# design 1

design_1/clock_nets.png
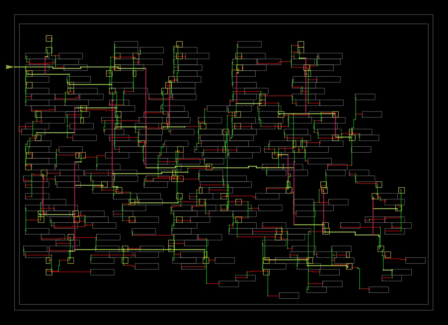
design_1/util_map.png
Bar = 50 µm. 19 x 14 tiles, from dark purple (low) to yellow (high), 0 to 100% covered.
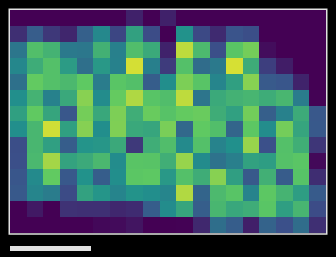
design_1/layers.png
Only two layers are drawn.
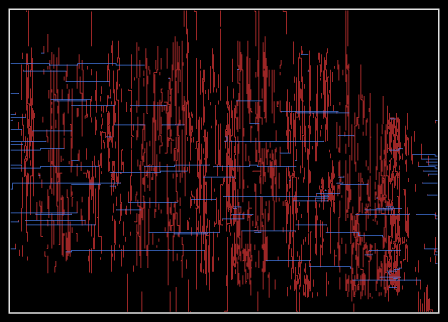
<file path="config.mk">
export PLATFORM = sky130hd
export DESIGN_NAME = axi_rd_responder_flat
export DESIGN_NICKNAME = d
export VERILOG_FILES = /design/src/rtl/axi_rd_responder_if.sv /design/src/rtl/axi_rd_responder.sv /design/src/flat_wrapper.sv
export SDC_FILE = /design/constraint.sdc
export NUM_CORES = 1
export LEC_CHECK = 0
export CAP_MARGIN = 20
export CORE_ASPECT_RATIO = 0.7
export CORE_MARGIN = 2
export CORE_UTILIZATION = 40
export CTS_BUF_LIST = sky130_fd_sc_hd__clkbuf_4
export CTS_CLUSTER_DIAMETER = 80
export DETAILED_ROUTE_END_ITERATION = 8
export RECOVER_POWER = 25
export SYNTH_ARGS = -nofsm -noshare
export SYNTH_HDL_FRONTEND = slang
export SYNTH_SLANG_ARGS = --single-unit
</file>
<file path="constraint.sdc">
create_clock -name clk -period 7 [get_ports clk]
set_input_delay 1.4 -clock clk [delete_from_list [all_inputs] [get_ports clk]]
set_output_delay 1.4 -clock clk [all_outputs]
set_load 0.005 [all_outputs]
</file>
<file path="src/rtl/axi_rd_responder_if.sv">
// AR/R channel bundle between a read initiator and the responder.
// slave is the responder side, master the initiator side.
interface axi_rd_responder_if #(
    parameter int ADDR_BITS            = 64,
    parameter int BURST_LEN_WIDTH      = 8,
    parameter int TID_WIDTH            = 8,
    parameter int LOG_BLOCK_DATA_BYTES = 0
);
    localparam int DATA_WIDTH = 8 << LOG_BLOCK_DATA_BYTES;

    logic                       s_ar_valid;
    logic                       s_ar_ready;
    logic [ADDR_BITS-1:0]       s_ar_addr;
    logic [BURST_LEN_WIDTH-1:0] s_ar_len;
    logic [TID_WIDTH-1:0]       s_ar_id;
    logic                       s_r_valid;
    logic                       s_r_ready;
    logic [DATA_WIDTH-1:0]      s_r_data;
    logic                       s_r_last;
    logic [TID_WIDTH-1:0]       s_r_id;

    modport slave (
        input  s_ar_valid, s_ar_addr, s_ar_len, s_ar_id, s_r_ready,
        output s_ar_ready, s_r_valid, s_r_data, s_r_last, s_r_id
    );

    modport master (
        output s_ar_valid, s_ar_addr, s_ar_len, s_ar_id, s_r_ready,
        input  s_ar_ready, s_r_valid, s_r_data, s_r_last, s_r_id
    );
endinterface

</file>
<file path="src/rtl/axi_rd_responder.sv">
// In-order AXI-style read responder: queues AR requests, returns address-pattern bursts.
// First beat rd_latency+2 cycles after AR; R stalls hold the beat, AR ready drops when the queue is full.
module axi_rd_responder #(
    parameter int ADDR_BITS            = 64,
    parameter int BURST_LEN_WIDTH      = 8,
    parameter int TID_WIDTH            = 8,
    parameter int LOG_BLOCK_DATA_BYTES = 0,
    parameter int LOG_QUEUE_SIZE       = 3,
    parameter int LATENCY_WIDTH        = 8
) (
    input  logic                     clk,
    input  logic                     resetN,
    input  logic                     en,
    input  logic [LATENCY_WIDTH-1:0] rd_latency,
    axi_rd_responder_if.slave        bus,
    output logic [LOG_QUEUE_SIZE:0]  outstandingCnt
);
    localparam int DATA_WIDTH = 8 << LOG_BLOCK_DATA_BYTES;
    localparam int DEPTH      = 1 << LOG_QUEUE_SIZE;
    localparam int PTR_W      = (LOG_QUEUE_SIZE > 0) ? LOG_QUEUE_SIZE : 1;

    typedef struct packed {
        logic [ADDR_BITS-1:0]       addr;
        logic [BURST_LEN_WIDTH-1:0] len;
        logic [TID_WIDTH-1:0]       id;
    } req_t;

    typedef enum logic [1:0] {IDLE, WAIT, BURST} state_t;

    state_t                     state, state_nxt;
    req_t                       queue [DEPTH];
    req_t                       active;
    logic [PTR_W-1:0]           wr_ptr, rd_ptr;
    logic [LOG_QUEUE_SIZE:0]    count;
    logic [LATENCY_WIDTH-1:0]   lat_cnt;
    logic [BURST_LEN_WIDTH-1:0] beat;
    logic [ADDR_BITS-1:0]       beat_addr;
    logic [LOG_QUEUE_SIZE+1:0]  occ_sum;
    logic                       full, empty, push, pop, beat_last;

    function automatic logic [PTR_W-1:0] ptr_inc(input logic [PTR_W-1:0] p);
        return (p == PTR_W'(DEPTH - 1)) ? '0 : p + 1'b1;
    endfunction

    assign full           = (count == (LOG_QUEUE_SIZE+1)'(DEPTH));
    assign empty          = (count == '0);
    assign bus.s_ar_ready = en && !full;
    assign push           = bus.s_ar_valid && bus.s_ar_ready;
    assign beat_addr      = active.addr + (ADDR_BITS'(beat) << LOG_BLOCK_DATA_BYTES);
    assign beat_last      = (beat == active.len);

    // Occupancy plus the burst in flight; the extra bit absorbs the +1 before saturation.
    assign occ_sum        = {1'b0, count} + {{(LOG_QUEUE_SIZE+1){1'b0}}, state != IDLE};
    assign outstandingCnt = occ_sum[LOG_QUEUE_SIZE+1] ? '1 : occ_sum[LOG_QUEUE_SIZE:0];

    always_comb begin
        state_nxt     = state;
        pop           = 1'b0;
        bus.s_r_valid = 1'b0;
        bus.s_r_last  = 1'b0;
        bus.s_r_data  = '0;
        bus.s_r_id    = '0;
        case (state)
            IDLE: begin
                if (en && !empty) begin
                    pop       = 1'b1;
                    state_nxt = (rd_latency != '0) ? WAIT : BURST;
                end
            end
            WAIT: begin
                if (en && lat_cnt == LATENCY_WIDTH'(1)) state_nxt = BURST;
            end
            BURST: begin
                bus.s_r_valid = 1'b1;
                bus.s_r_last  = beat_last;
                bus.s_r_data  = beat_addr[DATA_WIDTH-1:0];
                bus.s_r_id    = active.id;
                if (bus.s_r_ready && beat_last) state_nxt = IDLE;
            end
            default: state_nxt = IDLE;
        endcase
    end

    always_ff @(posedge clk or negedge resetN) begin
        if (!resetN) begin
            state   <= IDLE;
            wr_ptr  <= '0;
            rd_ptr  <= '0;
            count   <= '0;
            lat_cnt <= '0;
            beat    <= '0;
            active  <= '0;
        end else begin
            state <= state_nxt;
            if (push) wr_ptr <= ptr_inc(wr_ptr);
            if (pop) begin
                rd_ptr  <= ptr_inc(rd_ptr);
                active  <= queue[rd_ptr];
                lat_cnt <= rd_latency;
                beat    <= '0;
            end else if (state == WAIT && en) begin
                lat_cnt <= lat_cnt - 1'b1;
            end else if (state == BURST && bus.s_r_ready) begin
                beat <= beat + 1'b1;
            end
            case ({push, pop})
                2'b10:   count <= count + 1'b1;
                2'b01:   count <= count - 1'b1;
                default: count <= count;
            endcase
        end
    end

    // Storage needs no reset: entries are only read after being written.
    always_ff @(posedge clk) begin
        if (push) queue[wr_ptr] <= '{addr: bus.s_ar_addr, len: bus.s_ar_len, id: bus.s_ar_id};
    end
endmodule

</file>
<file path="src/flat_wrapper.sv">
// flat-port wrapper written by rule: the top's interface ports become plain ports
module axi_rd_responder_flat 
#(
    parameter int ADDR_BITS            = 64,
    parameter int BURST_LEN_WIDTH      = 8,
    parameter int TID_WIDTH            = 8,
    parameter int LOG_BLOCK_DATA_BYTES = 0,
    parameter int LOG_QUEUE_SIZE       = 3,
    parameter int LATENCY_WIDTH        = 8
)
  (clk, resetN, en, rd_latency, outstandingCnt, bus_s_ar_valid, bus_s_ar_addr, bus_s_ar_len, bus_s_ar_id, bus_s_r_ready, bus_s_ar_ready, bus_s_r_valid, bus_s_r_data, bus_s_r_last, bus_s_r_id);
  axi_rd_responder_if #(.ADDR_BITS(ADDR_BITS), .BURST_LEN_WIDTH(BURST_LEN_WIDTH), .TID_WIDTH(TID_WIDTH), .LOG_BLOCK_DATA_BYTES(LOG_BLOCK_DATA_BYTES)) bus_i ();
  input  logic clk;
  input  logic resetN;
  input  logic en;
  input  logic [LATENCY_WIDTH-1:0] rd_latency;
  output logic [LOG_QUEUE_SIZE:0] outstandingCnt;
  input wire logic [$bits(bus_i.s_ar_valid)-1:0] bus_s_ar_valid;
  input wire logic [$bits(bus_i.s_ar_addr)-1:0] bus_s_ar_addr;
  input wire logic [$bits(bus_i.s_ar_len)-1:0] bus_s_ar_len;
  input wire logic [$bits(bus_i.s_ar_id)-1:0] bus_s_ar_id;
  input wire logic [$bits(bus_i.s_r_ready)-1:0] bus_s_r_ready;
  output wire logic [$bits(bus_i.s_ar_ready)-1:0] bus_s_ar_ready;
  output wire logic [$bits(bus_i.s_r_valid)-1:0] bus_s_r_valid;
  output wire logic [$bits(bus_i.s_r_data)-1:0] bus_s_r_data;
  output wire logic [$bits(bus_i.s_r_last)-1:0] bus_s_r_last;
  output wire logic [$bits(bus_i.s_r_id)-1:0] bus_s_r_id;
  assign bus_i.s_ar_valid = bus_s_ar_valid;
  assign bus_i.s_ar_addr = bus_s_ar_addr;
  assign bus_i.s_ar_len = bus_s_ar_len;
  assign bus_i.s_ar_id = bus_s_ar_id;
  assign bus_i.s_r_ready = bus_s_r_ready;
  assign bus_s_ar_ready = bus_i.s_ar_ready;
  assign bus_s_r_valid = bus_i.s_r_valid;
  assign bus_s_r_data = bus_i.s_r_data;
  assign bus_s_r_last = bus_i.s_r_last;
  assign bus_s_r_id = bus_i.s_r_id;
  axi_rd_responder #(.ADDR_BITS(ADDR_BITS), .BURST_LEN_WIDTH(BURST_LEN_WIDTH), .TID_WIDTH(TID_WIDTH), .LOG_BLOCK_DATA_BYTES(LOG_BLOCK_DATA_BYTES), .LOG_QUEUE_SIZE(LOG_QUEUE_SIZE), .LATENCY_WIDTH(LATENCY_WIDTH)) u_core (.clk(clk), .resetN(resetN), .en(en), .rd_latency(rd_latency), .bus(bus_i), .outstandingCnt(outstandingCnt));
endmodule
</file>
==> flow_metrics.tcl <==
# flow metrics
set metrics [dict create \
    lay_top_count "edfxtp_1" \
    status "finished, violations left" \
    power_frac_comb_pct 28.4 \
    p_seq_mw 2.00 \
    wl_met3_um 1350 \
    power_mw 4.380 \
    ys_sh_mux_pct 13.58 \
    whs_ps 467.2 \
    ios 116 \
    via_per_inst 5.299 \
    period_used_pct 64.63 \
    die_h_um 137.6 \
    power.leakage_nw 4.179 \
    violations "max-capacitance violations, max-slew violations" \
    grt_max_degree 56 \
    min_path_type "flop to flop" \
    drv_slew 53 \
    drv_cap 1 \
    hold_viol_final 0 \
]
About design_1/clock_nets.png:
clock network power: 1.13 mW
worst skew pair latency: 700 ps
flip-flops: 244

About design_1/util_map.png:
12% of the tiles are over 75% full. The fullest tile reaches 94%. 15% of the tiles are nearly empty.
core footprint: 0.02486 mm²
Core Util, Final: 47.96%
FP Core Util: 41.05%

About design_1/layers.png:
Key: red = M2 [wire length 9960 µm]; blue = M3 [wire length 1350 µm]
GR Util All Layers: 16.95%
total number of vias: 5723

==> cells in the mapped netlist (3+ instances only) <==
cell,n
xnor2_1,12
nor2_1,16
o211ai_1,4
edfxtp_1,192
nand3_1,7
nor4_1,3
nor3b_1,4
clkbuf_1,17
and3_1,3
nand2b_1,6
nand2_1,47
nand4_1,5
or4_1,4
or3_1,6
dfrtp_1,52
ha_1,19
xor2_1,5
mux2_2,4
inv_1,7
mux2i_1,26
o21ai_0,42
nor3_1,13
a221o_1,3
mux4_2,48
and2_1,10
buf_2,8
a21oi_1,13
==> state kept, by name, indices dropped and copies added (netlist names) <==
| signal | cells |
|---|---|
| u_core.rd_ptr | 3 |
| u_core.state | 2 |
| u_core.wr_ptr | 3 |
| u_core.beat | 8 |
| u_core.queue | 192 |
| u_core.lat_cnt | 8 |
| u_core.active | 24 |
| u_core.count | 4 |
==> layout make-up <==
class	count	area, µm²
diodes	1	2.502
clock buffers	90	675.6
clock inverters	14	58.81
fillers	2158	12940
inverters	8	32.53
multi-input cells	330	3029
flip-flops and latches	244	7069
well taps	325	406.6
repair buffers	68	649.4

# design 2

design_2/clock_nets.png
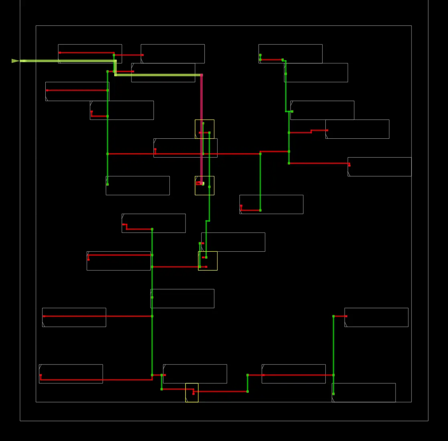
design_2/route_heat.png
12 x 12 tiles, from dark purple (low) to yellow (high), scaled to the fullest tile. Values are wire area over tile area, all layers added.
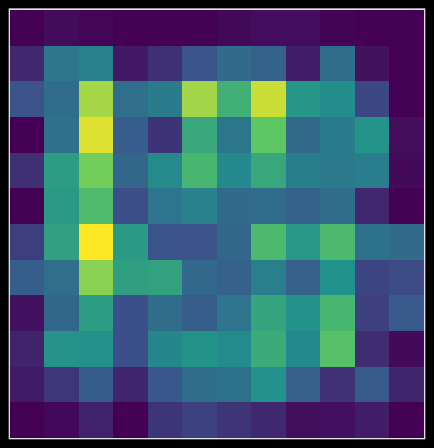
design_2/util_map.png
Bar = 20 µm. 6 x 6 tiles, from dark purple (low) to yellow (high), 0 to 100% covered.
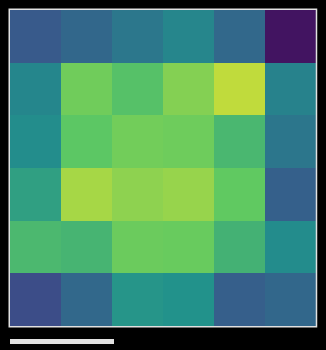
--- src/rtl/line_sync_gen_if.sv ---
// Line/frame sync bundle between the generator and its downstream consumer.
// The generator side takes the enable and frame-request controls and drives
// the pixel/line timing outputs.
interface line_sync_gen_if;
    logic       gen_enb;
    logic       start;
    logic       pix_valid;
    logic [7:0] pix_x;
    logic [4:0] line_idx;
    logic       newLine;
    logic       frameStart;
    logic       endFrame;
    logic       busy;

    modport master (
        input  gen_enb,
        input  start,
        output pix_valid,
        output pix_x,
        output line_idx,
        output newLine,
        output frameStart,
        output endFrame,
        output busy
    );

    modport slave (
        output gen_enb,
        output start,
        input  pix_valid,
        input  pix_x,
        input  line_idx,
        input  newLine,
        input  frameStart,
        input  endFrame,
        input  busy
    );
endinterface

--- src/rtl/line_sync_gen.sv ---
// Line sync generator: walks H_ACTIVE pixel clocks and H_BLANK blanking
// clocks per line for V_LINES lines, then pulses endFrame for one clock.
// Every output is decoded from registered state and counters, so no input
// reaches an output combinationally.
// Build option: define LINE_SYNC_GEN_AUTORESTART_EN to chain frames
// back-to-back from DONE while gen_enb stays high; otherwise every frame
// needs its own start.
module line_sync_gen #(
    parameter int unsigned H_ACTIVE = 32,
    parameter int unsigned H_BLANK  = 4,
    parameter int unsigned V_LINES  = 24
) (
    input logic             clk,
    input logic             rst_n,
    line_sync_gen_if.master bus
);

    localparam logic [7:0] PixLast   = 8'(H_ACTIVE - 1);
    localparam logic [7:0] BlankLast = 8'(H_BLANK - 1);
    localparam logic [4:0] LineLast  = 5'(V_LINES - 1);

    typedef enum logic [1:0] {StIdle, StActive, StBlank, StDone} state_e;

    state_e     state_q, state_d;
    logic [7:0] pix_x_q, pix_x_d;
    logic [4:0] line_q, line_d;
    logic [7:0] blank_q, blank_d;

    // State and counter registers.
    always_ff @(posedge clk or negedge rst_n) begin
        if (!rst_n) begin
            state_q <= StIdle;
            pix_x_q <= '0;
            line_q  <= '0;
            blank_q <= '0;
        end else begin
            state_q <= state_d;
            pix_x_q <= pix_x_d;
            line_q  <= line_d;
            blank_q <= blank_d;
        end
    end

    // Next-state and counter update; counters hold unless explicitly advanced.
    always_comb begin
        state_d = state_q;
        pix_x_d = pix_x_q;
        line_d  = line_q;
        blank_d = blank_q;
        if (!bus.gen_enb) begin
            // Abort: drop back to idle with clean counters, no end-of-line/frame pulses.
            state_d = StIdle;
            pix_x_d = '0;
            line_d  = '0;
            blank_d = '0;
        end else begin
            unique case (state_q)
                StIdle: begin
                    if (bus.start) begin
                        state_d = StActive;
                        pix_x_d = '0;
                        line_d  = '0;
                        blank_d = '0;
                    end
                end
                StActive: begin
                    if (pix_x_q == PixLast) begin
                        state_d = StBlank;
                        blank_d = '0;
                    end else begin
                        pix_x_d = pix_x_q + 8'd1;
                    end
                end
                StBlank: begin
                    if (blank_q == BlankLast) begin
                        blank_d = '0;
                        if (line_q == LineLast) begin
                            state_d = StDone;
                        end else begin
                            state_d = StActive;
                            line_d  = line_q + 5'd1;
                            pix_x_d = '0;
                        end
                    end else begin
                        blank_d = blank_q + 8'd1;
                    end
                end
                StDone: begin
`ifdef LINE_SYNC_GEN_AUTORESTART_EN
                    // gen_enb is known high here; chain straight into the next frame.
                    state_d = StActive;
                    pix_x_d = '0;
                    line_d  = '0;
`else
                    state_d = StIdle;
`endif
                end
            endcase
        end
    end

    // Output decode from registered state only.
    always_comb begin
        bus.pix_valid  = (state_q == StActive);
        bus.pix_x      = pix_x_q;
        bus.line_idx   = line_q;
        bus.newLine    = (state_q == StBlank) && (blank_q == BlankLast);
        bus.frameStart = (state_q == StActive) && (pix_x_q == '0) && (line_q == '0);
        bus.endFrame   = (state_q == StDone);
        bus.busy       = (state_q != StIdle);
    end

endmodule

--- src/flat_wrapper.sv ---
// flat-port wrapper written by rule: the top's interface ports become plain ports
module line_sync_gen_flat 
#(
    parameter int unsigned H_ACTIVE = 32,
    parameter int unsigned H_BLANK  = 4,
    parameter int unsigned V_LINES  = 24
)
  (clk, rst_n, bus_gen_enb, bus_start, bus_pix_valid, bus_pix_x, bus_line_idx, bus_newLine, bus_frameStart, bus_endFrame, bus_busy);
  line_sync_gen_if bus_i ();
  input logic clk;
  input logic rst_n;
  input wire logic [$bits(bus_i.gen_enb)-1:0] bus_gen_enb;
  input wire logic [$bits(bus_i.start)-1:0] bus_start;
  output wire logic [$bits(bus_i.pix_valid)-1:0] bus_pix_valid;
  output wire logic [$bits(bus_i.pix_x)-1:0] bus_pix_x;
  output wire logic [$bits(bus_i.line_idx)-1:0] bus_line_idx;
  output wire logic [$bits(bus_i.newLine)-1:0] bus_newLine;
  output wire logic [$bits(bus_i.frameStart)-1:0] bus_frameStart;
  output wire logic [$bits(bus_i.endFrame)-1:0] bus_endFrame;
  output wire logic [$bits(bus_i.busy)-1:0] bus_busy;
  assign bus_i.gen_enb = bus_gen_enb;
  assign bus_i.start = bus_start;
  assign bus_pix_valid = bus_i.pix_valid;
  assign bus_pix_x = bus_i.pix_x;
  assign bus_line_idx = bus_i.line_idx;
  assign bus_newLine = bus_i.newLine;
  assign bus_frameStart = bus_i.frameStart;
  assign bus_endFrame = bus_i.endFrame;
  assign bus_busy = bus_i.busy;
  line_sync_gen #(.H_ACTIVE(H_ACTIVE), .H_BLANK(H_BLANK), .V_LINES(V_LINES)) u_core (.clk(clk), .rst_n(rst_n), .bus(bus_i));
endmodule
--- config.mk ---
export PLATFORM = sky130hd
export DESIGN_NAME = line_sync_gen_flat
export DESIGN_NICKNAME = d
export VERILOG_FILES = /design/src/rtl/line_sync_gen_if.sv /design/src/rtl/line_sync_gen.sv /design/src/flat_wrapper.sv
export SDC_FILE = /design/constraint.sdc
export NUM_CORES = 1
export LEC_CHECK = 0
export CORE_AREA = 2 2 57 59
export DETAILED_ROUTE_END_ITERATION = 6
export DIE_AREA = 0 0 59 61
export PLACE_DENSITY_LB_ADDON = 0.05
export SLEW_MARGIN = 10
export SYNTH_ARGS = -nofsm -noshare
export SYNTH_HDL_FRONTEND = slang
export SYNTH_SLANG_ARGS = --single-unit
export TNS_END_PERCENT = 10
--- constraint.sdc ---
create_clock -name clk -period 1.9 [get_ports clk]
set_clock_uncertainty 0.1 [all_clocks]
set_input_delay 0.38 -clock clk [delete_from_list [all_inputs] [get_ports clk]]
set_output_delay 0.38 -clock clk [all_outputs]
set_load 0.01 [all_outputs]
==> flow_metrics.tcl <==
# flow metrics
set metrics [dict create \
    status "finished, violations left" \
    violations "negative setup slack" \
    cp_max_fo 2 \
    required_ps 1420 \
    synth_top_area_share_pct 43.11 \
    worstMarginPinSlew_ps 331.8 \
    routabilityCongestion 0.7885 \
    drt-initial-drc-count 49 \
    ys_ff 23 \
    cpLargestDelayFamily "simple AND/OR/NAND/NOR gates" \
    post_drt_wl_per_cell_um 13.62 \
    timing.rr.start "u_core.blank_q[6]$_DFFE_PN0P_" \
    synthTopCellsByCount "23 x dfrtp_1, 18 x o21ai_0, 16 x nand2_1, 12 x a21oi_1, 9 x nor2_1" \
    ios 22 \
    cp-startpoint "u_core.blank_q[6]$_DFFE_PN0P_" \
    period_minus_slack_ps 2195 \
    cp.depth 4 \
    top_area_cell "dfrtp_1" \
    cts_max_path_buffers 2 \
    gr-total-overflow 0 \
    p_sw_uw 472.7 \
    rr_worst_depth 6 \
    grt_usage_pct 22.02 \
    lay_top_count "buf_4" \
    area_growth_syn_to_layout_pct 54.26 \
    critPathKind "flop to output port" \
    port-buffer-count 21 \
    setup_ws_ps -295.5 \
    synth.most_common_cell "dfrtp_1" \
    setup_viol 14 \
    power_leader "combinational cells" \
    timing.reg2reg.setup_slack_ps -250 \
    ys_sh_simple_pct 25.21 \
    fillers 259 \
    drv_cap 0 \
    antenna_found_initial 0 \
    fin_setup_tns_ps -1969 \
    grt_pass1_vias 1314 \
    cts_tree "yes" \
    ys_sh_mux_pct 0.8435 \
]
Notes on design_2/clock_nets.png above:
worst skew pair latency: 310 ps
clock network power: 240 µW
Sink Count: 23
clkbuf count: 3

Notes on design_2/route_heat.png above:
24% of the tiles are over half the peak. The fullest tile reaches 0.47. The densest ninth of the die: left middle. 11% of the tiles are nearly empty. The mean over all tiles is 0.15.
total number of vias: 1363
final WL: 3433 µm

Notes on design_2/util_map.png above:
31% of the tiles are over 75% full. The mean over all tiles is 56%. The densest ninth of the die: middle. The fullest tile reaches 90%.
FP Core Util: 45.21%
Core Util, Final: 69.75%
core footprint: 0.002953 mm²

## area by class of cell
class | instances | area share [%]
Sequential cell | 23 | 27.95
Multi-Input combinational cell | 116 | 39.25
Clock buffer | 3 | 1.094
Tap cell | 33 | 2.005
Timing Repair Buffer | 69 | 28.19
Inverter | 7 | 1.276
Clock inverter | 1 | 0.2430
## worst max path at each step
| stage | slack (ps) | endpoint |
|---|---|---|
| after floorplan | -100 | u_core.bus.pix_x[7]$_DFFE_PN0P_ |
| after global placement | -320 | bus_newLine |
| after detailed placement | -350 | bus_newLine |
| after CTS | -340 | bus_newLine |
| after global routing | -370 | bus_newLine |
| final | -300 | bus_newLine |
## registers in the layout, summed over array words and instances (netlist names)
name / count
u_core.blank_q: 8
u_core.bus.pix_x: 8
u_core.bus.line_idx: 5
u_core.state_q: 2
## per-stage QoR
stage,setup slack [ps],std cells
6_report,-295.5,252
5_1_grt,-369.5,252
4_1_cts,-343.4,251
3_5_place_dp,-354.4,244
3_3_place_gp,-315.8,244
2_1_floorplan,-99.48,149
## timing repair
item | CTS | global route
pin swaps | 6 | 8
buffers inserted | 3 | 1
hold buffers | 0 | 0
endpoints found under the setup margin | 27 | 33
gates resized | 34 | 20

# design 3

--- config.mk ---
export PLATFORM = sky130hd
export DESIGN_NAME = br_resolve
export DESIGN_NICKNAME = d
export VERILOG_FILES = /design/src/rtl/br_pkg.sv /design/src/rtl/sat_cnt2.sv /design/src/rtl/br_resolve.sv
export SDC_FILE = /design/constraint.sdc
export NUM_CORES = 1
export LEC_CHECK = 0
export ABC_AREA = 1
export CAP_MARGIN = 20
export CORE_UTILIZATION = 54
export CTS_CLUSTER_SIZE = 10
export DETAILED_ROUTE_END_ITERATION = 7
export PLACE_DENSITY = 0.95
export SYNTH_ARGS = -nofsm -noshare
export SYNTH_HDL_FRONTEND = slang
export SYNTH_SLANG_ARGS = --single-unit
--- constraint.sdc ---
create_clock -name i_clk -period 4.15 [get_ports i_clk]
set_clock_uncertainty 0.1 [all_clocks]
set_input_delay 0.83 -clock i_clk [delete_from_list [all_inputs] [get_ports i_clk]]
set_output_delay 0.83 -clock i_clk [all_outputs]
set_load 0.03 [all_outputs]
--- src/rtl/br_pkg.sv ---
// rtl/br_pkg.sv - shared types and constants for the branch resolve unit
package br_pkg;

    localparam int BHT_DEPTH_DEFAULT = 16;

    typedef enum logic [1:0] {
        SNT = 2'b00,
        WNT = 2'b01,
        WT  = 2'b10,
        ST  = 2'b11
    } cnt_state_e;

    localparam logic [2:0] F3_BEQ  = 3'b000;
    localparam logic [2:0] F3_BNE  = 3'b001;
    localparam logic [2:0] F3_BLT  = 3'b100;
    localparam logic [2:0] F3_BGE  = 3'b101;
    localparam logic [2:0] F3_BLTU = 3'b110;
    localparam logic [2:0] F3_BGEU = 3'b111;

    // Only 010 and 011 fall outside the conditional-branch encodings.
    function automatic logic f3_legal(input logic [2:0] f3);
        return f3[2:1] != 2'b01;
    endfunction

endpackage

--- src/rtl/sat_cnt2.sv ---
// rtl/sat_cnt2.sv - 2-bit saturating predictor counter, resets to weakly-not-taken
module sat_cnt2
    import br_pkg::*;
(
    input  logic       i_clk,
    input  logic       i_reset,
    input  logic       i_en,
    input  logic       i_up,
    output cnt_state_e o_state
);

    cnt_state_e state_q;
    cnt_state_e state_d;

    always_ff @(posedge i_clk) begin
        if (i_reset) begin
            state_q <= WNT;
        end else begin
            state_q <= state_d;
        end
    end

    always_comb begin
        state_d = state_q;
        if (i_en) begin
            case (state_q)
                SNT:     state_d = i_up ? WNT : SNT;
                WNT:     state_d = i_up ? WT  : SNT;
                WT:      state_d = i_up ? ST  : WNT;
                ST:      state_d = i_up ? ST  : WT;
                default: state_d = WNT;
            endcase
        end
    end

    assign o_state = state_q;

endmodule

--- src/rtl/br_resolve.sv ---
// rtl/br_resolve.sv - branch outcome resolution, BHT prediction and statistics counters
module br_resolve
    import br_pkg::*;
#(
    parameter int BHT_DEPTH = BHT_DEPTH_DEFAULT
) (
    input  logic        i_clk,
    input  logic        i_reset,
    input  logic [31:0] i_pc,
    output logic        o_pred_taken,
    input  logic        i_ex_valid,
    input  logic [31:0] i_ex_pc,
    input  logic [2:0]  i_ex_funct3,
    input  logic        i_ex_pred_taken,
    output logic        o_br_un,
    input  logic        i_br_less,
    input  logic        i_br_equal,
    output logic        o_taken,
    output logic        o_mispredict,
    output logic        o_illegal,
    output logic [31:0] o_branch_cnt,
    output logic [31:0] o_mispred_cnt
);

    localparam int IDX_W = $clog2(BHT_DEPTH);

    logic [IDX_W-1:0] lk_idx;
    logic [IDX_W-1:0] up_idx;
    cnt_state_e       bht [BHT_DEPTH];
    logic [1:0]       lk_state;

    logic        active;
    logic        legal;
    logic        taken_raw;
    logic        upd_en;
    logic        mispred_en;
    logic [31:0] branch_cnt_q, branch_cnt_d;
    logic [31:0] mispred_cnt_q, mispred_cnt_d;
    logic        unused_pc_bits;

    assign lk_idx         = i_pc[IDX_W+1:2];
    assign up_idx         = i_ex_pc[IDX_W+1:2];
    assign unused_pc_bits = ^{i_pc[31:IDX_W+2], i_pc[1:0], i_ex_pc[31:IDX_W+2], i_ex_pc[1:0]};

    always_comb begin
        taken_raw = 1'b0;
        case (i_ex_funct3)
            F3_BEQ:          taken_raw = i_br_equal;
            F3_BNE:          taken_raw = !i_br_equal;
            F3_BLT, F3_BLTU: taken_raw = i_br_less;
            F3_BGE, F3_BGEU: taken_raw = !i_br_less;
            default:         taken_raw = 1'b0;
        endcase

        // A branch resolving under reset is dropped entirely.
        active        = i_ex_valid && !i_reset;
        legal         = f3_legal(i_ex_funct3);
        upd_en        = active && legal;
        mispred_en    = upd_en && (taken_raw ^ i_ex_pred_taken);
        o_taken       = upd_en && taken_raw;
        o_mispredict  = mispred_en;
        o_illegal     = active && !legal;
        o_br_un       = i_ex_funct3[1];
        branch_cnt_d  = branch_cnt_q + {31'b0, upd_en};
        mispred_cnt_d = mispred_cnt_q + {31'b0, mispred_en};
    end

    always_ff @(posedge i_clk) begin
        if (i_reset) begin
            branch_cnt_q  <= 32'd0;
            mispred_cnt_q <= 32'd0;
        end else begin
            branch_cnt_q  <= branch_cnt_d;
            mispred_cnt_q <= mispred_cnt_d;
        end
    end

    for (genvar g = 0; g < BHT_DEPTH; g++) begin : g_bht
        sat_cnt2 u_cnt (
            .i_clk   (i_clk),
            .i_reset (i_reset),
            .i_en    (upd_en && (up_idx == IDX_W'(g))),
            .i_up    (taken_raw),
            .o_state (bht[g])
        );
    end

    // Lookup reads the registered state, so a same-cycle update shows up one cycle later.
    assign lk_state      = bht[lk_idx];
    assign o_pred_taken  = lk_state[1];
    assign o_branch_cnt  = branch_cnt_q;
    assign o_mispred_cnt = mispred_cnt_q;

endmodule

design_3/layers.png
Only two layers are drawn.
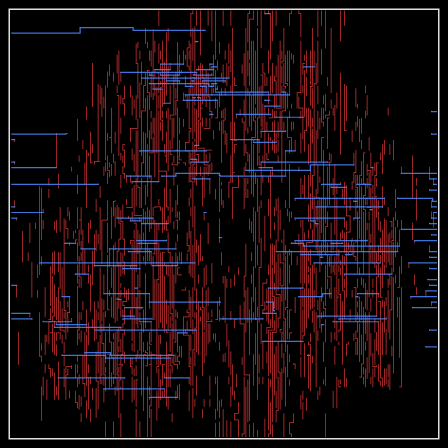
Key: blue = M3 [wire length 1090 µm]; red = M2 [wire length 6810 µm]
final WL: 14330 µm
total number of vias: 6006

design_3/clock_nets.png
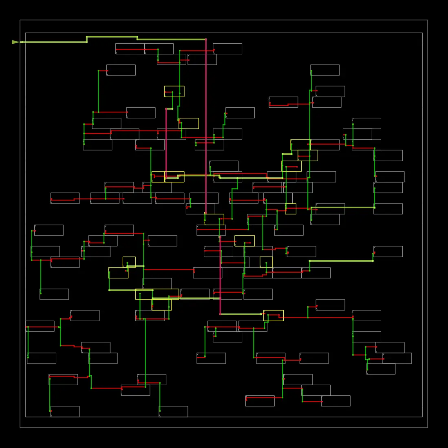
worst skew pair latency: 360 ps
clkbuf count: 11
total CTS buffers: 9
Sink Count: 96

## where the power goes
group | leakage [nW] | total, mW | switching (mW) | internal, mW
Sequential | 0.774 | 0.929 | 0.00367 | 0.925
Combinational | 1.44 | 0.136 | 0.0905 | 0.0458
Clock | 0.106 | 0.659 | 0.343 | 0.316
## cells by family after synthesis
| kind of cell | after synthesis |
|---|---|
| and+or+nand+nor | 523 |
| AOI/OAI and AO/OA | 145 |
| DFF | 96 |
| buffers and inverters | 124 |
| xor gates and xnor gates | 5 |
| adders and majority gates | 4 |
## flip-flops by register name (all words and copies together) (netlist names)
name / count
g_bht.u_cnt.o_state: 32
o_branch_cnt: 32
o_mispred_cnt: 32
## synthesized netlist by cell type, types with 8 or more instances
library cell / n
nand3_1: 65
o21ai_0: 40
nand2_1: 248
inv_1: 100
dfxtp_1: 96
nor2_1: 160
a21oi_1: 82
clkbuf_1: 8
nor2_4: 8
## routing by layer
metal	track usage [%]	part of all wire [%]
met1	33.24	42
met2	45.33	48
met3	4.950	7.6
met4	10.51	2.4
met5	0	0
## critical path: cells and delay by family
kind	cells	cell delay [ps]
buffers and inverters	2	1320
AND-OR/OR-AND	2	380
AND/OR/NAND/NOR	3	240
==> flow_metrics.tcl <==
# flow metrics
set metrics [dict create \
    setup_ws_ps 451.8 \
    area_leaders "dfxtp_1 34%, nand2_1 17%, nor2_1 11%" \
    rows 36 \
    whs_ps 382.2 \
    synth.comb.largest_family "simple AND/OR/NAND/NOR gates" \
    synthFlopType "dfxtp_1" \
    status "completed" \
    startpoint_type "input port" \
    synthAdderAreaFrac_pct 0.8927 \
    ys_sh_mux_pct 0 \
    comb-cell-share_pct 46.93 \
    min_path_type "flop to flop" \
    clk_pin_slew_ps 90 \
    period_used_pct 89.11 \
    cp-end-kind "output port" \
    first_pass_iters 6 \
    flop-count 96 \
    critPathSlowestCell "clkdlybuf4s50_1" \
    fillers 829 \
    ios 142 \
    final_core_util_pct 68.26 \
    n_all_buffers 91 \
    min_path_cells 2 \
    ys_sh_xor_pct 0.7811 \
    placed_cells 1103 \
    ys_types 36 \
    postSynth.asyncResetShare_pct 0 \
    layoutNonFillerInstCount 1119 \
    die_h_um 103.9 \
    initial_core_util_pct 56.58 \
    area_growth_syn_to_layout_pct 20.64 \
    cts_setup_buffers 0 \
    period_minus_slack_ps 3698 \
    ys_area_mm2 0.005607 \
    max_stage_delay_ps 670 \
    dp_slack_ps 490.7 \
    grt_usage_pct 26.65 \
    power.density_mw_per_mm2 254.9 \
    hold_start "g_bht[5].u_cnt.o_state[0]$_SDFFE_PP1P_" \
    rr_worst_depth 8 \
    synth-edff-count 0 \
    area_dominant_class "combinational gates" \
]

# design 4

`src/rtl/adsb_rx_if.sv`:
```
// Sample-side inputs and frame-side outputs of the ADS-B receive core.
// The core attaches to the slave modport; whatever feeds samples and takes bytes uses master.
interface adsb_rx_if #(
    parameter int width = 10,
    parameter int SPS   = 4
);
    localparam int AW = width + $clog2(SPS);

    logic             ena;
    logic             det_ena;
    logic [1:0]       mode;
    logic [width-1:0] mtl;
    logic [AW-1:0]    conf_thresh;
    logic [width-1:0] logmag;
    logic             trigger;
    logic             data_start;
    logic             byte_valid;
    logic [7:0]       byte_data;
    logic             byte_conf;
    logic             frame_done;
    logic             frame_abort;
    logic             frame_long;
    logic [6:0]       lowconf_cnt;
    logic             busy;

    modport master (
        output ena, det_ena, mode, mtl, conf_thresh, logmag,
        input  trigger, data_start, byte_valid, byte_data, byte_conf,
               frame_done, frame_abort, frame_long, lowconf_cnt, busy
    );

    modport slave (
        input  ena, det_ena, mode, mtl, conf_thresh, logmag,
        output trigger, data_start, byte_valid, byte_data, byte_conf,
               frame_done, frame_abort, frame_long, lowconf_cnt, busy
    );
endinterface

```
`src/rtl/adsb_rx_core.sv`:
```
// ADS-B receive core: Mode S preamble search, PPM bit demodulation and byte assembly.
// state    | meaning
// IDLE     | waiting for a sliced sample with det_ena=1
// PREAMBLE | collecting 16 chips of slice hits, verdict on the last sample
// DATA     | demodulating bits until 56/112 bits or det_ena drops
module adsb_rx_core #(
    parameter int width = 10,
    parameter int SPS   = 4
) (
    input  logic      clock,
    input  logic      reset,
    adsb_rx_if.slave  rx
);
    localparam int AW = width + $clog2(SPS);
    localparam int SW = $clog2(SPS);
    localparam int PW = SW + 4;
    localparam int DW = SW + 1;

    typedef enum logic [1:0] {IDLE = 2'd0, PREAMBLE = 2'd1, DATA = 2'd2} state_t;
    state_t state, state_nxt;

    logic          s;
    logic [PW-1:0] pre_left;
    logic [SW:0]   chip_cnt;
    logic [SW:0]   chip_sum;
    logic          chip_hit;
    logic [14:0]   hits;
    logic          pre_pass;
    logic [DW-1:0] bit_left;
    logic [AW-1:0] sum_a, sum_b, sum_b_fin, diff;
    logic          bit_val, bit_conf, long_now, long_sel, last_bit;
    logic [6:0]    bit_idx;
    logic [6:0]    byte_sr;
    logic          byte_ok, byte_ok_fin;
    logic          go, trig_ev, pre_end, bit_end, byte_end;
    logic          busy_c, trig_c, start_c, valid_c, done_c, abort_c;
    logic          trigger_r, data_start_r, byte_valid_r, byte_conf_r;
    logic          frame_done_r, frame_abort_r, frame_long_r;
    logic [7:0]    byte_data_r;
    logic [6:0]    lowconf_r;

    assign s        = rx.logmag >= rx.mtl;
    assign go       = rx.ena & rx.det_ena;
    assign chip_sum = chip_cnt + {{SW{1'b0}}, s};
    assign chip_hit = chip_sum > (SW+1)'(SPS/2);
    // chips 0..9 sit in hits[14:5], chip 0 oldest
    assign pre_pass = hits[14:5] == 10'b1010000101;

    assign sum_b_fin   = sum_b + AW'(rx.logmag);
    assign bit_val     = sum_a > sum_b_fin;
    assign diff        = bit_val ? (sum_a - sum_b_fin) : (sum_b_fin - sum_a);
    assign bit_conf    = diff >= rx.conf_thresh;
    assign long_now    = (rx.mode == 2'b10) ? 1'b1 : (rx.mode == 2'b01) ? 1'b0 : bit_val;
    assign long_sel    = (bit_idx == 7'd0) ? long_now : frame_long_r;
    assign last_bit    = bit_idx == (long_sel ? 7'd111 : 7'd55);
    assign byte_ok_fin = ((bit_idx[2:0] == 3'd0) ? 1'b1 : byte_ok) & bit_conf;

    assign trig_ev  = (state == IDLE) & go & s;
    assign pre_end  = (state == PREAMBLE) & go & (pre_left == '0);
    assign bit_end  = (state == DATA) & go & (bit_left == '0);
    assign byte_end = bit_end & (bit_idx[2:0] == 3'd7);

    always_ff @(posedge clock or posedge reset) begin
        if (reset) state <= IDLE;
        else       state <= state_nxt;
    end

    always_comb begin
        state_nxt = state;
        case (state)
            IDLE:     if (trig_ev) state_nxt = PREAMBLE;
            PREAMBLE: if (!rx.det_ena) state_nxt = IDLE;
                      else if (pre_end) state_nxt = pre_pass ? DATA : IDLE;
            DATA:     if (!rx.det_ena || (bit_end && last_bit)) state_nxt = IDLE;
            default:  state_nxt = IDLE;
        endcase
    end

    always_comb begin
        busy_c  = state != IDLE;
        trig_c  = trig_ev;
        start_c = pre_end & pre_pass;
        valid_c = byte_end;
        done_c  = bit_end & last_bit;
        abort_c = (state == DATA) & ~rx.det_ena;
    end

    always_ff @(posedge clock or posedge reset) begin
        if (reset) begin
            pre_left     <= '0;
            chip_cnt     <= '0;
            hits         <= '0;
            bit_left     <= '0;
            sum_a        <= '0;
            sum_b        <= '0;
            bit_idx      <= '0;
            byte_sr      <= '0;
            byte_ok      <= 1'b0;
            frame_long_r <= 1'b0;
            lowconf_r    <= '0;
        end else begin
            case (state)
                IDLE: if (trig_ev) begin
                    // the triggering sample is chip 0, sample 0
                    pre_left <= PW'(16*SPS-2);
                    chip_cnt <= (SW+1)'(1);
                    hits     <= '0;
                end
                PREAMBLE: if (go) begin
                    pre_left <= pre_left - PW'(1);
                    if (pre_left[SW-1:0] == '0) begin
                        hits     <= {hits[13:0], chip_hit};
                        chip_cnt <= '0;
                    end else begin
                        chip_cnt <= chip_sum;
                    end
                    if (pre_end && pre_pass) begin
                        bit_left     <= DW'(2*SPS-1);
                        sum_a        <= '0;
                        sum_b        <= '0;
                        bit_idx      <= '0;
                        frame_long_r <= 1'b0;
                        lowconf_r    <= '0;
                    end
                end
                DATA: if (go) begin
                    if (bit_left == '0) begin
                        bit_left <= DW'(2*SPS-1);
                        sum_a    <= '0;
                        sum_b    <= '0;
                        bit_idx  <= bit_idx + 7'd1;
                        byte_sr  <= {byte_sr[5:0], bit_val};
                        byte_ok  <= byte_ok_fin;
                        if (bit_idx == 7'd0) frame_long_r <= long_now;
                        if (!bit_conf && lowconf_r != 7'd112) lowconf_r <= lowconf_r + 7'd1;
                    end else begin
                        bit_left <= bit_left - DW'(1);
                        if (bit_left[SW]) sum_a <= sum_a + AW'(rx.logmag);
                        else              sum_b <= sum_b + AW'(rx.logmag);
                    end
                end
                default: ;
            endcase
        end
    end

    always_ff @(posedge clock or posedge reset) begin
        if (reset) begin
            trigger_r     <= 1'b0;
            data_start_r  <= 1'b0;
            byte_valid_r  <= 1'b0;
            byte_data_r   <= '0;
            byte_conf_r   <= 1'b0;
            frame_done_r  <= 1'b0;
            frame_abort_r <= 1'b0;
        end else begin
            trigger_r     <= trig_c;
            data_start_r  <= start_c;
            byte_valid_r  <= valid_c;
            frame_done_r  <= done_c;
            frame_abort_r <= abort_c;
            if (valid_c) begin
                byte_data_r <= {byte_sr, bit_val};
                byte_conf_r <= byte_ok_fin;
            end
        end
    end

    assign rx.trigger     = trigger_r;
    assign rx.data_start  = data_start_r;
    assign rx.byte_valid  = byte_valid_r;
    assign rx.byte_data   = byte_data_r;
    assign rx.byte_conf   = byte_conf_r;
    assign rx.frame_done  = frame_done_r;
    assign rx.frame_abort = frame_abort_r;
    assign rx.frame_long  = frame_long_r;
    assign rx.lowconf_cnt = lowconf_r;
    assign rx.busy        = busy_c;
endmodule

```
`src/flat_wrapper.sv`:
```
// flat-port wrapper written by rule: the top's interface ports become plain ports
module adsb_rx_core_flat 
#(
    parameter int width = 10,
    parameter int SPS   = 4
)
  (clock, reset, rx_ena, rx_det_ena, rx_mode, rx_mtl, rx_conf_thresh, rx_logmag, rx_trigger, rx_data_start, rx_byte_valid, rx_byte_data, rx_byte_conf, rx_frame_done, rx_frame_abort, rx_frame_long, rx_lowconf_cnt, rx_busy);
  adsb_rx_if #(.width(width), .SPS(SPS)) rx_i ();
  input  logic clock;
  input  logic reset;
  input wire logic [$bits(rx_i.ena)-1:0] rx_ena;
  input wire logic [$bits(rx_i.det_ena)-1:0] rx_det_ena;
  input wire logic [$bits(rx_i.mode)-1:0] rx_mode;
  input wire logic [$bits(rx_i.mtl)-1:0] rx_mtl;
  input wire logic [$bits(rx_i.conf_thresh)-1:0] rx_conf_thresh;
  input wire logic [$bits(rx_i.logmag)-1:0] rx_logmag;
  output wire logic [$bits(rx_i.trigger)-1:0] rx_trigger;
  output wire logic [$bits(rx_i.data_start)-1:0] rx_data_start;
  output wire logic [$bits(rx_i.byte_valid)-1:0] rx_byte_valid;
  output wire logic [$bits(rx_i.byte_data)-1:0] rx_byte_data;
  output wire logic [$bits(rx_i.byte_conf)-1:0] rx_byte_conf;
  output wire logic [$bits(rx_i.frame_done)-1:0] rx_frame_done;
  output wire logic [$bits(rx_i.frame_abort)-1:0] rx_frame_abort;
  output wire logic [$bits(rx_i.frame_long)-1:0] rx_frame_long;
  output wire logic [$bits(rx_i.lowconf_cnt)-1:0] rx_lowconf_cnt;
  output wire logic [$bits(rx_i.busy)-1:0] rx_busy;
  assign rx_i.ena = rx_ena;
  assign rx_i.det_ena = rx_det_ena;
  assign rx_i.mode = rx_mode;
  assign rx_i.mtl = rx_mtl;
  assign rx_i.conf_thresh = rx_conf_thresh;
  assign rx_i.logmag = rx_logmag;
  assign rx_trigger = rx_i.trigger;
  assign rx_data_start = rx_i.data_start;
  assign rx_byte_valid = rx_i.byte_valid;
  assign rx_byte_data = rx_i.byte_data;
  assign rx_byte_conf = rx_i.byte_conf;
  assign rx_frame_done = rx_i.frame_done;
  assign rx_frame_abort = rx_i.frame_abort;
  assign rx_frame_long = rx_i.frame_long;
  assign rx_lowconf_cnt = rx_i.lowconf_cnt;
  assign rx_busy = rx_i.busy;
  adsb_rx_core #(.width(width), .SPS(SPS)) u_core (.clock(clock), .reset(reset), .rx(rx_i));
endmodule
```
`config.mk`:
```
export PLATFORM = sky130hd
export DESIGN_NAME = adsb_rx_core_flat
export DESIGN_NICKNAME = d
export VERILOG_FILES = /design/src/rtl/adsb_rx_if.sv /design/src/rtl/adsb_rx_core.sv /design/src/flat_wrapper.sv
export SDC_FILE = /design/constraint.sdc
export NUM_CORES = 1
export LEC_CHECK = 0
export ABC_CLOCK_PERIOD_IN_PS = 6900
export CAP_MARGIN = 10
export CORE_UTILIZATION = 58
export DETAILED_ROUTE_END_ITERATION = 7
export PLACE_DENSITY = 0.82
export SLEW_MARGIN = 0
export SYNTH_ARGS = -nofsm -noshare
export SYNTH_HDL_FRONTEND = slang
export SYNTH_SLANG_ARGS = --single-unit
export TNS_END_PERCENT = 50
```
`constraint.sdc`:
```
create_clock -name clock -period 6.9 [get_ports clock]
set_clock_uncertainty 0.05 [all_clocks]
set_input_delay 1.035 -clock clock [delete_from_list [all_inputs] [get_ports clock]]
set_output_delay 1.035 -clock clock [all_outputs]
set_load 0.02 [all_outputs]
```
==> flow_metrics.tcl <==
# flow metrics
set metrics [dict create \
    rr_worst_depth 27 \
    synth_top_area_share_pct 35.61 \
    largest-register "u_core.hits" \
    status "completed" \
    grt_max_degree 91 \
    htree_levels 3 \
    finalInstanceArea_mm2 0.007352 \
    antennaDiodeCount 0 \
    die_h_um 106.4 \
    cts_tree "yes" \
    dp_slack_ps -7.052 \
    clkbuf_count 9 \
    lay_top_count "dfrtp_1" \
    switching_share_pct 32.33 \
    fmax_mhz 154.1 \
    fillers 816 \
    ys_types 62 \
    place_hpwl_um 10380 \
    grt_pass1_vias 4968 \
    fin_setup_tns_ps 0 \
    worstMarginPinSlew_ps 793.4 \
    timing.rr.start "u_core.sum_b[0]$_DFFE_PP0P_" \
    postSynth.asyncResetShare_pct 100.0 \
    tool_warnings 41 \
    comb_area_mm2 0.003792 \
    power_frac_comb_pct 23.3 \
    final_layout_size_suffix_gt1_share_pct 8.188 \
    chipArea_mm2 0.01133 \
    num_tap_cells 136 \
    drv_slew 0 \
    netlist_instances 679 \
    cts_inserted_buffers 9 \
    top_area_cell "dfrtp_1" \
    drt-initial-drc-count 356 \
    area_leaders "dfrtp_1 36%, ha_1 15%, o21ai_0 4.2%" \
    required_ps 7100 \
    syn_avg_cell_area_um2 9.315 \
    flop_area_mm2 0.002252 \
    port-buffer-count 60 \
    cpMostUsedCell "a21oi_1" \
    nonClockInverterCount 67 \
    yosysWarningCount 0 \
    placed_cells 862 \
    cp-end-kind "flop" \
]
cells in the mapped netlist (5+ instances only):
master / count
a21oi_1: 40
nor2b_1: 6
nand2_1: 51
a22o_1: 20
o21ai_0: 53
and2_1: 6
clkbuf_1: 8
a21o_1: 14
xnor2_1: 23
nand2b_1: 12
ha_1: 76
nor3_1: 10
nor4_1: 7
o31ai_1: 10
inv_1: 67
xor2_1: 12
a211oi_1: 5
nor2_1: 51
nand4_1: 5
nand3_1: 11
mux2_2: 15
dfrtp_1: 90
o21a_1: 9
mux2i_1: 6
buf_2: 8
cells by family after synthesis:
family                   share of synthesized area [%]
AND-OR/OR-AND                                    19.33
multiplexers                                     3.620
XOR/XNOR                                         4.847
flip-flops                                       35.61
AND/OR/NAND/NOR                                  15.07
adder cells (fa/ha/maj)                          16.30
buffers and inverters                            5.222
layer usage:
metal | wire length [µm] | part of all wire [%] | track usage (%) | vias up
met3 | 637 | 4.6 | 4.169 | 33
met5 | 0 | 0 | 0 | -
met1 | 6440 | 46 | 35.17 | 2473
met4 | 338 | 2.4 | 10.37 | 0
met2 | 6464 | 47 | 40.86 | 163
li1 | - | - | - | 2505
design_4/layers.png
Only two layers are drawn.
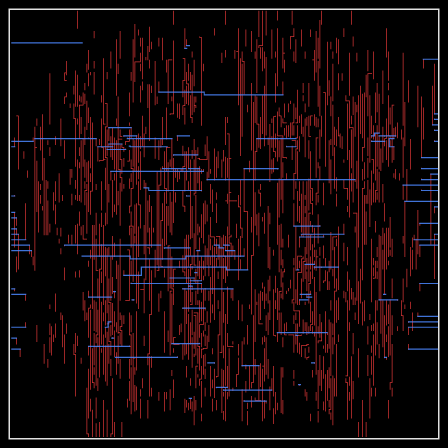
Key: blue = M3 [wire length 638 µm]; red = M2 [wire length 6460 µm]
final WL: 13880 µm
GR Util All Layers: 25.75%
drt wl/cell: 15.75 µm

design_4/clock_nets.png
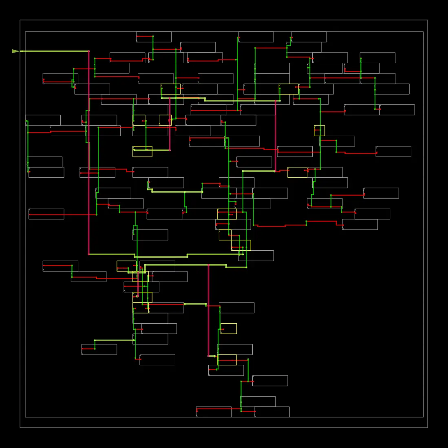
flip-flops: 90
Sink Count: 90
clock network power: 360 µW
worst skew pair latency: 370 ps

design_4/util_map.png
Bar = 20 µm. 11 x 11 tiles, from dark purple (low) to yellow (high), 0 to 100% covered.
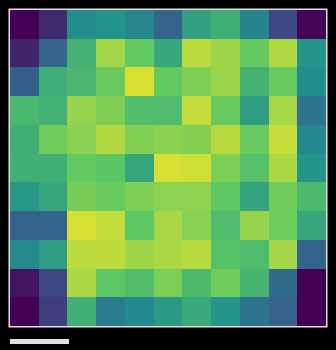
The mean over all tiles is 63%. 43% of the tiles are over 75% full. The fullest tile reaches 95%. The densest ninth of the die: middle.
Core Util, Final: 70.27%
FP Core Util: 60.45%
core footprint: 0.01046 mm²


# design 5

File: src/rtl/unidade_controle_multiciclo_if.sv
`default_nettype none
// ============================================================================
// Module      : unidade_controle_multiciclo_if
// Description : Control/datapath bus between the multicycle MIPS controller
//               and the 32-bit ULA datapath.
// Revision    : 1.0 - initial release
// ============================================================================
interface unidade_controle_multiciclo_if #(
  parameter int LARGURA_ESTADO = 4
);
  logic [5:0]                op;
  logic [5:0]                funct;
  logic                      zero;
  logic                      overflow;
  logic                      IorD;
  logic                      MemWrite;
  logic                      IRWrite;
  logic                      RegDst;
  logic                      MemtoReg;
  logic                      RegWrite;
  logic                      ULAfonteA;
  logic [1:0]                ULAfonteB;
  logic [2:0]                ULAcontrole;
  logic [1:0]                PCSrc;
  logic                      PCEn;
  logic                      excecao;
  logic [LARGURA_ESTADO-1:0] estado;

  modport master (
    input  op, funct, zero, overflow,
    output IorD, MemWrite, IRWrite, RegDst, MemtoReg, RegWrite,
           ULAfonteA, ULAfonteB, ULAcontrole, PCSrc, PCEn, excecao, estado
  );

  modport slave (
    output op, funct, zero, overflow,
    input  IorD, MemWrite, IRWrite, RegDst, MemtoReg, RegWrite,
           ULAfonteA, ULAfonteB, ULAcontrole, PCSrc, PCEn, excecao, estado
  );
endinterface
`default_nettype wire

File: src/rtl/unidade_controle_multiciclo.sv
`default_nettype none
// ============================================================================
// Module      : unidade_controle_multiciclo
// Description : Multicycle MIPS control FSM (lw/sw/R-type/addi/beq/j) driving
//               the ULA datapath, with overflow/illegal-instruction exception.
// Revision    : 1.0 - initial release
// ============================================================================
module unidade_controle_multiciclo #(
  parameter int LARGURA_ESTADO = 4
) (
  input  wire logic                         clk,
  input  wire logic                         reset_n,
  unidade_controle_multiciclo_if.master     ctrl
);

  localparam logic [5:0] c_op_rtype = 6'b000000;
  localparam logic [5:0] c_op_lw    = 6'b100011;
  localparam logic [5:0] c_op_sw    = 6'b101011;
  localparam logic [5:0] c_op_beq   = 6'b000100;
  localparam logic [5:0] c_op_addi  = 6'b001000;
  localparam logic [5:0] c_op_j     = 6'b000010;

  localparam logic [2:0] c_ula_add = 3'b010;
  localparam logic [2:0] c_ula_sub = 3'b110;
  localparam logic [2:0] c_ula_and = 3'b000;
  localparam logic [2:0] c_ula_or  = 3'b001;
  localparam logic [2:0] c_ula_slt = 3'b111;

  typedef enum logic [LARGURA_ESTADO-1:0] {
    S_RESET    = LARGURA_ESTADO'(0),
    S_FETCH    = LARGURA_ESTADO'(1),
    S_DECODE   = LARGURA_ESTADO'(2),
    S_MEMADR   = LARGURA_ESTADO'(3),
    S_MEMREAD  = LARGURA_ESTADO'(4),
    S_MEMWB    = LARGURA_ESTADO'(5),
    S_MEMWRITE = LARGURA_ESTADO'(6),
    S_EXECUTE  = LARGURA_ESTADO'(7),
    S_ALUWB    = LARGURA_ESTADO'(8),
    S_BRANCH   = LARGURA_ESTADO'(9),
    S_ADDIEXEC = LARGURA_ESTADO'(10),
    S_ADDIWB   = LARGURA_ESTADO'(11),
    S_JUMP     = LARGURA_ESTADO'(12),
    S_OVF      = LARGURA_ESTADO'(13),
    S_ILEGAL   = LARGURA_ESTADO'(14)
  } estado_t;

  estado_t    r_estado;
  estado_t    w_proximo;
  logic       r_excecao;

  logic       w_iord;
  logic       w_memwrite;
  logic       w_irwrite;
  logic       w_regdst;
  logic       w_memtoreg;
  logic       w_regwrite;
  logic       w_fonte_a;
  logic [1:0] w_fonte_b;
  logic [2:0] w_ula_ctl;
  logic [1:0] w_pcsrc;
  logic       w_pcwrite;
  logic       w_branch;
  logic       w_funct_ok;
  logic       w_aritmetica;

  always_ff @(posedge clk or negedge reset_n) begin
    if (!reset_n) begin
      r_estado  <= S_RESET;
      r_excecao <= 1'b0;
    end else begin
      r_estado  <= w_proximo;
      r_excecao <= (w_proximo == S_OVF) || (w_proximo == S_ILEGAL);
    end
  end

  // R-type funct decode; only add/sub can raise an arithmetic exception
  always_comb begin
    w_ula_ctl    = c_ula_add;
    w_funct_ok   = 1'b1;
    w_aritmetica = 1'b0;
    case (ctrl.funct)
      6'b100000: begin w_ula_ctl = c_ula_add; w_aritmetica = 1'b1; end
      6'b100010: begin w_ula_ctl = c_ula_sub; w_aritmetica = 1'b1; end
      6'b100100: w_ula_ctl = c_ula_and;
      6'b100101: w_ula_ctl = c_ula_or;
      6'b101010: w_ula_ctl = c_ula_slt;
      default:   w_funct_ok = 1'b0;
    endcase
  end

  always_comb begin
    w_proximo  = r_estado;
    w_iord     = 1'b0;
    w_memwrite = 1'b0;
    w_irwrite  = 1'b0;
    w_regdst   = 1'b0;
    w_memtoreg = 1'b0;
    w_regwrite = 1'b0;
    w_fonte_a  = 1'b0;
    w_fonte_b  = 2'b00;
    ctrl.ULAcontrole = 3'b000;
    w_pcsrc    = 2'b00;
    w_pcwrite  = 1'b0;
    w_branch   = 1'b0;
    case (r_estado)
      S_RESET: w_proximo = S_FETCH;
      S_FETCH: begin
        w_irwrite        = 1'b1;
        w_fonte_b        = 2'b01;
        ctrl.ULAcontrole = c_ula_add;
        w_pcwrite        = 1'b1;
        w_proximo        = S_DECODE;
      end
      S_DECODE: begin
        w_fonte_b        = 2'b11;
        ctrl.ULAcontrole = c_ula_add;
        case (ctrl.op)
          c_op_lw, c_op_sw: w_proximo = S_MEMADR;
          c_op_rtype:       w_proximo = S_EXECUTE;
          c_op_beq:         w_proximo = S_BRANCH;
          c_op_addi:        w_proximo = S_ADDIEXEC;
          c_op_j:           w_proximo = S_JUMP;
          default:          w_proximo = S_ILEGAL;
        endcase
      end
      S_MEMADR: begin
        w_fonte_a        = 1'b1;
        w_fonte_b        = 2'b10;
        ctrl.ULAcontrole = c_ula_add;
        w_proximo        = (ctrl.op == c_op_sw) ? S_MEMWRITE : S_MEMREAD;
      end
      S_MEMREAD: begin
        w_iord    = 1'b1;
        w_proximo = S_MEMWB;
      end
      S_MEMWB: begin
        w_memtoreg = 1'b1;
        w_regwrite = 1'b1;
        w_proximo  = S_FETCH;
      end
      S_MEMWRITE: begin
        w_iord     = 1'b1;
        w_memwrite = 1'b1;
        w_proximo  = S_FETCH;
      end
      S_EXECUTE: begin
        w_fonte_a        = 1'b1;
        ctrl.ULAcontrole = w_ula_ctl;
        if (!w_funct_ok)
          w_proximo = S_ILEGAL;
        else if (w_aritmetica && ctrl.overflow)
          w_proximo = S_OVF;
        else
          w_proximo = S_ALUWB;
      end
      S_ALUWB: begin
        w_regdst   = 1'b1;
        w_regwrite = 1'b1;
        w_proximo  = S_FETCH;
      end
      S_BRANCH: begin
        w_fonte_a        = 1'b1;
        ctrl.ULAcontrole = c_ula_sub;
        w_pcsrc          = 2'b01;
        w_branch         = 1'b1;
        w_proximo        = S_FETCH;
      end
      S_ADDIEXEC: begin
        w_fonte_a        = 1'b1;
        w_fonte_b        = 2'b10;
        ctrl.ULAcontrole = c_ula_add;
        w_proximo        = ctrl.overflow ? S_OVF : S_ADDIWB;
      end
      S_ADDIWB: begin
        w_regwrite = 1'b1;
        w_proximo  = S_FETCH;
      end
      S_JUMP: begin
        w_pcsrc   = 2'b10;
        w_pcwrite = 1'b1;
        w_proximo = S_FETCH;
      end
      S_OVF, S_ILEGAL: w_proximo = S_FETCH;
      default:         w_proximo = S_RESET;
    endcase
  end

  assign ctrl.IorD      = w_iord;
  assign ctrl.MemWrite  = w_memwrite;
  assign ctrl.IRWrite   = w_irwrite;
  assign ctrl.RegDst    = w_regdst;
  assign ctrl.MemtoReg  = w_memtoreg;
  assign ctrl.RegWrite  = w_regwrite;
  assign ctrl.ULAfonteA = w_fonte_a;
  assign ctrl.ULAfonteB = w_fonte_b;
  assign ctrl.PCSrc     = w_pcsrc;
  assign ctrl.PCEn      = w_pcwrite | (w_branch & ctrl.zero);
  assign ctrl.excecao   = r_excecao;
  assign ctrl.estado    = r_estado;

endmodule
`default_nettype wire

File: src/flat_wrapper.sv
// flat-port wrapper written by rule: the top's interface ports become plain ports
module unidade_controle_multiciclo_flat 
#(
  parameter int LARGURA_ESTADO = 4
)
  (clk, reset_n, ctrl_op, ctrl_funct, ctrl_zero, ctrl_overflow, ctrl_IorD, ctrl_MemWrite, ctrl_IRWrite, ctrl_RegDst, ctrl_MemtoReg, ctrl_RegWrite, ctrl_ULAfonteA, ctrl_ULAfonteB, ctrl_ULAcontrole, ctrl_PCSrc, ctrl_PCEn, ctrl_excecao, ctrl_estado);
  unidade_controle_multiciclo_if #(.LARGURA_ESTADO(LARGURA_ESTADO)) ctrl_i ();
  input  wire logic clk;
  input  wire logic reset_n;
  input wire logic [$bits(ctrl_i.op)-1:0] ctrl_op;
  input wire logic [$bits(ctrl_i.funct)-1:0] ctrl_funct;
  input wire logic [$bits(ctrl_i.zero)-1:0] ctrl_zero;
  input wire logic [$bits(ctrl_i.overflow)-1:0] ctrl_overflow;
  output wire logic [$bits(ctrl_i.IorD)-1:0] ctrl_IorD;
  output wire logic [$bits(ctrl_i.MemWrite)-1:0] ctrl_MemWrite;
  output wire logic [$bits(ctrl_i.IRWrite)-1:0] ctrl_IRWrite;
  output wire logic [$bits(ctrl_i.RegDst)-1:0] ctrl_RegDst;
  output wire logic [$bits(ctrl_i.MemtoReg)-1:0] ctrl_MemtoReg;
  output wire logic [$bits(ctrl_i.RegWrite)-1:0] ctrl_RegWrite;
  output wire logic [$bits(ctrl_i.ULAfonteA)-1:0] ctrl_ULAfonteA;
  output wire logic [$bits(ctrl_i.ULAfonteB)-1:0] ctrl_ULAfonteB;
  output wire logic [$bits(ctrl_i.ULAcontrole)-1:0] ctrl_ULAcontrole;
  output wire logic [$bits(ctrl_i.PCSrc)-1:0] ctrl_PCSrc;
  output wire logic [$bits(ctrl_i.PCEn)-1:0] ctrl_PCEn;
  output wire logic [$bits(ctrl_i.excecao)-1:0] ctrl_excecao;
  output wire logic [$bits(ctrl_i.estado)-1:0] ctrl_estado;
  assign ctrl_i.op = ctrl_op;
  assign ctrl_i.funct = ctrl_funct;
  assign ctrl_i.zero = ctrl_zero;
  assign ctrl_i.overflow = ctrl_overflow;
  assign ctrl_IorD = ctrl_i.IorD;
  assign ctrl_MemWrite = ctrl_i.MemWrite;
  assign ctrl_IRWrite = ctrl_i.IRWrite;
  assign ctrl_RegDst = ctrl_i.RegDst;
  assign ctrl_MemtoReg = ctrl_i.MemtoReg;
  assign ctrl_RegWrite = ctrl_i.RegWrite;
  assign ctrl_ULAfonteA = ctrl_i.ULAfonteA;
  assign ctrl_ULAfonteB = ctrl_i.ULAfonteB;
  assign ctrl_ULAcontrole = ctrl_i.ULAcontrole;
  assign ctrl_PCSrc = ctrl_i.PCSrc;
  assign ctrl_PCEn = ctrl_i.PCEn;
  assign ctrl_excecao = ctrl_i.excecao;
  assign ctrl_estado = ctrl_i.estado;
  unidade_controle_multiciclo #(.LARGURA_ESTADO(LARGURA_ESTADO)) u_core (.clk(clk), .reset_n(reset_n), .ctrl(ctrl_i));
endmodule
File: config.mk
export PLATFORM = sky130hd
export DESIGN_NAME = unidade_controle_multiciclo_flat
export DESIGN_NICKNAME = d
export VERILOG_FILES = /design/src/rtl/unidade_controle_multiciclo_if.sv /design/src/rtl/unidade_controle_multiciclo.sv /design/src/flat_wrapper.sv
export SDC_FILE = /design/constraint.sdc
export NUM_CORES = 1
export LEC_CHECK = 0
export CAP_MARGIN = 5
export CORE_ASPECT_RATIO = 0.75
export CORE_MARGIN = 2
export CORE_UTILIZATION = 35
export DETAILED_ROUTE_END_ITERATION = 10
export GPL_ROUTABILITY_DRIVEN = 1
export PLACE_DENSITY = 0.71
export SETUP_SLACK_MARGIN = 0.02
export SLEW_MARGIN = 20
export SYNTH_ARGS = -nofsm -noshare
export SYNTH_HDL_FRONTEND = slang
export SYNTH_SLANG_ARGS = --single-unit
export TNS_END_PERCENT = 1
File: constraint.sdc
create_clock -name clk -period 2.1 [get_ports clk]
set_input_delay 0.315 -clock clk [delete_from_list [all_inputs] [get_ports clk]]
set_output_delay 0.315 -clock clk [all_outputs]
set_load 0.01 [all_outputs]
design_5/clock_nets.png
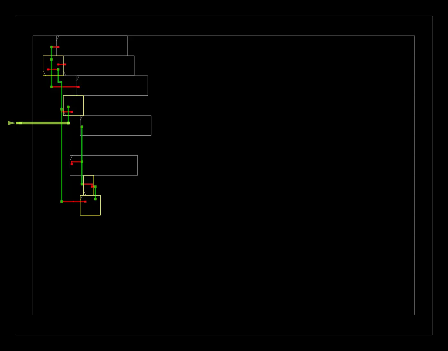
clkbuf count: 4
worst skew pair latency: 230 ps
flip-flops: 5
Sink Count: 5

-- worst max-delay path: stages --
cell	delay, ps
clkdlybuf4s50_1	450
nor3b_2	230
a31oi_1	120
nand2_1	70
o21ai_0	80
a21o_1	180
dlygate4sd2_1	280
-- sequential cells by signal, indices dropped and copies added, names as in the netlist --
| signal | flops |
|---|---|
| u_core.ctrl.estado | 4 |
| u_core.ctrl.excecao | 1 |
-- power by group through the flow --
stage | logic [mW] | registers (mW) | clock network, mW
after global routing | 1.21 | 0.298 | 0.120
after global placement | 1.17 | 0.265 | 0
after CTS | 1.13 | 0.277 | 0.110
final | 1.12 | 0.283 | 0.106
after detailed placement | 1.17 | 0.269 | 0
after floorplan | 0.667 | 0.206 | 0
-- layout by cell type, fill, tap and decap left out, types with 2 or more instances in the layout --
master	count
o22ai_1	2
nor2_1	9
inv_1	3
nor4bb_1	2
nor2b_1	2
nor4_1	2
nand2b_1	5
dlygate4sd2_1	9
nand3_1	3
a21oi_1	7
clkdlybuf4s50_1	21
o21ai_0	4
clkbuf_4	3
o31ai_2	2
a31oi_1	2
xor2_1	3
dfrtp_2	4
nand2_1	7
nor3_1	4
dlymetal6s2s_1	5
buf_4	21
a21o_1	2
==> flow_metrics.tcl <==
# flow metrics
set metrics [dict create \
    fp.coreArea_mm2 0.001979 \
    drv_slew 0 \
    p_clk_share_pct 7.0 \
    cts_max_path_buffers 2 \
    setup_viol 0 \
    ios 36 \
    synth_stat.cells 93 \
    sh_seq_area_pct 10.17 \
    status "completed" \
    final_layout_size_suffix_gt1_share_pct 28.38 \
    cp-startpoint "ctrl_funct[3]" \
    drt-initial-drc-count 41 \
    fmax_mhz 494.2 \
    cts_tree "yes" \
    area_leaders "dfrtp_1 17%, nand2b_1 5.2%, nor2_1 5.2%" \
    worstMarginPinSlew_ps 330.2 \
    hold_viol_final 0 \
    antenna_found_initial 0 \
    synth_top_area_share_pct 17.18 \
    period_used_pct 96.35 \
    synthAdderAreaFrac_pct 0 \
    ir_drop_uv 832.0 \
    final_core_util_pct 64.66 \
    routabilityCongestion 0.8024 \
    area_growth_syn_to_layout_pct 75.77 \
    grt_setup_unrepaired "false" \
    layoutNonFillerInstCount 172 \
    clkCellAreaFrac_pct 2.053 \
]

# design 6

File: config.mk
export PLATFORM = sky130hd
export DESIGN_NAME = calc1_req_scheduler
export DESIGN_NICKNAME = d
export VERILOG_FILES = /design/src/rtl/calc1_req_scheduler.sv
export SDC_FILE = /design/constraint.sdc
export NUM_CORES = 1
export LEC_CHECK = 0
export ABC_AREA = 1
export CORE_UTILIZATION = 30
export DETAILED_ROUTE_END_ITERATION = 8
export PLACE_DENSITY = 0.5
export SETUP_SLACK_MARGIN = 0.1
export SLEW_MARGIN = 30
export SYNTH_ARGS = -nofsm -noshare
export SYNTH_HDL_FRONTEND = slang
export SYNTH_SLANG_ARGS = --single-unit
File: constraint.sdc
create_clock -name c_clk -period 7.4 [get_ports c_clk]
set_input_delay 0.74 -clock c_clk [delete_from_list [all_inputs] [get_ports c_clk]]
set_output_delay 0.74 -clock c_clk [all_outputs]
set_load 0.02 [all_outputs]
File: src/rtl/calc1_req_scheduler.sv
// Four-port request scheduler sharing one ALU, round-robin grant.
// Define CALC1_SCHED_TIMEOUT_EN to enable the 16-cycle WAIT timeout.
module calc1_req_scheduler (
    input  logic        c_clk,
    input  logic        reset,
    input  logic [0:3]  req1_cmd_in,
    input  logic [0:3]  req2_cmd_in,
    input  logic [0:3]  req3_cmd_in,
    input  logic [0:3]  req4_cmd_in,
    input  logic [0:31] req1_data_in,
    input  logic [0:31] req2_data_in,
    input  logic [0:31] req3_data_in,
    input  logic [0:31] req4_data_in,
    output logic [0:1]  out_resp1,
    output logic [0:1]  out_resp2,
    output logic [0:1]  out_resp3,
    output logic [0:1]  out_resp4,
    output logic [0:31] out_data1,
    output logic [0:31] out_data2,
    output logic [0:31] out_data3,
    output logic [0:31] out_data4,
    output logic        alu_valid,
    output logic [0:3]  alu_cmd,
    output logic [0:31] alu_op1,
    output logic [0:31] alu_op2,
    input  logic        alu_done,
    input  logic        alu_overflow,
    input  logic [0:31] alu_result
);

    typedef enum logic [1:0] {IDLE, ISSUE, WAIT, RESP} state_t;
    typedef enum logic [1:0] {SL_FREE, SL_OP2, SL_PEND, SL_BUSY} slot_t;

    state_t      state, state_nxt;
    slot_t       slot  [4];
    logic [3:0]  cmd_q [4];
    logic [31:0] op1_q [4];
    logic [31:0] op2_q [4];
    logic [3:0]  cmd_in  [4];
    logic [31:0] data_in [4];
    logic [1:0]  last, gnt, pick, idx;
    logic        pick_vld;
    logic [1:0]  rcode;
    logic [31:0] rdata;
`ifdef CALC1_SCHED_TIMEOUT_EN
    logic [3:0]  tmo_cnt;
`endif

    assign cmd_in[0]  = req1_cmd_in;
    assign cmd_in[1]  = req2_cmd_in;
    assign cmd_in[2]  = req3_cmd_in;
    assign cmd_in[3]  = req4_cmd_in;
    assign data_in[0] = req1_data_in;
    assign data_in[1] = req2_data_in;
    assign data_in[2] = req3_data_in;
    assign data_in[3] = req4_data_in;

    function automatic logic valid_cmd(input logic [3:0] c);
        return (c == 4'd1) || (c == 4'd2) || (c == 4'd5) || (c == 4'd6);
    endfunction

    // Search starts one past the last granted port.
    always_comb begin
        pick     = last;
        pick_vld = 1'b0;
        idx      = last;
        for (int i = 1; i <= 4; i++) begin
            idx = last + 2'(i);
            if (!pick_vld && slot[idx] == SL_PEND) begin
                pick     = idx;
                pick_vld = 1'b1;
            end
        end
    end

    always_comb begin
        state_nxt = state;
        unique case (state)
            IDLE:
                if (pick_vld)
                    state_nxt = valid_cmd(cmd_q[pick]) ? ISSUE : RESP;
            ISSUE: state_nxt = WAIT;
            WAIT: begin
                if (alu_done)
                    state_nxt = RESP;
`ifdef CALC1_SCHED_TIMEOUT_EN
                else if (tmo_cnt == 4'hF)
                    state_nxt = RESP;
`endif
            end
            RESP:    state_nxt = IDLE;
            default: state_nxt = IDLE;
        endcase
    end

    always_ff @(posedge c_clk) begin
        if (reset)
            state <= IDLE;
        else
            state <= state_nxt;
    end

    always_ff @(posedge c_clk) begin
        if (reset) begin
            for (int i = 0; i < 4; i++) begin
                slot[i]  <= SL_FREE;
                cmd_q[i] <= '0;
                op1_q[i] <= '0;
                op2_q[i] <= '0;
            end
            last    <= 2'd3;
            gnt     <= '0;
            alu_cmd <= '0;
            alu_op1 <= '0;
            alu_op2 <= '0;
            rcode   <= '0;
            rdata   <= '0;
`ifdef CALC1_SCHED_TIMEOUT_EN
            tmo_cnt <= '0;
`endif
        end else begin
            for (int i = 0; i < 4; i++) begin
                unique case (slot[i])
                    SL_FREE:
                        if (cmd_in[i] != 4'd0) begin
                            slot[i]  <= SL_OP2;
                            cmd_q[i] <= cmd_in[i];
                            op1_q[i] <= data_in[i];
                        end
                    SL_OP2: begin
                        op2_q[i] <= data_in[i];
                        slot[i]  <= SL_PEND;
                    end
                    default: ;
                endcase
            end
            unique case (state)
                IDLE:
                    if (pick_vld) begin
                        slot[pick] <= SL_BUSY;
                        gnt        <= pick;
                        last       <= pick;
                        alu_cmd    <= cmd_q[pick];
                        alu_op1    <= op1_q[pick];
                        alu_op2    <= op2_q[pick];
                        rcode      <= 2'd2;
                        rdata      <= '0;
                    end
                ISSUE: begin
`ifdef CALC1_SCHED_TIMEOUT_EN
                    tmo_cnt <= '0;
`endif
                end
                WAIT: begin
                    if (alu_done) begin
                        rcode <= alu_overflow ? 2'd2 : 2'd1;
                        rdata <= alu_overflow ? 32'd0 : alu_result;
                    end
`ifdef CALC1_SCHED_TIMEOUT_EN
                    else begin
                        tmo_cnt <= tmo_cnt + 4'd1;
                        if (tmo_cnt == 4'hF) begin
                            rcode <= 2'd3;
                            rdata <= '0;
                        end
                    end
`endif
                end
                RESP:    slot[gnt] <= SL_FREE;
                default: ;
            endcase
        end
    end

    assign alu_valid = (state == ISSUE);

    always_comb begin
        out_resp1 = '0;
        out_resp2 = '0;
        out_resp3 = '0;
        out_resp4 = '0;
        out_data1 = '0;
        out_data2 = '0;
        out_data3 = '0;
        out_data4 = '0;
        if (state == RESP) begin
            unique case (gnt)
                2'd0: begin out_resp1 = rcode; out_data1 = rdata; end
                2'd1: begin out_resp2 = rcode; out_data2 = rdata; end
                2'd2: begin out_resp3 = rcode; out_data3 = rdata; end
                default: begin out_resp4 = rcode; out_data4 = rdata; end
            endcase
        end
    end

endmodule

==> flow_metrics.tcl <==
# flow metrics
set metrics [dict create \
    routabilityCongestion 0.8937 \
    tool_warnings 30 \
    ys_sh_xor_pct 0 \
    lay_top_count "nand2_1" \
    initial_core_util_pct 30.52 \
    cp_max_fo 64 \
    antenna_found_initial 5 \
    via_count 15841 \
    fillers 6109 \
    yosysWarningCount 0 \
    cpLargestDelayFamily "simple AND/OR/NAND/NOR gates" \
    ys_ff 390 \
    r2r_end "slot[3][1]$_DFFE_PP_" \
    ios 385 \
    postRouteAntennaNets 0 \
    grt_pass1_wl_um 97990 \
    clock-sinks 390 \
    chipArea_mm2 0.06263 \
    ys_sh_simple_pct 28.42 \
    first_pass_iters 5 \
    synth.comb.largest_family "simple AND/OR/NAND/NOR gates" \
    routedLengthMet1_um 26880 \
    compound_area_share_pct 4.845 \
    max_stage_delay_ps 890 \
    cpMostUsedCell "nand2_1" \
    port-buffer-count 384 \
    status "completed" \
    fmax_mhz 212.0 \
    cp-endpoint "slot[3][1]$_DFFE_PP_" \
    ys_seq_share_pct 57.39 \
]
[report_power, final]
part / total [mW] / internal [mW] / leakage [nW] / switching, mW
clock: 2.13 / 1.23 / 0.685 / 0.897
combinational: 5.10 / 1.42 / 5.79 / 3.68
sequential: 3.54 / 3.19 / 3.94 / 0.351
[stage by stage]
stage | utilization [%] | hold WS [ps] | area [µm²]
after floorplan | - | 443.9 | 18490
after global placement | 37.68 | 454.6 | 22830
after detailed placement | 37.69 | 456.1 | 22830
after CTS | 40.01 | 466.1 | 24240
after global routing | 40.03 | 486.4 | 24250
final | 40.04 | 465.4 | 24250
[cells in the mapped netlist, drive strengths merged, types with 2 or more instances]
library cell	number
ha	5
o21ai	26
a21oi	40
nand3b	2
nand2	578
dfxtp	110
nand4	4
edfxtp	280
nor4	3
nor3	3
buf	89
nor2	432
o211ai	70
clkbuf	52
inv	243
nand3	257
or2	3
[cell type report]
type / count / share of cell area, %
multi-input cells: 1425 / 25.90
diodes: 4 / 0.04127
clock buffers: 62 / 5.246
inverters: 243 / 3.781
well taps: 782 / 4.034
flip-flops and latches: 390 / 43.75
clock inverters: 22 / 0.5365
repair buffers: 411 / 16.71
design_6/util_map.png
Bar = 100 µm. 25 x 25 tiles, from dark purple (low) to yellow (high), 0 to 100% covered.
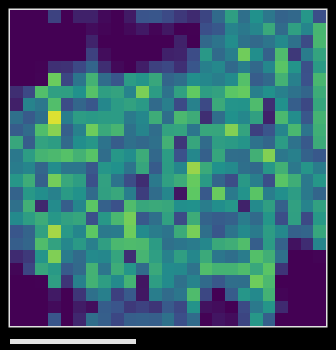
The fullest tile reaches 95%. 14% of the tiles are nearly empty. The mean over all tiles is 37%.
core footprint: 0.06058 mm²
Core Util, Final: 40.04%


# design 7

design_7/ff_map.png
Bar = 50 µm. Other sequential cells in the stronger gray, the rest of the logic in the fainter gray.
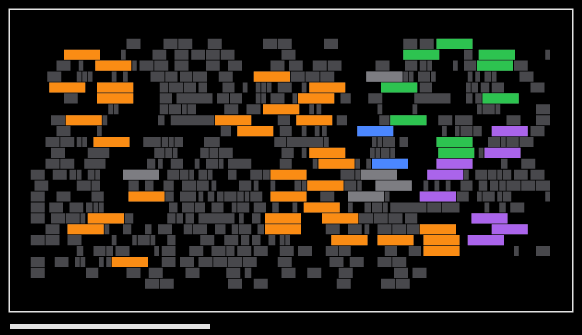
design_7/util_map.png
Bar = 50 µm. 14 x 8 tiles, from dark purple (low) to yellow (high), 0 to 100% covered.
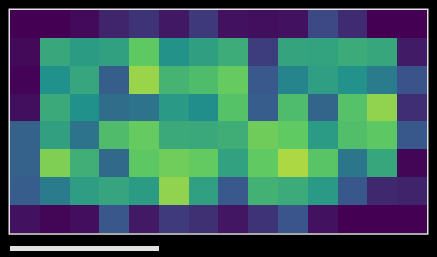
design_7/route_heat.png
28 x 15 tiles, from dark purple (low) to yellow (high), scaled to the fullest tile. Values are wire area over tile area, all layers added.
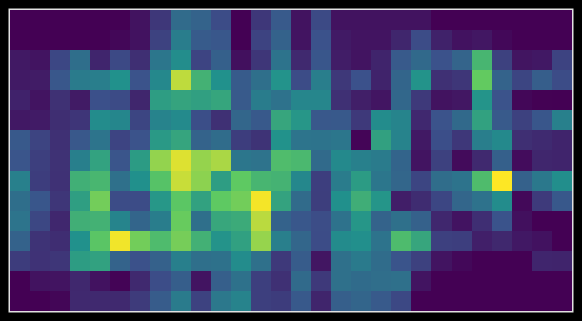
## src/rtl/riscv_pkg.sv

```systemverilog
// Shared RV32I encoding definitions: instruction formats, major opcodes, canonical nop.
// Pure declarations; no timing or flow-control behaviour of its own.
package riscv_pkg;

  typedef enum logic [2:0] {
    FMT_R = 3'd0,
    FMT_I = 3'd1,
    FMT_S = 3'd2,
    FMT_B = 3'd3,
    FMT_U = 3'd4,
    FMT_J = 3'd5
  } fmt_t;

  localparam logic [6:0] OP_LOAD   = 7'd3;
  localparam logic [6:0] OP_I_AL   = 7'd19;
  localparam logic [6:0] OP_AUIPC  = 7'd23;
  localparam logic [6:0] OP_STORE  = 7'd35;
  localparam logic [6:0] OP_REG    = 7'd51;
  localparam logic [6:0] OP_LUI    = 7'd55;
  localparam logic [6:0] OP_BRANCH = 7'd99;
  localparam logic [6:0] OP_JALR   = 7'd103;
  localparam logic [6:0] OP_JAL    = 7'd111;

  localparam logic [31:0] NOP_WORD = 32'h0000_0013;

  // True when v is representable as an n-bit two's-complement value.
  function automatic logic fits_signed(input logic [31:0] v, input int unsigned n);
    logic [31:0] s;
    s = $unsigned($signed(v) >>> (n - 1));
    return (s == '0) || (s == '1);
  endfunction

endpackage

```

## src/rtl/instr_pack.sv

```systemverilog
// Combinational RV32I word packer with immediate range/format error flag.
// Zero latency; no flow control.
module instr_pack
  import riscv_pkg::*;
(
  input  logic [2:0]  fmt_i,
  input  logic [6:0]  op_i,
  input  logic [4:0]  rd_i,
  input  logic [4:0]  rs1_i,
  input  logic [4:0]  rs2_i,
  input  logic [2:0]  funct3_i,
  input  logic [6:0]  funct7_i,
  input  logic [31:0] imm_i,
  output logic [31:0] word_o,
  output logic        err_o
);

  always_comb begin
    word_o = NOP_WORD;
    err_o  = 1'b0;
    case (fmt_i)
      FMT_R: word_o = {funct7_i, rs2_i, rs1_i, funct3_i, rd_i, op_i};
      FMT_I: begin
        word_o = {imm_i[11:0], rs1_i, funct3_i, rd_i, op_i};
        err_o  = !fits_signed(imm_i, 12);
      end
      FMT_S: begin
        word_o = {imm_i[11:5], rs2_i, rs1_i, funct3_i, imm_i[4:0], op_i};
        err_o  = !fits_signed(imm_i, 12);
      end
      FMT_B: begin
        word_o = {imm_i[12], imm_i[10:5], rs2_i, rs1_i, funct3_i,
                  imm_i[4:1], imm_i[11], op_i};
        err_o  = !fits_signed(imm_i, 13) || imm_i[0];
      end
      FMT_U: begin
        word_o = {imm_i[31:12], rd_i, op_i};
        err_o  = |imm_i[11:0];
      end
      FMT_J: begin
        word_o = {imm_i[20], imm_i[10:1], imm_i[11], imm_i[19:12], rd_i, op_i};
        err_o  = !fits_signed(imm_i, 21) || imm_i[0];
      end
      // Illegal formats still produce a harmless word so memory stays well-formed.
      default: begin
        word_o = NOP_WORD;
        err_o  = 1'b1;
      end
    endcase
  end

endmodule

```

## src/rtl/imem_encoder.sv

```systemverilog
// Session loader: packs field bundles into RV32I words and writes them to consecutive imem addresses.
// One-cycle accept-to-write latency; in_ready only in LOAD until the last bundle is taken.
module imem_encoder
  import riscv_pkg::*;
#(
  parameter int ADDR_WIDTH = 10,
  parameter int BASE_ADDR  = 0
) (
  input  logic                  clk,
  input  logic                  rst,
  input  logic                  start,
  input  logic                  in_valid,
  output logic                  in_ready,
  input  logic [2:0]            in_fmt,
  input  logic [6:0]            in_op,
  input  logic [4:0]            in_rd,
  input  logic [4:0]            in_rs1,
  input  logic [4:0]            in_rs2,
  input  logic [2:0]            in_funct3,
  input  logic [6:0]            in_funct7,
  input  logic [31:0]           in_imm,
  input  logic                  in_last,
  output logic                  mem_we,
  output logic [ADDR_WIDTH-1:0] mem_addr,
  output logic [31:0]           mem_wdata,
  output logic                  done,
  output logic                  err,
  output logic [ADDR_WIDTH-2:0] count
);

  typedef enum logic [1:0] {S_IDLE, S_LOAD, S_DONE} state_t;

  localparam logic [ADDR_WIDTH-1:0] BASE = ADDR_WIDTH'(BASE_ADDR);
  localparam logic [ADDR_WIDTH-1:0] STEP = ADDR_WIDTH'(4);
  localparam logic [ADDR_WIDTH-2:0] ONE  = (ADDR_WIDTH-1)'(1);

  state_t                state_q;
  logic                  in_ready_q, mem_we_q, done_q, err_q, last_q;
  logic [ADDR_WIDTH-1:0] addr_q;
  logic [31:0]           wdata_q;
  logic [ADDR_WIDTH-2:0] count_q;

  logic        accept;
  logic [31:0] pack_word;
  logic        pack_err;

  assign accept = in_valid && in_ready_q;

  instr_pack u_pack (
    .fmt_i    (in_fmt),
    .op_i     (in_op),
    .rd_i     (in_rd),
    .rs1_i    (in_rs1),
    .rs2_i    (in_rs2),
    .funct3_i (in_funct3),
    .funct7_i (in_funct7),
    .imm_i    (in_imm),
    .word_o   (pack_word),
    .err_o    (pack_err)
  );

  always_ff @(posedge clk or posedge rst) begin
    if (rst) begin
      state_q    <= S_IDLE;
      in_ready_q <= 1'b0;
      mem_we_q   <= 1'b0;
      addr_q     <= BASE;
      wdata_q    <= '0;
      done_q     <= 1'b0;
      err_q      <= 1'b0;
      last_q     <= 1'b0;
      count_q    <= '0;
    end else begin
      mem_we_q <= accept;
      // mem_addr shows the address of the word being written; it advances once that write retires.
      if (mem_we_q) begin
        addr_q  <= addr_q + STEP;
        count_q <= count_q + ONE;
      end
      if (accept) begin
        wdata_q <= pack_word;
        err_q   <= err_q | pack_err;
        if (in_last) begin
          in_ready_q <= 1'b0;
          last_q     <= 1'b1;
        end
      end
      case (state_q)
        S_IDLE, S_DONE: begin
          if (start) begin
            state_q    <= S_LOAD;
            in_ready_q <= 1'b1;
            addr_q     <= BASE;
            count_q    <= '0;
            err_q      <= 1'b0;
            done_q     <= 1'b0;
            last_q     <= 1'b0;
          end
        end
        S_LOAD: begin
          if (mem_we_q && last_q) begin
            state_q <= S_DONE;
            done_q  <= 1'b1;
            last_q  <= 1'b0;
          end
        end
        default: state_q <= S_IDLE;
      endcase
    end
  end

  assign in_ready  = in_ready_q;
  assign mem_we    = mem_we_q;
  assign mem_addr  = addr_q;
  assign mem_wdata = wdata_q;
  assign done      = done_q;
  assign err       = err_q;
  assign count     = count_q;

endmodule
```

## config.mk

```make
export PLATFORM = sky130hd
export DESIGN_NAME = imem_encoder
export DESIGN_NICKNAME = d
export VERILOG_FILES = /design/src/rtl/riscv_pkg.sv /design/src/rtl/instr_pack.sv /design/src/rtl/imem_encoder.sv
export SDC_FILE = /design/constraint.sdc
export NUM_CORES = 1
export LEC_CHECK = 0
export CORE_ASPECT_RATIO = 0.5
export CORE_MARGIN = 5
export CORE_UTILIZATION = 35
export DETAILED_ROUTE_END_ITERATION = 7
export HOLD_SLACK_MARGIN = 0.08
export MAX_ROUTING_LAYER = met4
export PLACE_DENSITY_LB_ADDON = 0.15
export SLEW_MARGIN = 20
export SYNTH_ARGS = -nofsm -noshare
export SYNTH_HDL_FRONTEND = slang
export SYNTH_SLANG_ARGS = --single-unit
```

## constraint.sdc

```tcl
create_clock -name clk -period 4.1 [get_ports clk]
set_input_delay 0.82 -clock clk [delete_from_list [all_inputs] [get_ports clk]]
set_output_delay 0.82 -clock clk [all_outputs]
set_load 0.02 [all_outputs]
```

==> flow_metrics.tcl <==
# flow metrics
set metrics [dict create \
    status "completed" \
    synth.most_common_cell "nor2_1" \
    syn_avg_cell_area_um2 9.414 \
    comb_area_mm2 0.001408 \
    startpoint_type "input port" \
    synth_top_area_share_pct 47.26 \
    flop_area_mm2 0.001401 \
    power.density_mw_per_mm2 590.2 \
    cp-endpoint "err$_DFF_PP0_" \
    postSynth.asyncResetShare_pct 100.0 \
    post_cts_resized 0 \
    clk_pin_slew_ps 70 \
    grt_setup_unrepaired "false" \
    placed_area_mm2 0.004253 \
    cts_tree "yes" \
    routed.top_layer "met4" \
    power.leakage_nw 1.810 \
    htree_levels 2 \
    final_layout_size_suffix_gt1_share_pct 6.236 \
    synthFlopType "dfrtp_1" \
    layoutNonFillerInstCount 545 \
    grt_pass1_vias 2950 \
    drc 0 \
    hold_viol_final 0 \
    timing.rr.start "in_ready$_DFF_PP0_" \
    yosysWarningCount 0 \
    cts_setup_buffers 0 \
    ys_types 47 \
]
## Picture notes: design_7/ff_map.png
Key: purple = mem_addr [flops 8, where right middle]; blue = state_q [flops 2]; green = count [flops 9]; orange = mem_wdata [flops 32]
Another 5 sequential cells are not colored.
sequential cell area share: 31.70%
Seq. pwr: 933 µW
Core Util, Final: 54.47%

## Picture notes: design_7/util_map.png
The densest ninth of the die: middle. The emptiest ninth of the die: bottom right. The mean over all tiles is 41%. 8.9% of the tiles are nearly empty.
FP Core Util: 36.54%
core footprint: 0.008115 mm²

## Picture notes: design_7/route_heat.png
The emptiest ninth of the die: bottom right. 13% of the tiles are nearly empty. 16% of the tiles are over half the peak.
final WL: 9117 µm
total number of vias: 2856
GR Util All Layers: 18.13%
drt wl/cell: 16.73 µm

==> worst max-delay path, cell delays in order <==
cell	delay, ps
clkdlybuf4s50_1	750
nor2b_2	630
o21ai_0	140
nor2_1	140
o211ai_1	120
o211ai_2	190
==> metal layers <==
layer,up-vias,track usage (%)
met2,88,30.99
met3,14,3.617
met4,0,5.478
met5,-,-
li1,1357,-
met1,1397,22.23
==> report_power, final <==
part | internal, mW | total [mW] | switching (mW)
sequential | 0.765 | 0.933 | 0.168
clock | 0.291 | 0.494 | 0.203
combinational | 0.575 | 1.18 | 0.607
total | 1.63 | 2.61 | 0.978
==> cell families after synthesis <==
group	Yosys count	synth area share, %
simple gates	137	20.89
compound gates	67	16.96
flops	56	47.26
buf+inv	26	5.400
xor+xnor	14	4.388
mux	12	4.135
fa+ha+maj	2	0.8437
other cells	1	0.1265
==> area by class of cell <==
type,count,share of cell area (%)
clock buffer,6,2.915
multi-input combinational,234,31.84
inverter,6,0.5661
timing repair buffer,129,28.93
tap,112,3.170
sequential,56,31.70
clock inverter,2,0.8774
==> state kept, by name (all words and copies together) (netlist names) <==
signal	flops
mem_wdata	32
state_q	2
last_q	1
count	9
done	1
err	1
mem_we	1
in_ready	1
mem_addr	8

# design 8

design_8/layers.png
Only two layers are drawn.
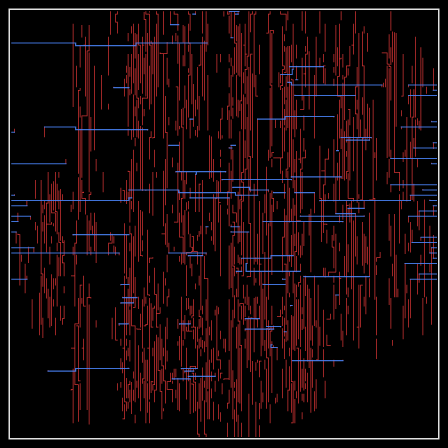
design_8/clock_nets.png
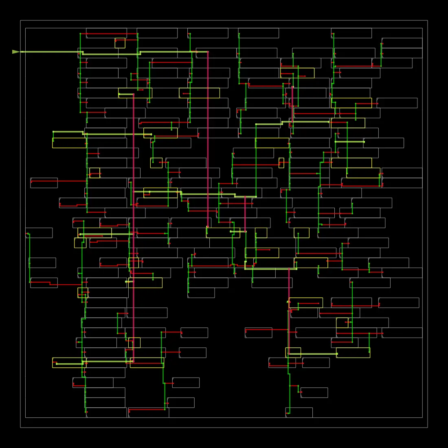
$ cat src/rtl/ras_ctrl.sv
// Return address stack with checkpoint/rollback for speculative fetch.
// A FIFO of {tos, cnt} snapshots allows rollback to the oldest unresolved prediction.
module ras_ctrl #(
    parameter int SIZE = 4,
    parameter int CKPT = 4
) (
    input  logic        s_clk_i,
    input  logic        s_reset_i,
    input  logic        s_enable_i,
    input  logic        s_push_i,
    input  logic [30:0] s_push_addr_i,
    input  logic        s_pop_i,
    input  logic        s_ckpt_i,
    input  logic        s_resolve_i,
    input  logic        s_restore_i,
    input  logic        s_invalidate_i,
    output logic [30:0] s_top_addr_o,
    output logic        s_top_valid_o,
    output logic        s_ckpt_full_o,
    output logic        s_busy_o
);
    localparam int TW = (SIZE > 1) ? $clog2(SIZE) : 1;
    localparam int CW = $clog2(SIZE + 1);
    localparam int PW = (CKPT > 1) ? $clog2(CKPT) : 1;
    localparam int OW = $clog2(CKPT + 1);

    localparam logic [CW-1:0] CNT_MAX  = CW'(SIZE);
    localparam logic [OW-1:0] OCC_MAX  = OW'(CKPT);
    localparam logic [TW-1:0] LAST_IDX = TW'(SIZE - 1);
    localparam logic [PW-1:0] LAST_PTR = PW'(CKPT - 1);

    typedef enum logic {IDLE, CLEAR} state_e;

    typedef struct packed {
        logic [TW-1:0] tos;
        logic [CW-1:0] cnt;
    } ckpt_t;

    state_e        state_q, state_d;
    logic [TW-1:0] tos_q, tos_d;
    logic [CW-1:0] cnt_q, cnt_d;
    logic [TW-1:0] clr_idx_q, clr_idx_d;
    logic [SIZE-1:0] valid_q;
    logic [30:0]   addr_q [SIZE];

    ckpt_t         fifo_q [CKPT];
    logic [PW-1:0] rd_ptr_q, wr_ptr_q;
    logic [OW-1:0] occ_q;

    logic          wr_en;
    logic [TW-1:0] wr_idx;
    logic          valid_clr;
    logic          fifo_clear;
    logic          enq;
    logic          deq;
    ckpt_t         head;

    function automatic logic [PW-1:0] ptr_inc(input logic [PW-1:0] p);
        return (p == LAST_PTR) ? '0 : p + 1'b1;
    endfunction

    assign head = fifo_q[rd_ptr_q];

    // NOTE: every signal gets a default before the case so no path leaves it
    // unassigned; otherwise synthesis infers a latch.
    always_comb begin
        state_d    = state_q;
        tos_d      = tos_q;
        cnt_d      = cnt_q;
        clr_idx_d  = clr_idx_q;
        wr_en      = 1'b0;
        wr_idx     = tos_q;
        valid_clr  = 1'b0;
        fifo_clear = 1'b0;
        enq        = 1'b0;
        deq        = 1'b0;

        unique case (state_q)
            IDLE: begin
                if (s_invalidate_i) begin
                    state_d    = CLEAR;
                    tos_d      = '0;
                    cnt_d      = '0;
                    clr_idx_d  = '0;
                    fifo_clear = 1'b1;
                end else if (s_restore_i && occ_q != '0) begin
                    tos_d      = head.tos;
                    cnt_d      = head.cnt;
                    fifo_clear = 1'b1;
                end else begin
                    if (s_push_i && s_pop_i && cnt_q != '0) begin
                        // Call replacing a return: overwrite the top in place.
                        wr_en  = 1'b1;
                        wr_idx = tos_q;
                    end else if (s_push_i) begin
                        tos_d  = tos_q + 1'b1;
                        wr_en  = 1'b1;
                        wr_idx = tos_q + 1'b1;
                        if (cnt_q != CNT_MAX) cnt_d = cnt_q + 1'b1;
                    end else if (s_pop_i && cnt_q != '0) begin
                        tos_d = tos_q - 1'b1;
                        cnt_d = cnt_q - 1'b1;
                    end
                    deq = s_resolve_i && occ_q != '0;
                    // A same-cycle release frees the slot the new snapshot needs.
                    enq = s_ckpt_i && (occ_q != OCC_MAX || deq);
                end
            end
            CLEAR: begin
                valid_clr = 1'b1;
                clr_idx_d = clr_idx_q + 1'b1;
                if (clr_idx_q == LAST_IDX) state_d = IDLE;
            end
            default: state_d = IDLE;
        endcase
    end

    // NOTE: sequential state uses non-blocking assignments so every register
    // samples the pre-edge values regardless of statement order.
    always_ff @(posedge s_clk_i) begin
        if (s_reset_i) begin
            state_q   <= IDLE;
            tos_q     <= '0;
            cnt_q     <= '0;
            clr_idx_q <= '0;
            valid_q   <= '0;
            rd_ptr_q  <= '0;
            wr_ptr_q  <= '0;
            occ_q     <= '0;
        end else begin
            state_q   <= state_d;
            tos_q     <= tos_d;
            cnt_q     <= cnt_d;
            clr_idx_q <= clr_idx_d;

            if (valid_clr)  valid_q[clr_idx_q] <= 1'b0;
            else if (wr_en) valid_q[wr_idx]    <= 1'b1;

            if (fifo_clear) begin
                rd_ptr_q <= '0;
                wr_ptr_q <= '0;
                occ_q    <= '0;
            end else begin
                if (enq) wr_ptr_q <= ptr_inc(wr_ptr_q);
                if (deq) rd_ptr_q <= ptr_inc(rd_ptr_q);
                unique case ({enq, deq})
                    2'b10:   occ_q <= occ_q + 1'b1;
                    2'b01:   occ_q <= occ_q - 1'b1;
                    default: occ_q <= occ_q;
                endcase
            end
        end
    end

    // NOTE: payload storage is left unreset; the valid bits and occupancy
    // counters already guard every read, so resetting data only costs area.
    always_ff @(posedge s_clk_i) begin
        if (wr_en) addr_q[wr_idx]   <= s_push_addr_i;
        if (enq)   fifo_q[wr_ptr_q] <= '{tos: tos_d, cnt: cnt_d};
    end

    assign s_top_addr_o  = addr_q[tos_q];
    assign s_top_valid_o = (cnt_q != '0) && valid_q[tos_q] && s_enable_i && (state_q == IDLE);
    assign s_ckpt_full_o = (occ_q == OCC_MAX);
    assign s_busy_o      = (state_q == CLEAR);

endmodule

$ cat config.mk
export PLATFORM = sky130hd
export DESIGN_NAME = ras_ctrl
export DESIGN_NICKNAME = d
export VERILOG_FILES = /design/src/rtl/ras_ctrl.sv
export SDC_FILE = /design/constraint.sdc
export NUM_CORES = 1
export LEC_CHECK = 0
export ABC_AREA = 1
export CAP_MARGIN = 5
export CORE_UTILIZATION = 56
export CTS_CLUSTER_SIZE = 25
export DETAILED_ROUTE_END_ITERATION = 8
export GPL_TIMING_DRIVEN = 0
export PLACE_DENSITY = 0.8
export SYNTH_ARGS = -nofsm -noshare
export SYNTH_HDL_FRONTEND = slang
export SYNTH_SLANG_ARGS = --single-unit
$ cat constraint.sdc
create_clock -name s_clk_i -period 4.7 [get_ports s_clk_i]
set_clock_uncertainty 0.1 [all_clocks]
set_input_delay 0.94 -clock s_clk_i [delete_from_list [all_inputs] [get_ports s_clk_i]]
set_output_delay 0.94 -clock s_clk_i [all_outputs]
set_load 0.05 [all_outputs]
==> flow_metrics.tcl <==
# flow metrics
set metrics [dict create \
    status "completed" \
    via_per_inst 5.569 \
    cts_tree "yes" \
    fin_nets 676 \
    cpLargestDelayFamily "buffers and inverters" \
    synth.most_common_cell "edfxtp_1" \
    ys_sh_simple_pct 12.19 \
    syn_avg_cell_area_um2 12.80 \
    max_slew_margin_pct 59.88 \
    required_ps 3660 \
    ios 74 \
    buf_share_pct 11.08 \
    netlist_area_mm2 0.006641 \
    area_dominant_class "flip-flops and latches" \
    syn-num-nets 573 \
    placed_cells 746 \
    ys_area_mm2 0.006641 \
]
Notes on design_8/layers.png above:
Key: blue = M3 [wire length 746 µm]; red = M2 [wire length 6790 µm]
GR Util All Layers: 23.13%
final WL: 13400 µm

Notes on design_8/clock_nets.png above:
total CTS buffers: 17
Sink Count: 165
clock network power: 1.42 mW

[how the worst max path moves through the flow]
| stage | startpoint | end | slack [ps] | depth (start not counted) |
|---|---|---|---|---|
| after global placement | s_invalidate_i | addr_q[1][6]$_DFFE_PP_ | -1840 | 6 |
| after CTS | tos_q[1]$_SDFF_PP0_ | s_top_addr_o[11] | 890 | 7 |
| final | tos_q[1]$_SDFF_PP0_ | s_top_addr_o[11] | 890 | 7 |
| after global routing | tos_q[1]$_SDFF_PP0_ | s_top_addr_o[1] | 750 | 7 |
| after floorplan | s_push_i | addr_q[2][0]$_DFFE_PP_ | 380 | 7 |
| after detailed placement | s_invalidate_i | addr_q[1][24]$_DFFE_PP_ | 1080 | 8 |
[per-layer routing]
metal	vias to the layer above	wire length [µm]	GRT usage, %
met1	2066	5453	28.19
li1	2093	-	-
met3	31	746	6.233
met5	-	0	0
met2	143	6793	37.97
met4	0	411	11.91
[registers in the layout, indices dropped and copies added, names as in the netlist, named ones only]
register	cells
addr_q	124
clr_idx_q	2
cnt_q	3
fifo_q	20
occ_q	3
rd_ptr_q	2
s_busy_o	1
tos_q	2
valid_q	4
wr_ptr_q	2

# design 9

design_9/ff_map.png
Bar = 20 µm. Other sequential cells in the stronger gray, the rest of the logic in the fainter gray.
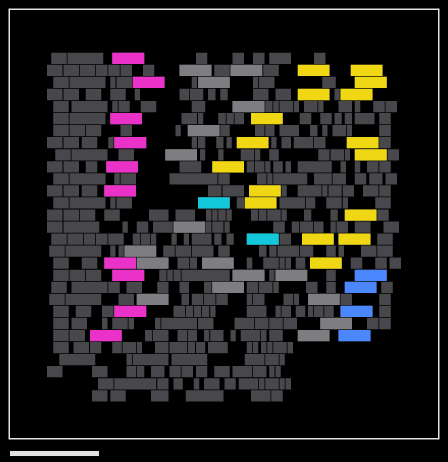
===== src/rtl/qdec_cabac_package.sv =====
// Shared types and constants for the CABAC bin-decode arbitration slice.
package qdec_cabac_package;

  localparam int unsigned ARB_NUM_REQ = 4;

  // Arbiter session states.
  typedef enum logic [1:0] {
    IDLE_ARB = 2'd0,
    OWNED    = 2'd1,
    DRAIN    = 2'd2
  } t_state_arb;

endpackage


===== src/rtl/qdec_rr_pick.sv =====
// Combinational round-robin priority picker.
// Searches req starting at last+1 and wrapping; the first set bit wins.
//   req     : request vector
//   last    : index of the previous winner
//   win     : one-hot winner (all zero when no request)
//   win_idx : index of the winner (0 when no request)
module qdec_rr_pick
  import qdec_cabac_package::*;
#(
  parameter int unsigned NUM_REQ = ARB_NUM_REQ,
  parameter int unsigned IDX_W   = $clog2(NUM_REQ)
) (
  input  logic [NUM_REQ-1:0] req,
  input  logic [IDX_W-1:0]   last,
  output logic [NUM_REQ-1:0] win,
  output logic [IDX_W-1:0]   win_idx
);

  int unsigned j;
  logic        found;

  always_comb begin
    win     = '0;
    win_idx = '0;
    found   = 1'b0;
    j       = 0;
    for (int unsigned i = 1; i <= NUM_REQ; i++) begin
      j = 32'(last) + i;
      if (j >= NUM_REQ) j = j - NUM_REQ;
      if (!found && req[j]) begin
        found   = 1'b1;
        win[j]  = 1'b1;
        win_idx = IDX_W'(j);
      end
    end
  end

endmodule


===== src/rtl/qdec_bin_arb.sv =====
// Arbiter for the shared CABAC bin-decode engine.
// A requester wins a session by round robin and keeps the engine until it releases.
//   clk, rst_n          : clock, synchronous active-low reset
//   req / rel / gnt     : session request level, release pulse, registered one-hot grant
//   rq_ctx_addr(_vld)   : per-requester context address lanes (flattened)
//   rq_dec_run/EPMode   : per-requester decode request and bypass flag
//   rq_ruiBin(_vld)     : returned bin (broadcast) and per-requester valid
//   ctx_addr(_vld), dec_run, EPMode, dec_rdy, ruiBin(_vld) : engine side
//   sess_bin_cnt        : saturating bin count of the current/last session
//   err_sticky          : [0] non-owner dec_run, [1] owner dec_run overflow
module qdec_bin_arb
  import qdec_cabac_package::*;
#(
  parameter int unsigned NUM_REQ = ARB_NUM_REQ,
  parameter int unsigned CTX_AW  = 10,
  parameter int unsigned CNT_W   = 16
) (
  input  logic                       clk,
  input  logic                       rst_n,
  input  logic [NUM_REQ-1:0]         req,
  input  logic [NUM_REQ-1:0]         rel,
  output logic [NUM_REQ-1:0]         gnt,
  input  logic [NUM_REQ*CTX_AW-1:0]  rq_ctx_addr,
  input  logic [NUM_REQ-1:0]         rq_ctx_addr_vld,
  input  logic [NUM_REQ-1:0]         rq_dec_run,
  input  logic [NUM_REQ-1:0]         rq_EPMode,
  output logic                       rq_ruiBin,
  output logic [NUM_REQ-1:0]         rq_ruiBin_vld,
  output logic [CTX_AW-1:0]          ctx_addr,
  output logic                       ctx_addr_vld,
  output logic                       dec_run,
  output logic                       EPMode,
  input  logic                       dec_rdy,
  input  logic                       ruiBin,
  input  logic                       ruiBin_vld,
  output logic [CNT_W-1:0]           sess_bin_cnt,
  output logic [1:0]                 err_sticky
);

  localparam int unsigned IDX_W = $clog2(NUM_REQ);

  t_state_arb         state_q, state_d;
  logic [IDX_W-1:0]   owner_q, owner_d;
  logic [IDX_W-1:0]   last_q, last_d;
  logic [NUM_REQ-1:0] gnt_q, gnt_d;
  logic               pending_q, pending_d;
  logic               outst_q, outst_d;
  logic               ep_pend_q, ep_pend_d;
  logic [CTX_AW-1:0]  ctx_addr_q, ctx_addr_d;
  logic               ctx_vld_q, ctx_vld_d;
  logic               dec_run_q, dec_run_d;
  logic               ep_q, ep_d;
  logic               bin_q, bin_d;
  logic [NUM_REQ-1:0] bin_vld_q, bin_vld_d;
  logic [CNT_W-1:0]   cnt_q, cnt_d;
  logic [1:0]         err_q, err_d;

  logic [NUM_REQ-1:0] pick_win;
  logic [IDX_W-1:0]   pick_idx;

  qdec_rr_pick #(
    .NUM_REQ (NUM_REQ),
    .IDX_W   (IDX_W)
  ) u_pick (
    .req     (req),
    .last    (last_q),
    .win     (pick_win),
    .win_idx (pick_idx)
  );

  logic [CTX_AW-1:0] own_addr;
  logic owner_run, foreign_run, accept, bin_ok, issue, rel_own;

  assign own_addr    = rq_ctx_addr[32'(owner_q)*CTX_AW +: CTX_AW];
  // gnt_q is zero outside a session, so every dec_run then counts as foreign.
  assign owner_run   = |(rq_dec_run & gnt_q);
  assign foreign_run = |(rq_dec_run & ~gnt_q);
  assign accept      = owner_run && (state_q == OWNED) && !pending_q && !outst_q;
  assign bin_ok      = ruiBin_vld && outst_q;
  // A bin returning this cycle frees the engine for a back-to-back issue.
  assign issue       = (pending_q || accept) && dec_rdy && (!outst_q || bin_ok);
  assign rel_own     = |(rel & gnt_q) && (state_q == OWNED);

  always_comb begin
    state_d    = state_q;
    owner_d    = owner_q;
    last_d     = last_q;
    gnt_d      = gnt_q;
    ctx_addr_d = ctx_addr_q;
    ctx_vld_d  = ctx_vld_q;
    dec_run_d  = 1'b0;
    ep_d       = ep_q;
    ep_pend_d  = ep_pend_q;
    bin_d      = bin_q;
    bin_vld_d  = '0;
    cnt_d      = cnt_q;
    err_d      = err_q | {owner_run && !accept, foreign_run};
    pending_d  = pending_q;
    outst_d    = outst_q;

    if (accept) begin
      pending_d = 1'b1;
      ep_pend_d = rq_EPMode[owner_q];
    end
    if (bin_ok) begin
      outst_d   = 1'b0;
      bin_vld_d = gnt_q;
      bin_d     = ruiBin;
      if (cnt_q != '1) cnt_d = cnt_q + CNT_W'(1);
    end
    if (issue) begin
      pending_d = 1'b0;
      outst_d   = 1'b1;
      dec_run_d = 1'b1;
      ep_d      = pending_q ? ep_pend_q : rq_EPMode[owner_q];
    end

    unique case (state_q)
      IDLE_ARB: begin
        ctx_vld_d = 1'b0;
        if (|req) begin
          owner_d = pick_idx;
          last_d  = pick_idx;
          gnt_d   = pick_win;
          cnt_d   = '0;
          state_d = OWNED;
        end
      end
      OWNED: begin
        ctx_addr_d = own_addr;
        ctx_vld_d  = rq_ctx_addr_vld[owner_q];
        if (rel_own) begin
          if (!pending_q && !outst_q && !accept) begin
            gnt_d     = '0;
            ctx_vld_d = 1'b0;
            state_d   = IDLE_ARB;
          end else begin
            state_d = DRAIN;
          end
        end
      end
      DRAIN: begin
        ctx_addr_d = own_addr;
        ctx_vld_d  = rq_ctx_addr_vld[owner_q];
        if (!pending_q && !outst_q) begin
          gnt_d     = '0;
          ctx_vld_d = 1'b0;
          state_d   = IDLE_ARB;
        end
      end
      default: begin
        gnt_d   = '0;
        state_d = IDLE_ARB;
      end
    endcase
  end

  always_ff @(posedge clk) begin
    if (!rst_n) begin
      state_q    <= IDLE_ARB;
      owner_q    <= '0;
      last_q     <= IDX_W'(NUM_REQ - 1);
      gnt_q      <= '0;
      pending_q  <= 1'b0;
      outst_q    <= 1'b0;
      ep_pend_q  <= 1'b0;
      ctx_addr_q <= '0;
      ctx_vld_q  <= 1'b0;
      dec_run_q  <= 1'b0;
      ep_q       <= 1'b0;
      bin_q      <= 1'b0;
      bin_vld_q  <= '0;
      cnt_q      <= '0;
      err_q      <= '0;
    end else begin
      state_q    <= state_d;
      owner_q    <= owner_d;
      last_q     <= last_d;
      gnt_q      <= gnt_d;
      pending_q  <= pending_d;
      outst_q    <= outst_d;
      ep_pend_q  <= ep_pend_d;
      ctx_addr_q <= ctx_addr_d;
      ctx_vld_q  <= ctx_vld_d;
      dec_run_q  <= dec_run_d;
      ep_q       <= ep_d;
      bin_q      <= bin_d;
      bin_vld_q  <= bin_vld_d;
      cnt_q      <= cnt_d;
      err_q      <= err_d;
    end
  end

  assign gnt           = gnt_q;
  assign ctx_addr      = ctx_addr_q;
  assign ctx_addr_vld  = ctx_vld_q;
  assign dec_run       = dec_run_q;
  assign EPMode        = ep_q;
  assign rq_ruiBin     = bin_q;
  assign rq_ruiBin_vld = bin_vld_q;
  assign sess_bin_cnt  = cnt_q;
  assign err_sticky    = err_q;

endmodule


===== config.mk =====
export PLATFORM = sky130hd
export DESIGN_NAME = qdec_bin_arb
export DESIGN_NICKNAME = d
export VERILOG_FILES = /design/src/rtl/qdec_cabac_package.sv /design/src/rtl/qdec_rr_pick.sv /design/src/rtl/qdec_bin_arb.sv
export SDC_FILE = /design/constraint.sdc
export NUM_CORES = 1
export LEC_CHECK = 0
export CAP_MARGIN = 20
export CORE_MARGIN = 8
export CORE_UTILIZATION = 45
export DETAILED_ROUTE_END_ITERATION = 16
export GPL_ROUTABILITY_DRIVEN = 0
export PLACE_DENSITY = 0.8
export SLEW_MARGIN = 15
export SYNTH_ARGS = -nofsm -noshare
export SYNTH_HDL_FRONTEND = slang
export SYNTH_SLANG_ARGS = --single-unit

===== constraint.sdc =====
create_clock -name clk -period 3.1 [get_ports clk]
set_clock_uncertainty 0.2 [all_clocks]
set_input_delay 0.465 -clock clk [delete_from_list [all_inputs] [get_ports clk]]
set_output_delay 0.465 -clock clk [all_outputs]
set_load 0.1 [all_outputs]

==> flow_metrics.tcl <==
# flow metrics
set metrics [dict create \
    status "completed" \
    clk_pin_slew_ps 90 \
    syn_avg_cell_area_um2 9.646 \
    max_slew_margin_pct 53.55 \
    use_met3_pct 7.187 \
    layoutNonFillerInstCount 488 \
    clock_latency_ps 300 \
    routed_wl_um 8071 \
    drt-initial-drc-count 111 \
    wl_met3_um 982 \
    cts_root_buffer "clkbuf_8" \
    antennaDiodeCount 0 \
    final_cell_mix "64 x clkdlybuf4s50_1, 49 x dfxtp_1, 49 x buf_4" \
    chipArea_mm2 0.009330 \
    cts_inserted_buffers 5 \
    post_drt_wl_per_cell_um 16.54 \
    clock-sinks 49 \
    post_cts_resized 0 \
    place_hpwl_um 6591 \
    top_area_cell "dfxtp_1" \
    required_ps 3110 \
    htree_levels 2 \
    cts_tree "yes" \
    placed_cells 480 \
    ios 105 \
]
Notes on design_9/ff_map.png above:
Key: cyan = err_sticky [flops 2]; blue = rq_ruiBin_vld [flops 4]; magenta = ctx_addr [flops 10]; yellow = sess_bin_cnt [flops 16]
Another 17 sequential cells are not colored.
Core Util, Final: 64.82%
Reg area: 980.9 µm²
Seq. pwr: 911 µW

worst max path at each step:
stage                           startpoint                     endpoint  slack [ps]  depth (start not counted)
CTS                                 req[2]  sess_bin_cnt[15]$_SDFF_PN0_         690                          6
global placement                    req[2]  sess_bin_cnt[14]$_SDFF_PN0_         400                          6
finish              last_q[1]$_SDFFE_PN1P_          gnt[3]$_SDFFE_PN0P_         680                          6
global route                        req[2]   sess_bin_cnt[4]$_SDFF_PN0_         460                          6
detailed placement                  req[2]  sess_bin_cnt[15]$_SDFF_PN0_         400                          6
floorplan           last_q[0]$_SDFFE_PN1P_      owner_q[0]$_SDFFE_PN0P_         370                          9
layout make-up:
cell class              count  area (µm²)
clock buffers               5       68.82
clock inverters             3       65.06
fillers                   549        2221
inverters                  16       60.06
multi-input cells         225        1813
flip-flops and latches     49       980.9
well taps                  77       96.34
repair buffers            113        1008
sequential cells by signal (all words and copies together), names as in the netlist:
name           cells
EPMode             1
ctx_addr          10
ctx_addr_vld       1
dec_run            1
ep_pend_q          1
err_sticky         2
gnt                4
last_q             2
outst_q            1
owner_q            2
pending_q          1
rq_ruiBin          1
rq_ruiBin_vld      4
sess_bin_cnt      16
state_q            2

# design 10

===== config.mk =====
export PLATFORM = sky130hd
export DESIGN_NAME = rot_req_buffer
export DESIGN_NICKNAME = d
export VERILOG_FILES = /design/src/rtl/rot_req_buffer.sv
export SDC_FILE = /design/constraint.sdc
export NUM_CORES = 1
export LEC_CHECK = 0
export CAP_MARGIN = 10
export CELL_PAD_IN_SITES_DETAIL_PLACEMENT = 1
export CELL_PAD_IN_SITES_GLOBAL_PLACEMENT = 1
export CORE_UTILIZATION = 34
export CTS_BUF_LIST = sky130_fd_sc_hd__clkbuf_8
export DETAILED_ROUTE_END_ITERATION = 8
export PLACE_DENSITY = 0.85
export SYNTH_ARGS = -nofsm -noshare
export SYNTH_HDL_FRONTEND = slang
export SYNTH_SLANG_ARGS = --single-unit

===== constraint.sdc =====
create_clock -name clk -period 1.7 [get_ports clk]
set_clock_uncertainty 0.1 [all_clocks]
set_input_delay 0.34 -clock clk [delete_from_list [all_inputs] [get_ports clk]]
set_output_delay 0.34 -clock clk [all_outputs]
set_load 0.01 [all_outputs]

===== src/rtl/rot_req_buffer.sv =====
// rot_req_buffer: request buffer in front of an external combinational rotator.
// Incoming {data, amt, op} requests wait in a 2-entry in-order queue. The queue head
// is presented to the rotator on rot_in_/rot_amt/rot_op. The rotator result comes back
// on rot_out and is captured into a result register that drives out_val/out_data.
// Optional feature: define ROT_REQ_BYPASS_EN to let a request go straight into the
// result register when the queue is empty. This cuts latency by one cycle.
// Without that macro there is no bypass path.
module rot_req_buffer #(
    parameter int nbits = 8
) (
    input  logic                     clk,
    input  logic                     reset,
    input  logic                     in_val,
    output logic                     in_rdy,
    input  logic [nbits-1:0]         in_data,
    input  logic [$clog2(nbits)-1:0] in_amt,
    input  logic                     in_op,
    output logic [nbits-1:0]         rot_in_,
    output logic [$clog2(nbits)-1:0] rot_amt,
    output logic                     rot_op,
    input  logic [nbits-1:0]         rot_out,
    output logic                     out_val,
    input  logic                     out_rdy,
    output logic [nbits-1:0]         out_data
);

    localparam int aw = $clog2(nbits);

    // Queue storage and bookkeeping
    logic [nbits-1:0] q_data_reg [2];
    logic [aw-1:0]    q_amt_reg  [2];
    logic             q_op_reg   [2];
    logic [1:0]       count_reg;
    logic [1:0]       count_next;
    logic             head_reg;
    logic             head_next;

    // Result register
    logic             rval_reg;
    logic [nbits-1:0] rdata_reg;

    // Handshake / control terms
    logic q_empty;
    logic r_free;
    logic accept;
    logic bypass_take;
    logic enq;
    logic deq;
    logic wr_ptr;

    assign q_empty = (count_reg == 2'd0);
    // The result register can take a new value when it is empty or is being drained this cycle.
    assign r_free  = !rval_reg || out_rdy;
    // in_rdy depends only on occupancy and reset. A full queue never accepts input,
    // even in a cycle where the head leaves the queue.
    assign in_rdy  = !reset && (count_reg != 2'd2);
    assign accept  = in_val && in_rdy;

`ifdef ROT_REQ_BYPASS_EN
    // An empty queue lets an accepted request skip the queue and go into R directly.
    assign bypass_take = q_empty && accept && r_free;
`else
    assign bypass_take = 1'b0;
`endif

    assign enq    = accept && !bypass_take;
    assign deq    = !q_empty && r_free;
    // The write slot is the slot just past the newest entry.
    // When the queue is empty, that is the head slot.
    assign wr_ptr = head_reg ^ count_reg[0];

    // Next occupancy and head pointer. A simultaneous enqueue and dequeue leaves count unchanged.
    always_comb begin
        count_next = count_reg;
        head_next  = head_reg;
        if (enq && !deq) begin
            count_next = count_reg + 2'd1;
        end else if (!enq && deq) begin
            count_next = count_reg - 2'd1;
        end
        if (deq) begin
            head_next = ~head_reg;
        end
    end

    // Occupancy and head pointer registers
    always_ff @(posedge clk) begin
        if (reset) begin
            count_reg <= 2'd0;
            head_reg  <= 1'b0;
        end else begin
            count_reg <= count_next;
            head_reg  <= head_next;
        end
    end

    // Per-slot storage. A slot is written only when it is the current write slot.
    generate
        for (genvar gi = 0; gi < 2; gi++) begin : g_slot
            logic slot_we;
            assign slot_we = enq && (wr_ptr == 1'(gi));

            // Capture an accepted request into this slot
            always_ff @(posedge clk) begin
                if (reset) begin
                    q_data_reg[gi] <= '0;
                    q_amt_reg[gi]  <= '0;
                    q_op_reg[gi]   <= 1'b0;
                end else if (slot_we) begin
                    q_data_reg[gi] <= in_data;
                    q_amt_reg[gi]  <= in_amt;
                    q_op_reg[gi]   <= in_op;
                end
            end
        end
    endgenerate

    // Rotator operands: the queue head, the bypassed input, or zeros when idle
    always_comb begin
        rot_in_ = '0;
        rot_amt = '0;
        rot_op  = 1'b0;
        if (!q_empty) begin
            rot_in_ = q_data_reg[head_reg];
            rot_amt = q_amt_reg[head_reg];
            rot_op  = q_op_reg[head_reg];
        end
`ifdef ROT_REQ_BYPASS_EN
        else if (in_val) begin
            rot_in_ = in_data;
            rot_amt = in_amt;
            rot_op  = in_op;
        end
`endif
    end

    // Result register: load the rotator output on a head move or bypass.
    // Drop the result on a handshake when nothing new arrives.
    always_ff @(posedge clk) begin
        if (reset) begin
            rval_reg  <= 1'b0;
            rdata_reg <= '0;
        end else if (deq || bypass_take) begin
            rval_reg  <= 1'b1;
            rdata_reg <= rot_out;
        end else if (out_rdy) begin
            rval_reg  <= 1'b0;
        end
    end

    assign out_val  = rval_reg && !reset;
    assign out_data = rdata_reg;

endmodule


design_10/layers.png
Only two layers are drawn.
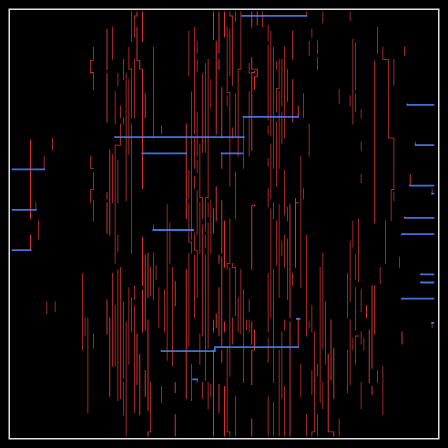
Key: blue = M3 [wire length 127 µm]; red = M2 [wire length 2210 µm]
GR Util All Layers: 17.20%
drt wl/cell: 14.67 µm
final WL: 4123 µm
total number of vias: 1294

design_10/ff_map.png
Bar = 20 µm. Other sequential cells in the stronger gray, the rest of the logic in the fainter gray.
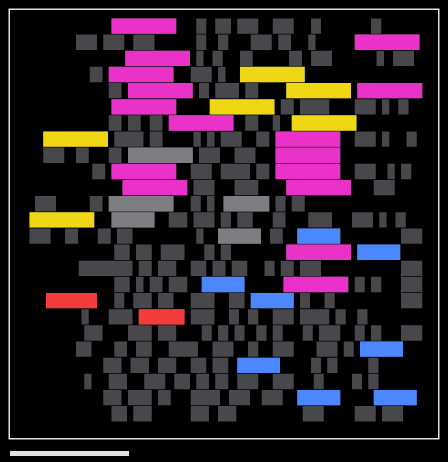
Key: magenta = q_data_reg [flops 16]; red = count_reg [flops 2]; blue = out_data [flops 8]; yellow = q_amt_reg [flops 6]
Another 5 sequential cells are not colored.
Reg area: 987.2 µm²
Core Util, Final: 50.97%

==> flow_metrics.tcl <==
# flow metrics
set metrics [dict create \
    synth_stat.cells 150 \
    cp_max_fo 6 \
    ys_ff 37 \
    routed.top_layer "met4" \
    period_used_pct 99.91 \
    cts_inserted_buffers 5 \
    tool_warnings 28 \
    grt_setup_unrepaired "true" \
    grt_max_degree 14 \
    cts_root_buffer "clkbuf_8" \
    num_tap_cells 67 \
    use_met3_pct 5.556 \
    status "completed" \
    buf_share_pct 23.96 \
    met1_usage_pct 19.39 \
    die_h_um 72.07 \
    clk_pin_slew_ps 80 \
    fillers 529 \
    drv_cap 0 \
    yosysWarningCount 0 \
    clkCellAreaFrac_pct 3.586 \
    compound_area_share_pct 7.946 \
    n_all_buffers 67 \
]
[cells by family after synthesis]
logic type,count (synthesis)
mux,12
simple gates,61
xor+xnor,2
buf+inv,12
fa+ha+maj,1
compound gates,25
flops,37
[where the power goes]
group | internal [mW] | switching [mW] | leakage (nW) | total, mW
clock | 0.283 | 0.329 | 0.0455 | 0.612
combinational | 0.830 | 0.758 | 0.545 | 1.59
sequential | 1.19 | 0.119 | 0.359 | 1.31
total | 2.31 | 1.21 | 0.950 | 3.51
[worst reg2reg max path, cell delays in order, from the launching register on]
cell and delay, ps:
dfxtp_4 390, buf_6 120, inv_2 30, a21oi_2 130
and2_4 170, ha_4 190, or3_1 370, a21oi_2 130
[synth_stat cells]
cell	n
mux2i_1	12
a21oi_2	2
nor2_1	14
xor2_1	2
or3_1	3
dfxtp_1	13
and2_1	25
inv_1	1
nand2_1	2
clkbuf_1	5
a21oi_1	13
edfxtp_1	24
nand3_1	8
buf_2	3
ha_1	1
nand2b_1	3
nor2b_1	2
o21ai_0	10
or2_2	3
buf_6	3
or3b_1	1


==> screenshots <==
Routed metal per tile.
panel A
11 x 9 tiles, from dark purple (low) to yellow (high), scaled to the fullest tile. Values are wire area over tile area, all layers added.
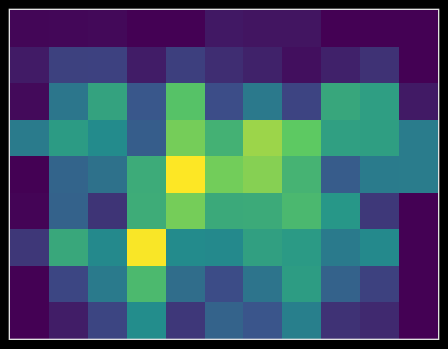
panel B
25 x 25 tiles, from dark purple (low) to yellow (high), scaled to the fullest tile. Values are wire area over tile area, all layers added.
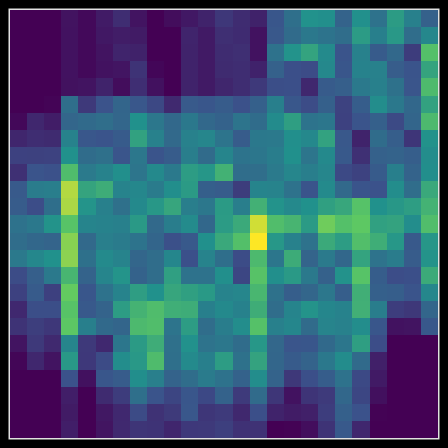
panel C
21 x 21 tiles, from dark purple (low) to yellow (high), scaled to the fullest tile. Values are wire area over tile area, all layers added.
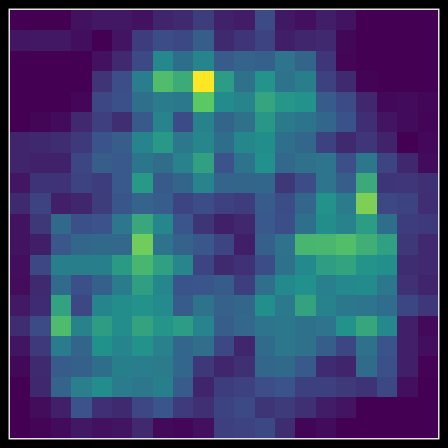
panel D
19 x 19 tiles, from dark purple (low) to yellow (high), scaled to the fullest tile. Values are wire area over tile area, all layers added.
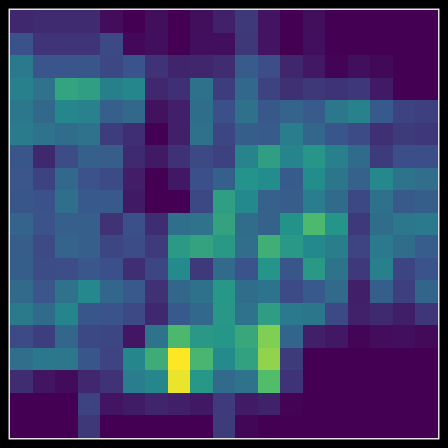
panel E
22 x 22 tiles, from dark purple (low) to yellow (high), scaled to the fullest tile. Values are wire area over tile area, all layers added.
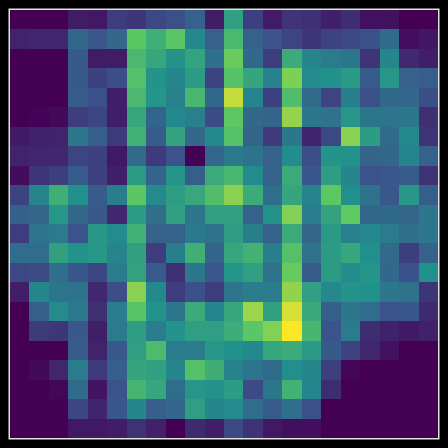
panel F
21 x 21 tiles, from dark purple (low) to yellow (high), scaled to the fullest tile. Values are wire area over tile area, all layers added.
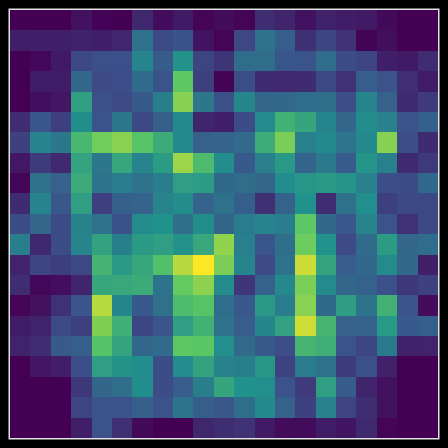
- panel C = design 3
- panel B = design 6
- panel D = design 9
- panel E = design 8
- panel F = design 4
- panel A = design 5

Key to panel C:
The fullest tile reaches 0.88. The mean over all tiles is 0.22. 9.5% of the tiles are over half the peak. 13% of the tiles are nearly empty.


## Gallery

Cell area per tile.
picture 1
Bar = 20 µm. 11 x 11 tiles, from dark purple (low) to yellow (high), 0 to 100% covered.
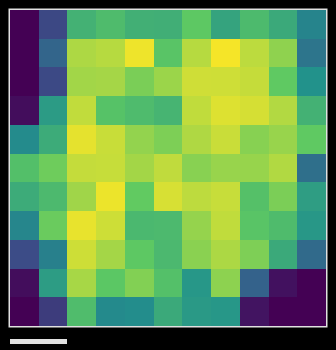
picture 2
Bar = 20 µm. 10 x 10 tiles, from dark purple (low) to yellow (high), 0 to 100% covered.
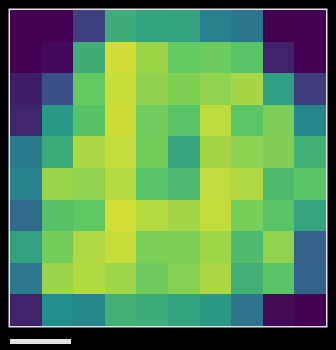
picture 3
Bar = 20 µm. 10 x 10 tiles, from dark purple (low) to yellow (high), 0 to 100% covered.
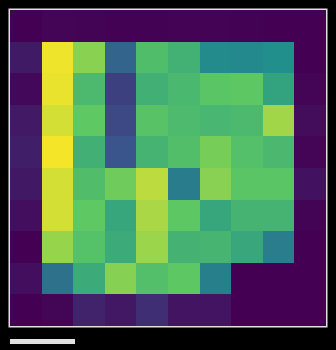
picture 4
Bar = 20 µm. 11 x 9 tiles, from dark purple (low) to yellow (high), 0 to 100% covered.
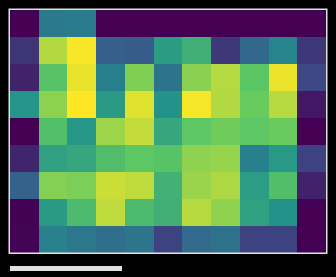
picture 5
Bar = 20 µm. 7 x 7 tiles, from dark purple (low) to yellow (high), 0 to 100% covered.
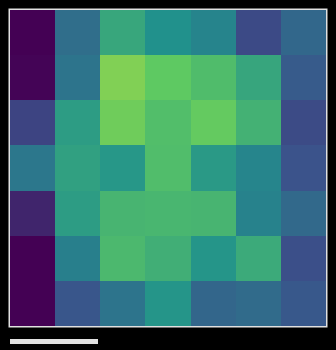
| from | picture |
|---|---|
| design 3 | picture 2 |
| design 5 | picture 4 |
| design 10 | picture 5 |
| design 8 | picture 1 |
| design 9 | picture 3 |
The one with the smallest die is picture 4.
The one with the lowest utilization is picture 5.

Power figures rest on the tool's default switching activity, not on a simulated workload.
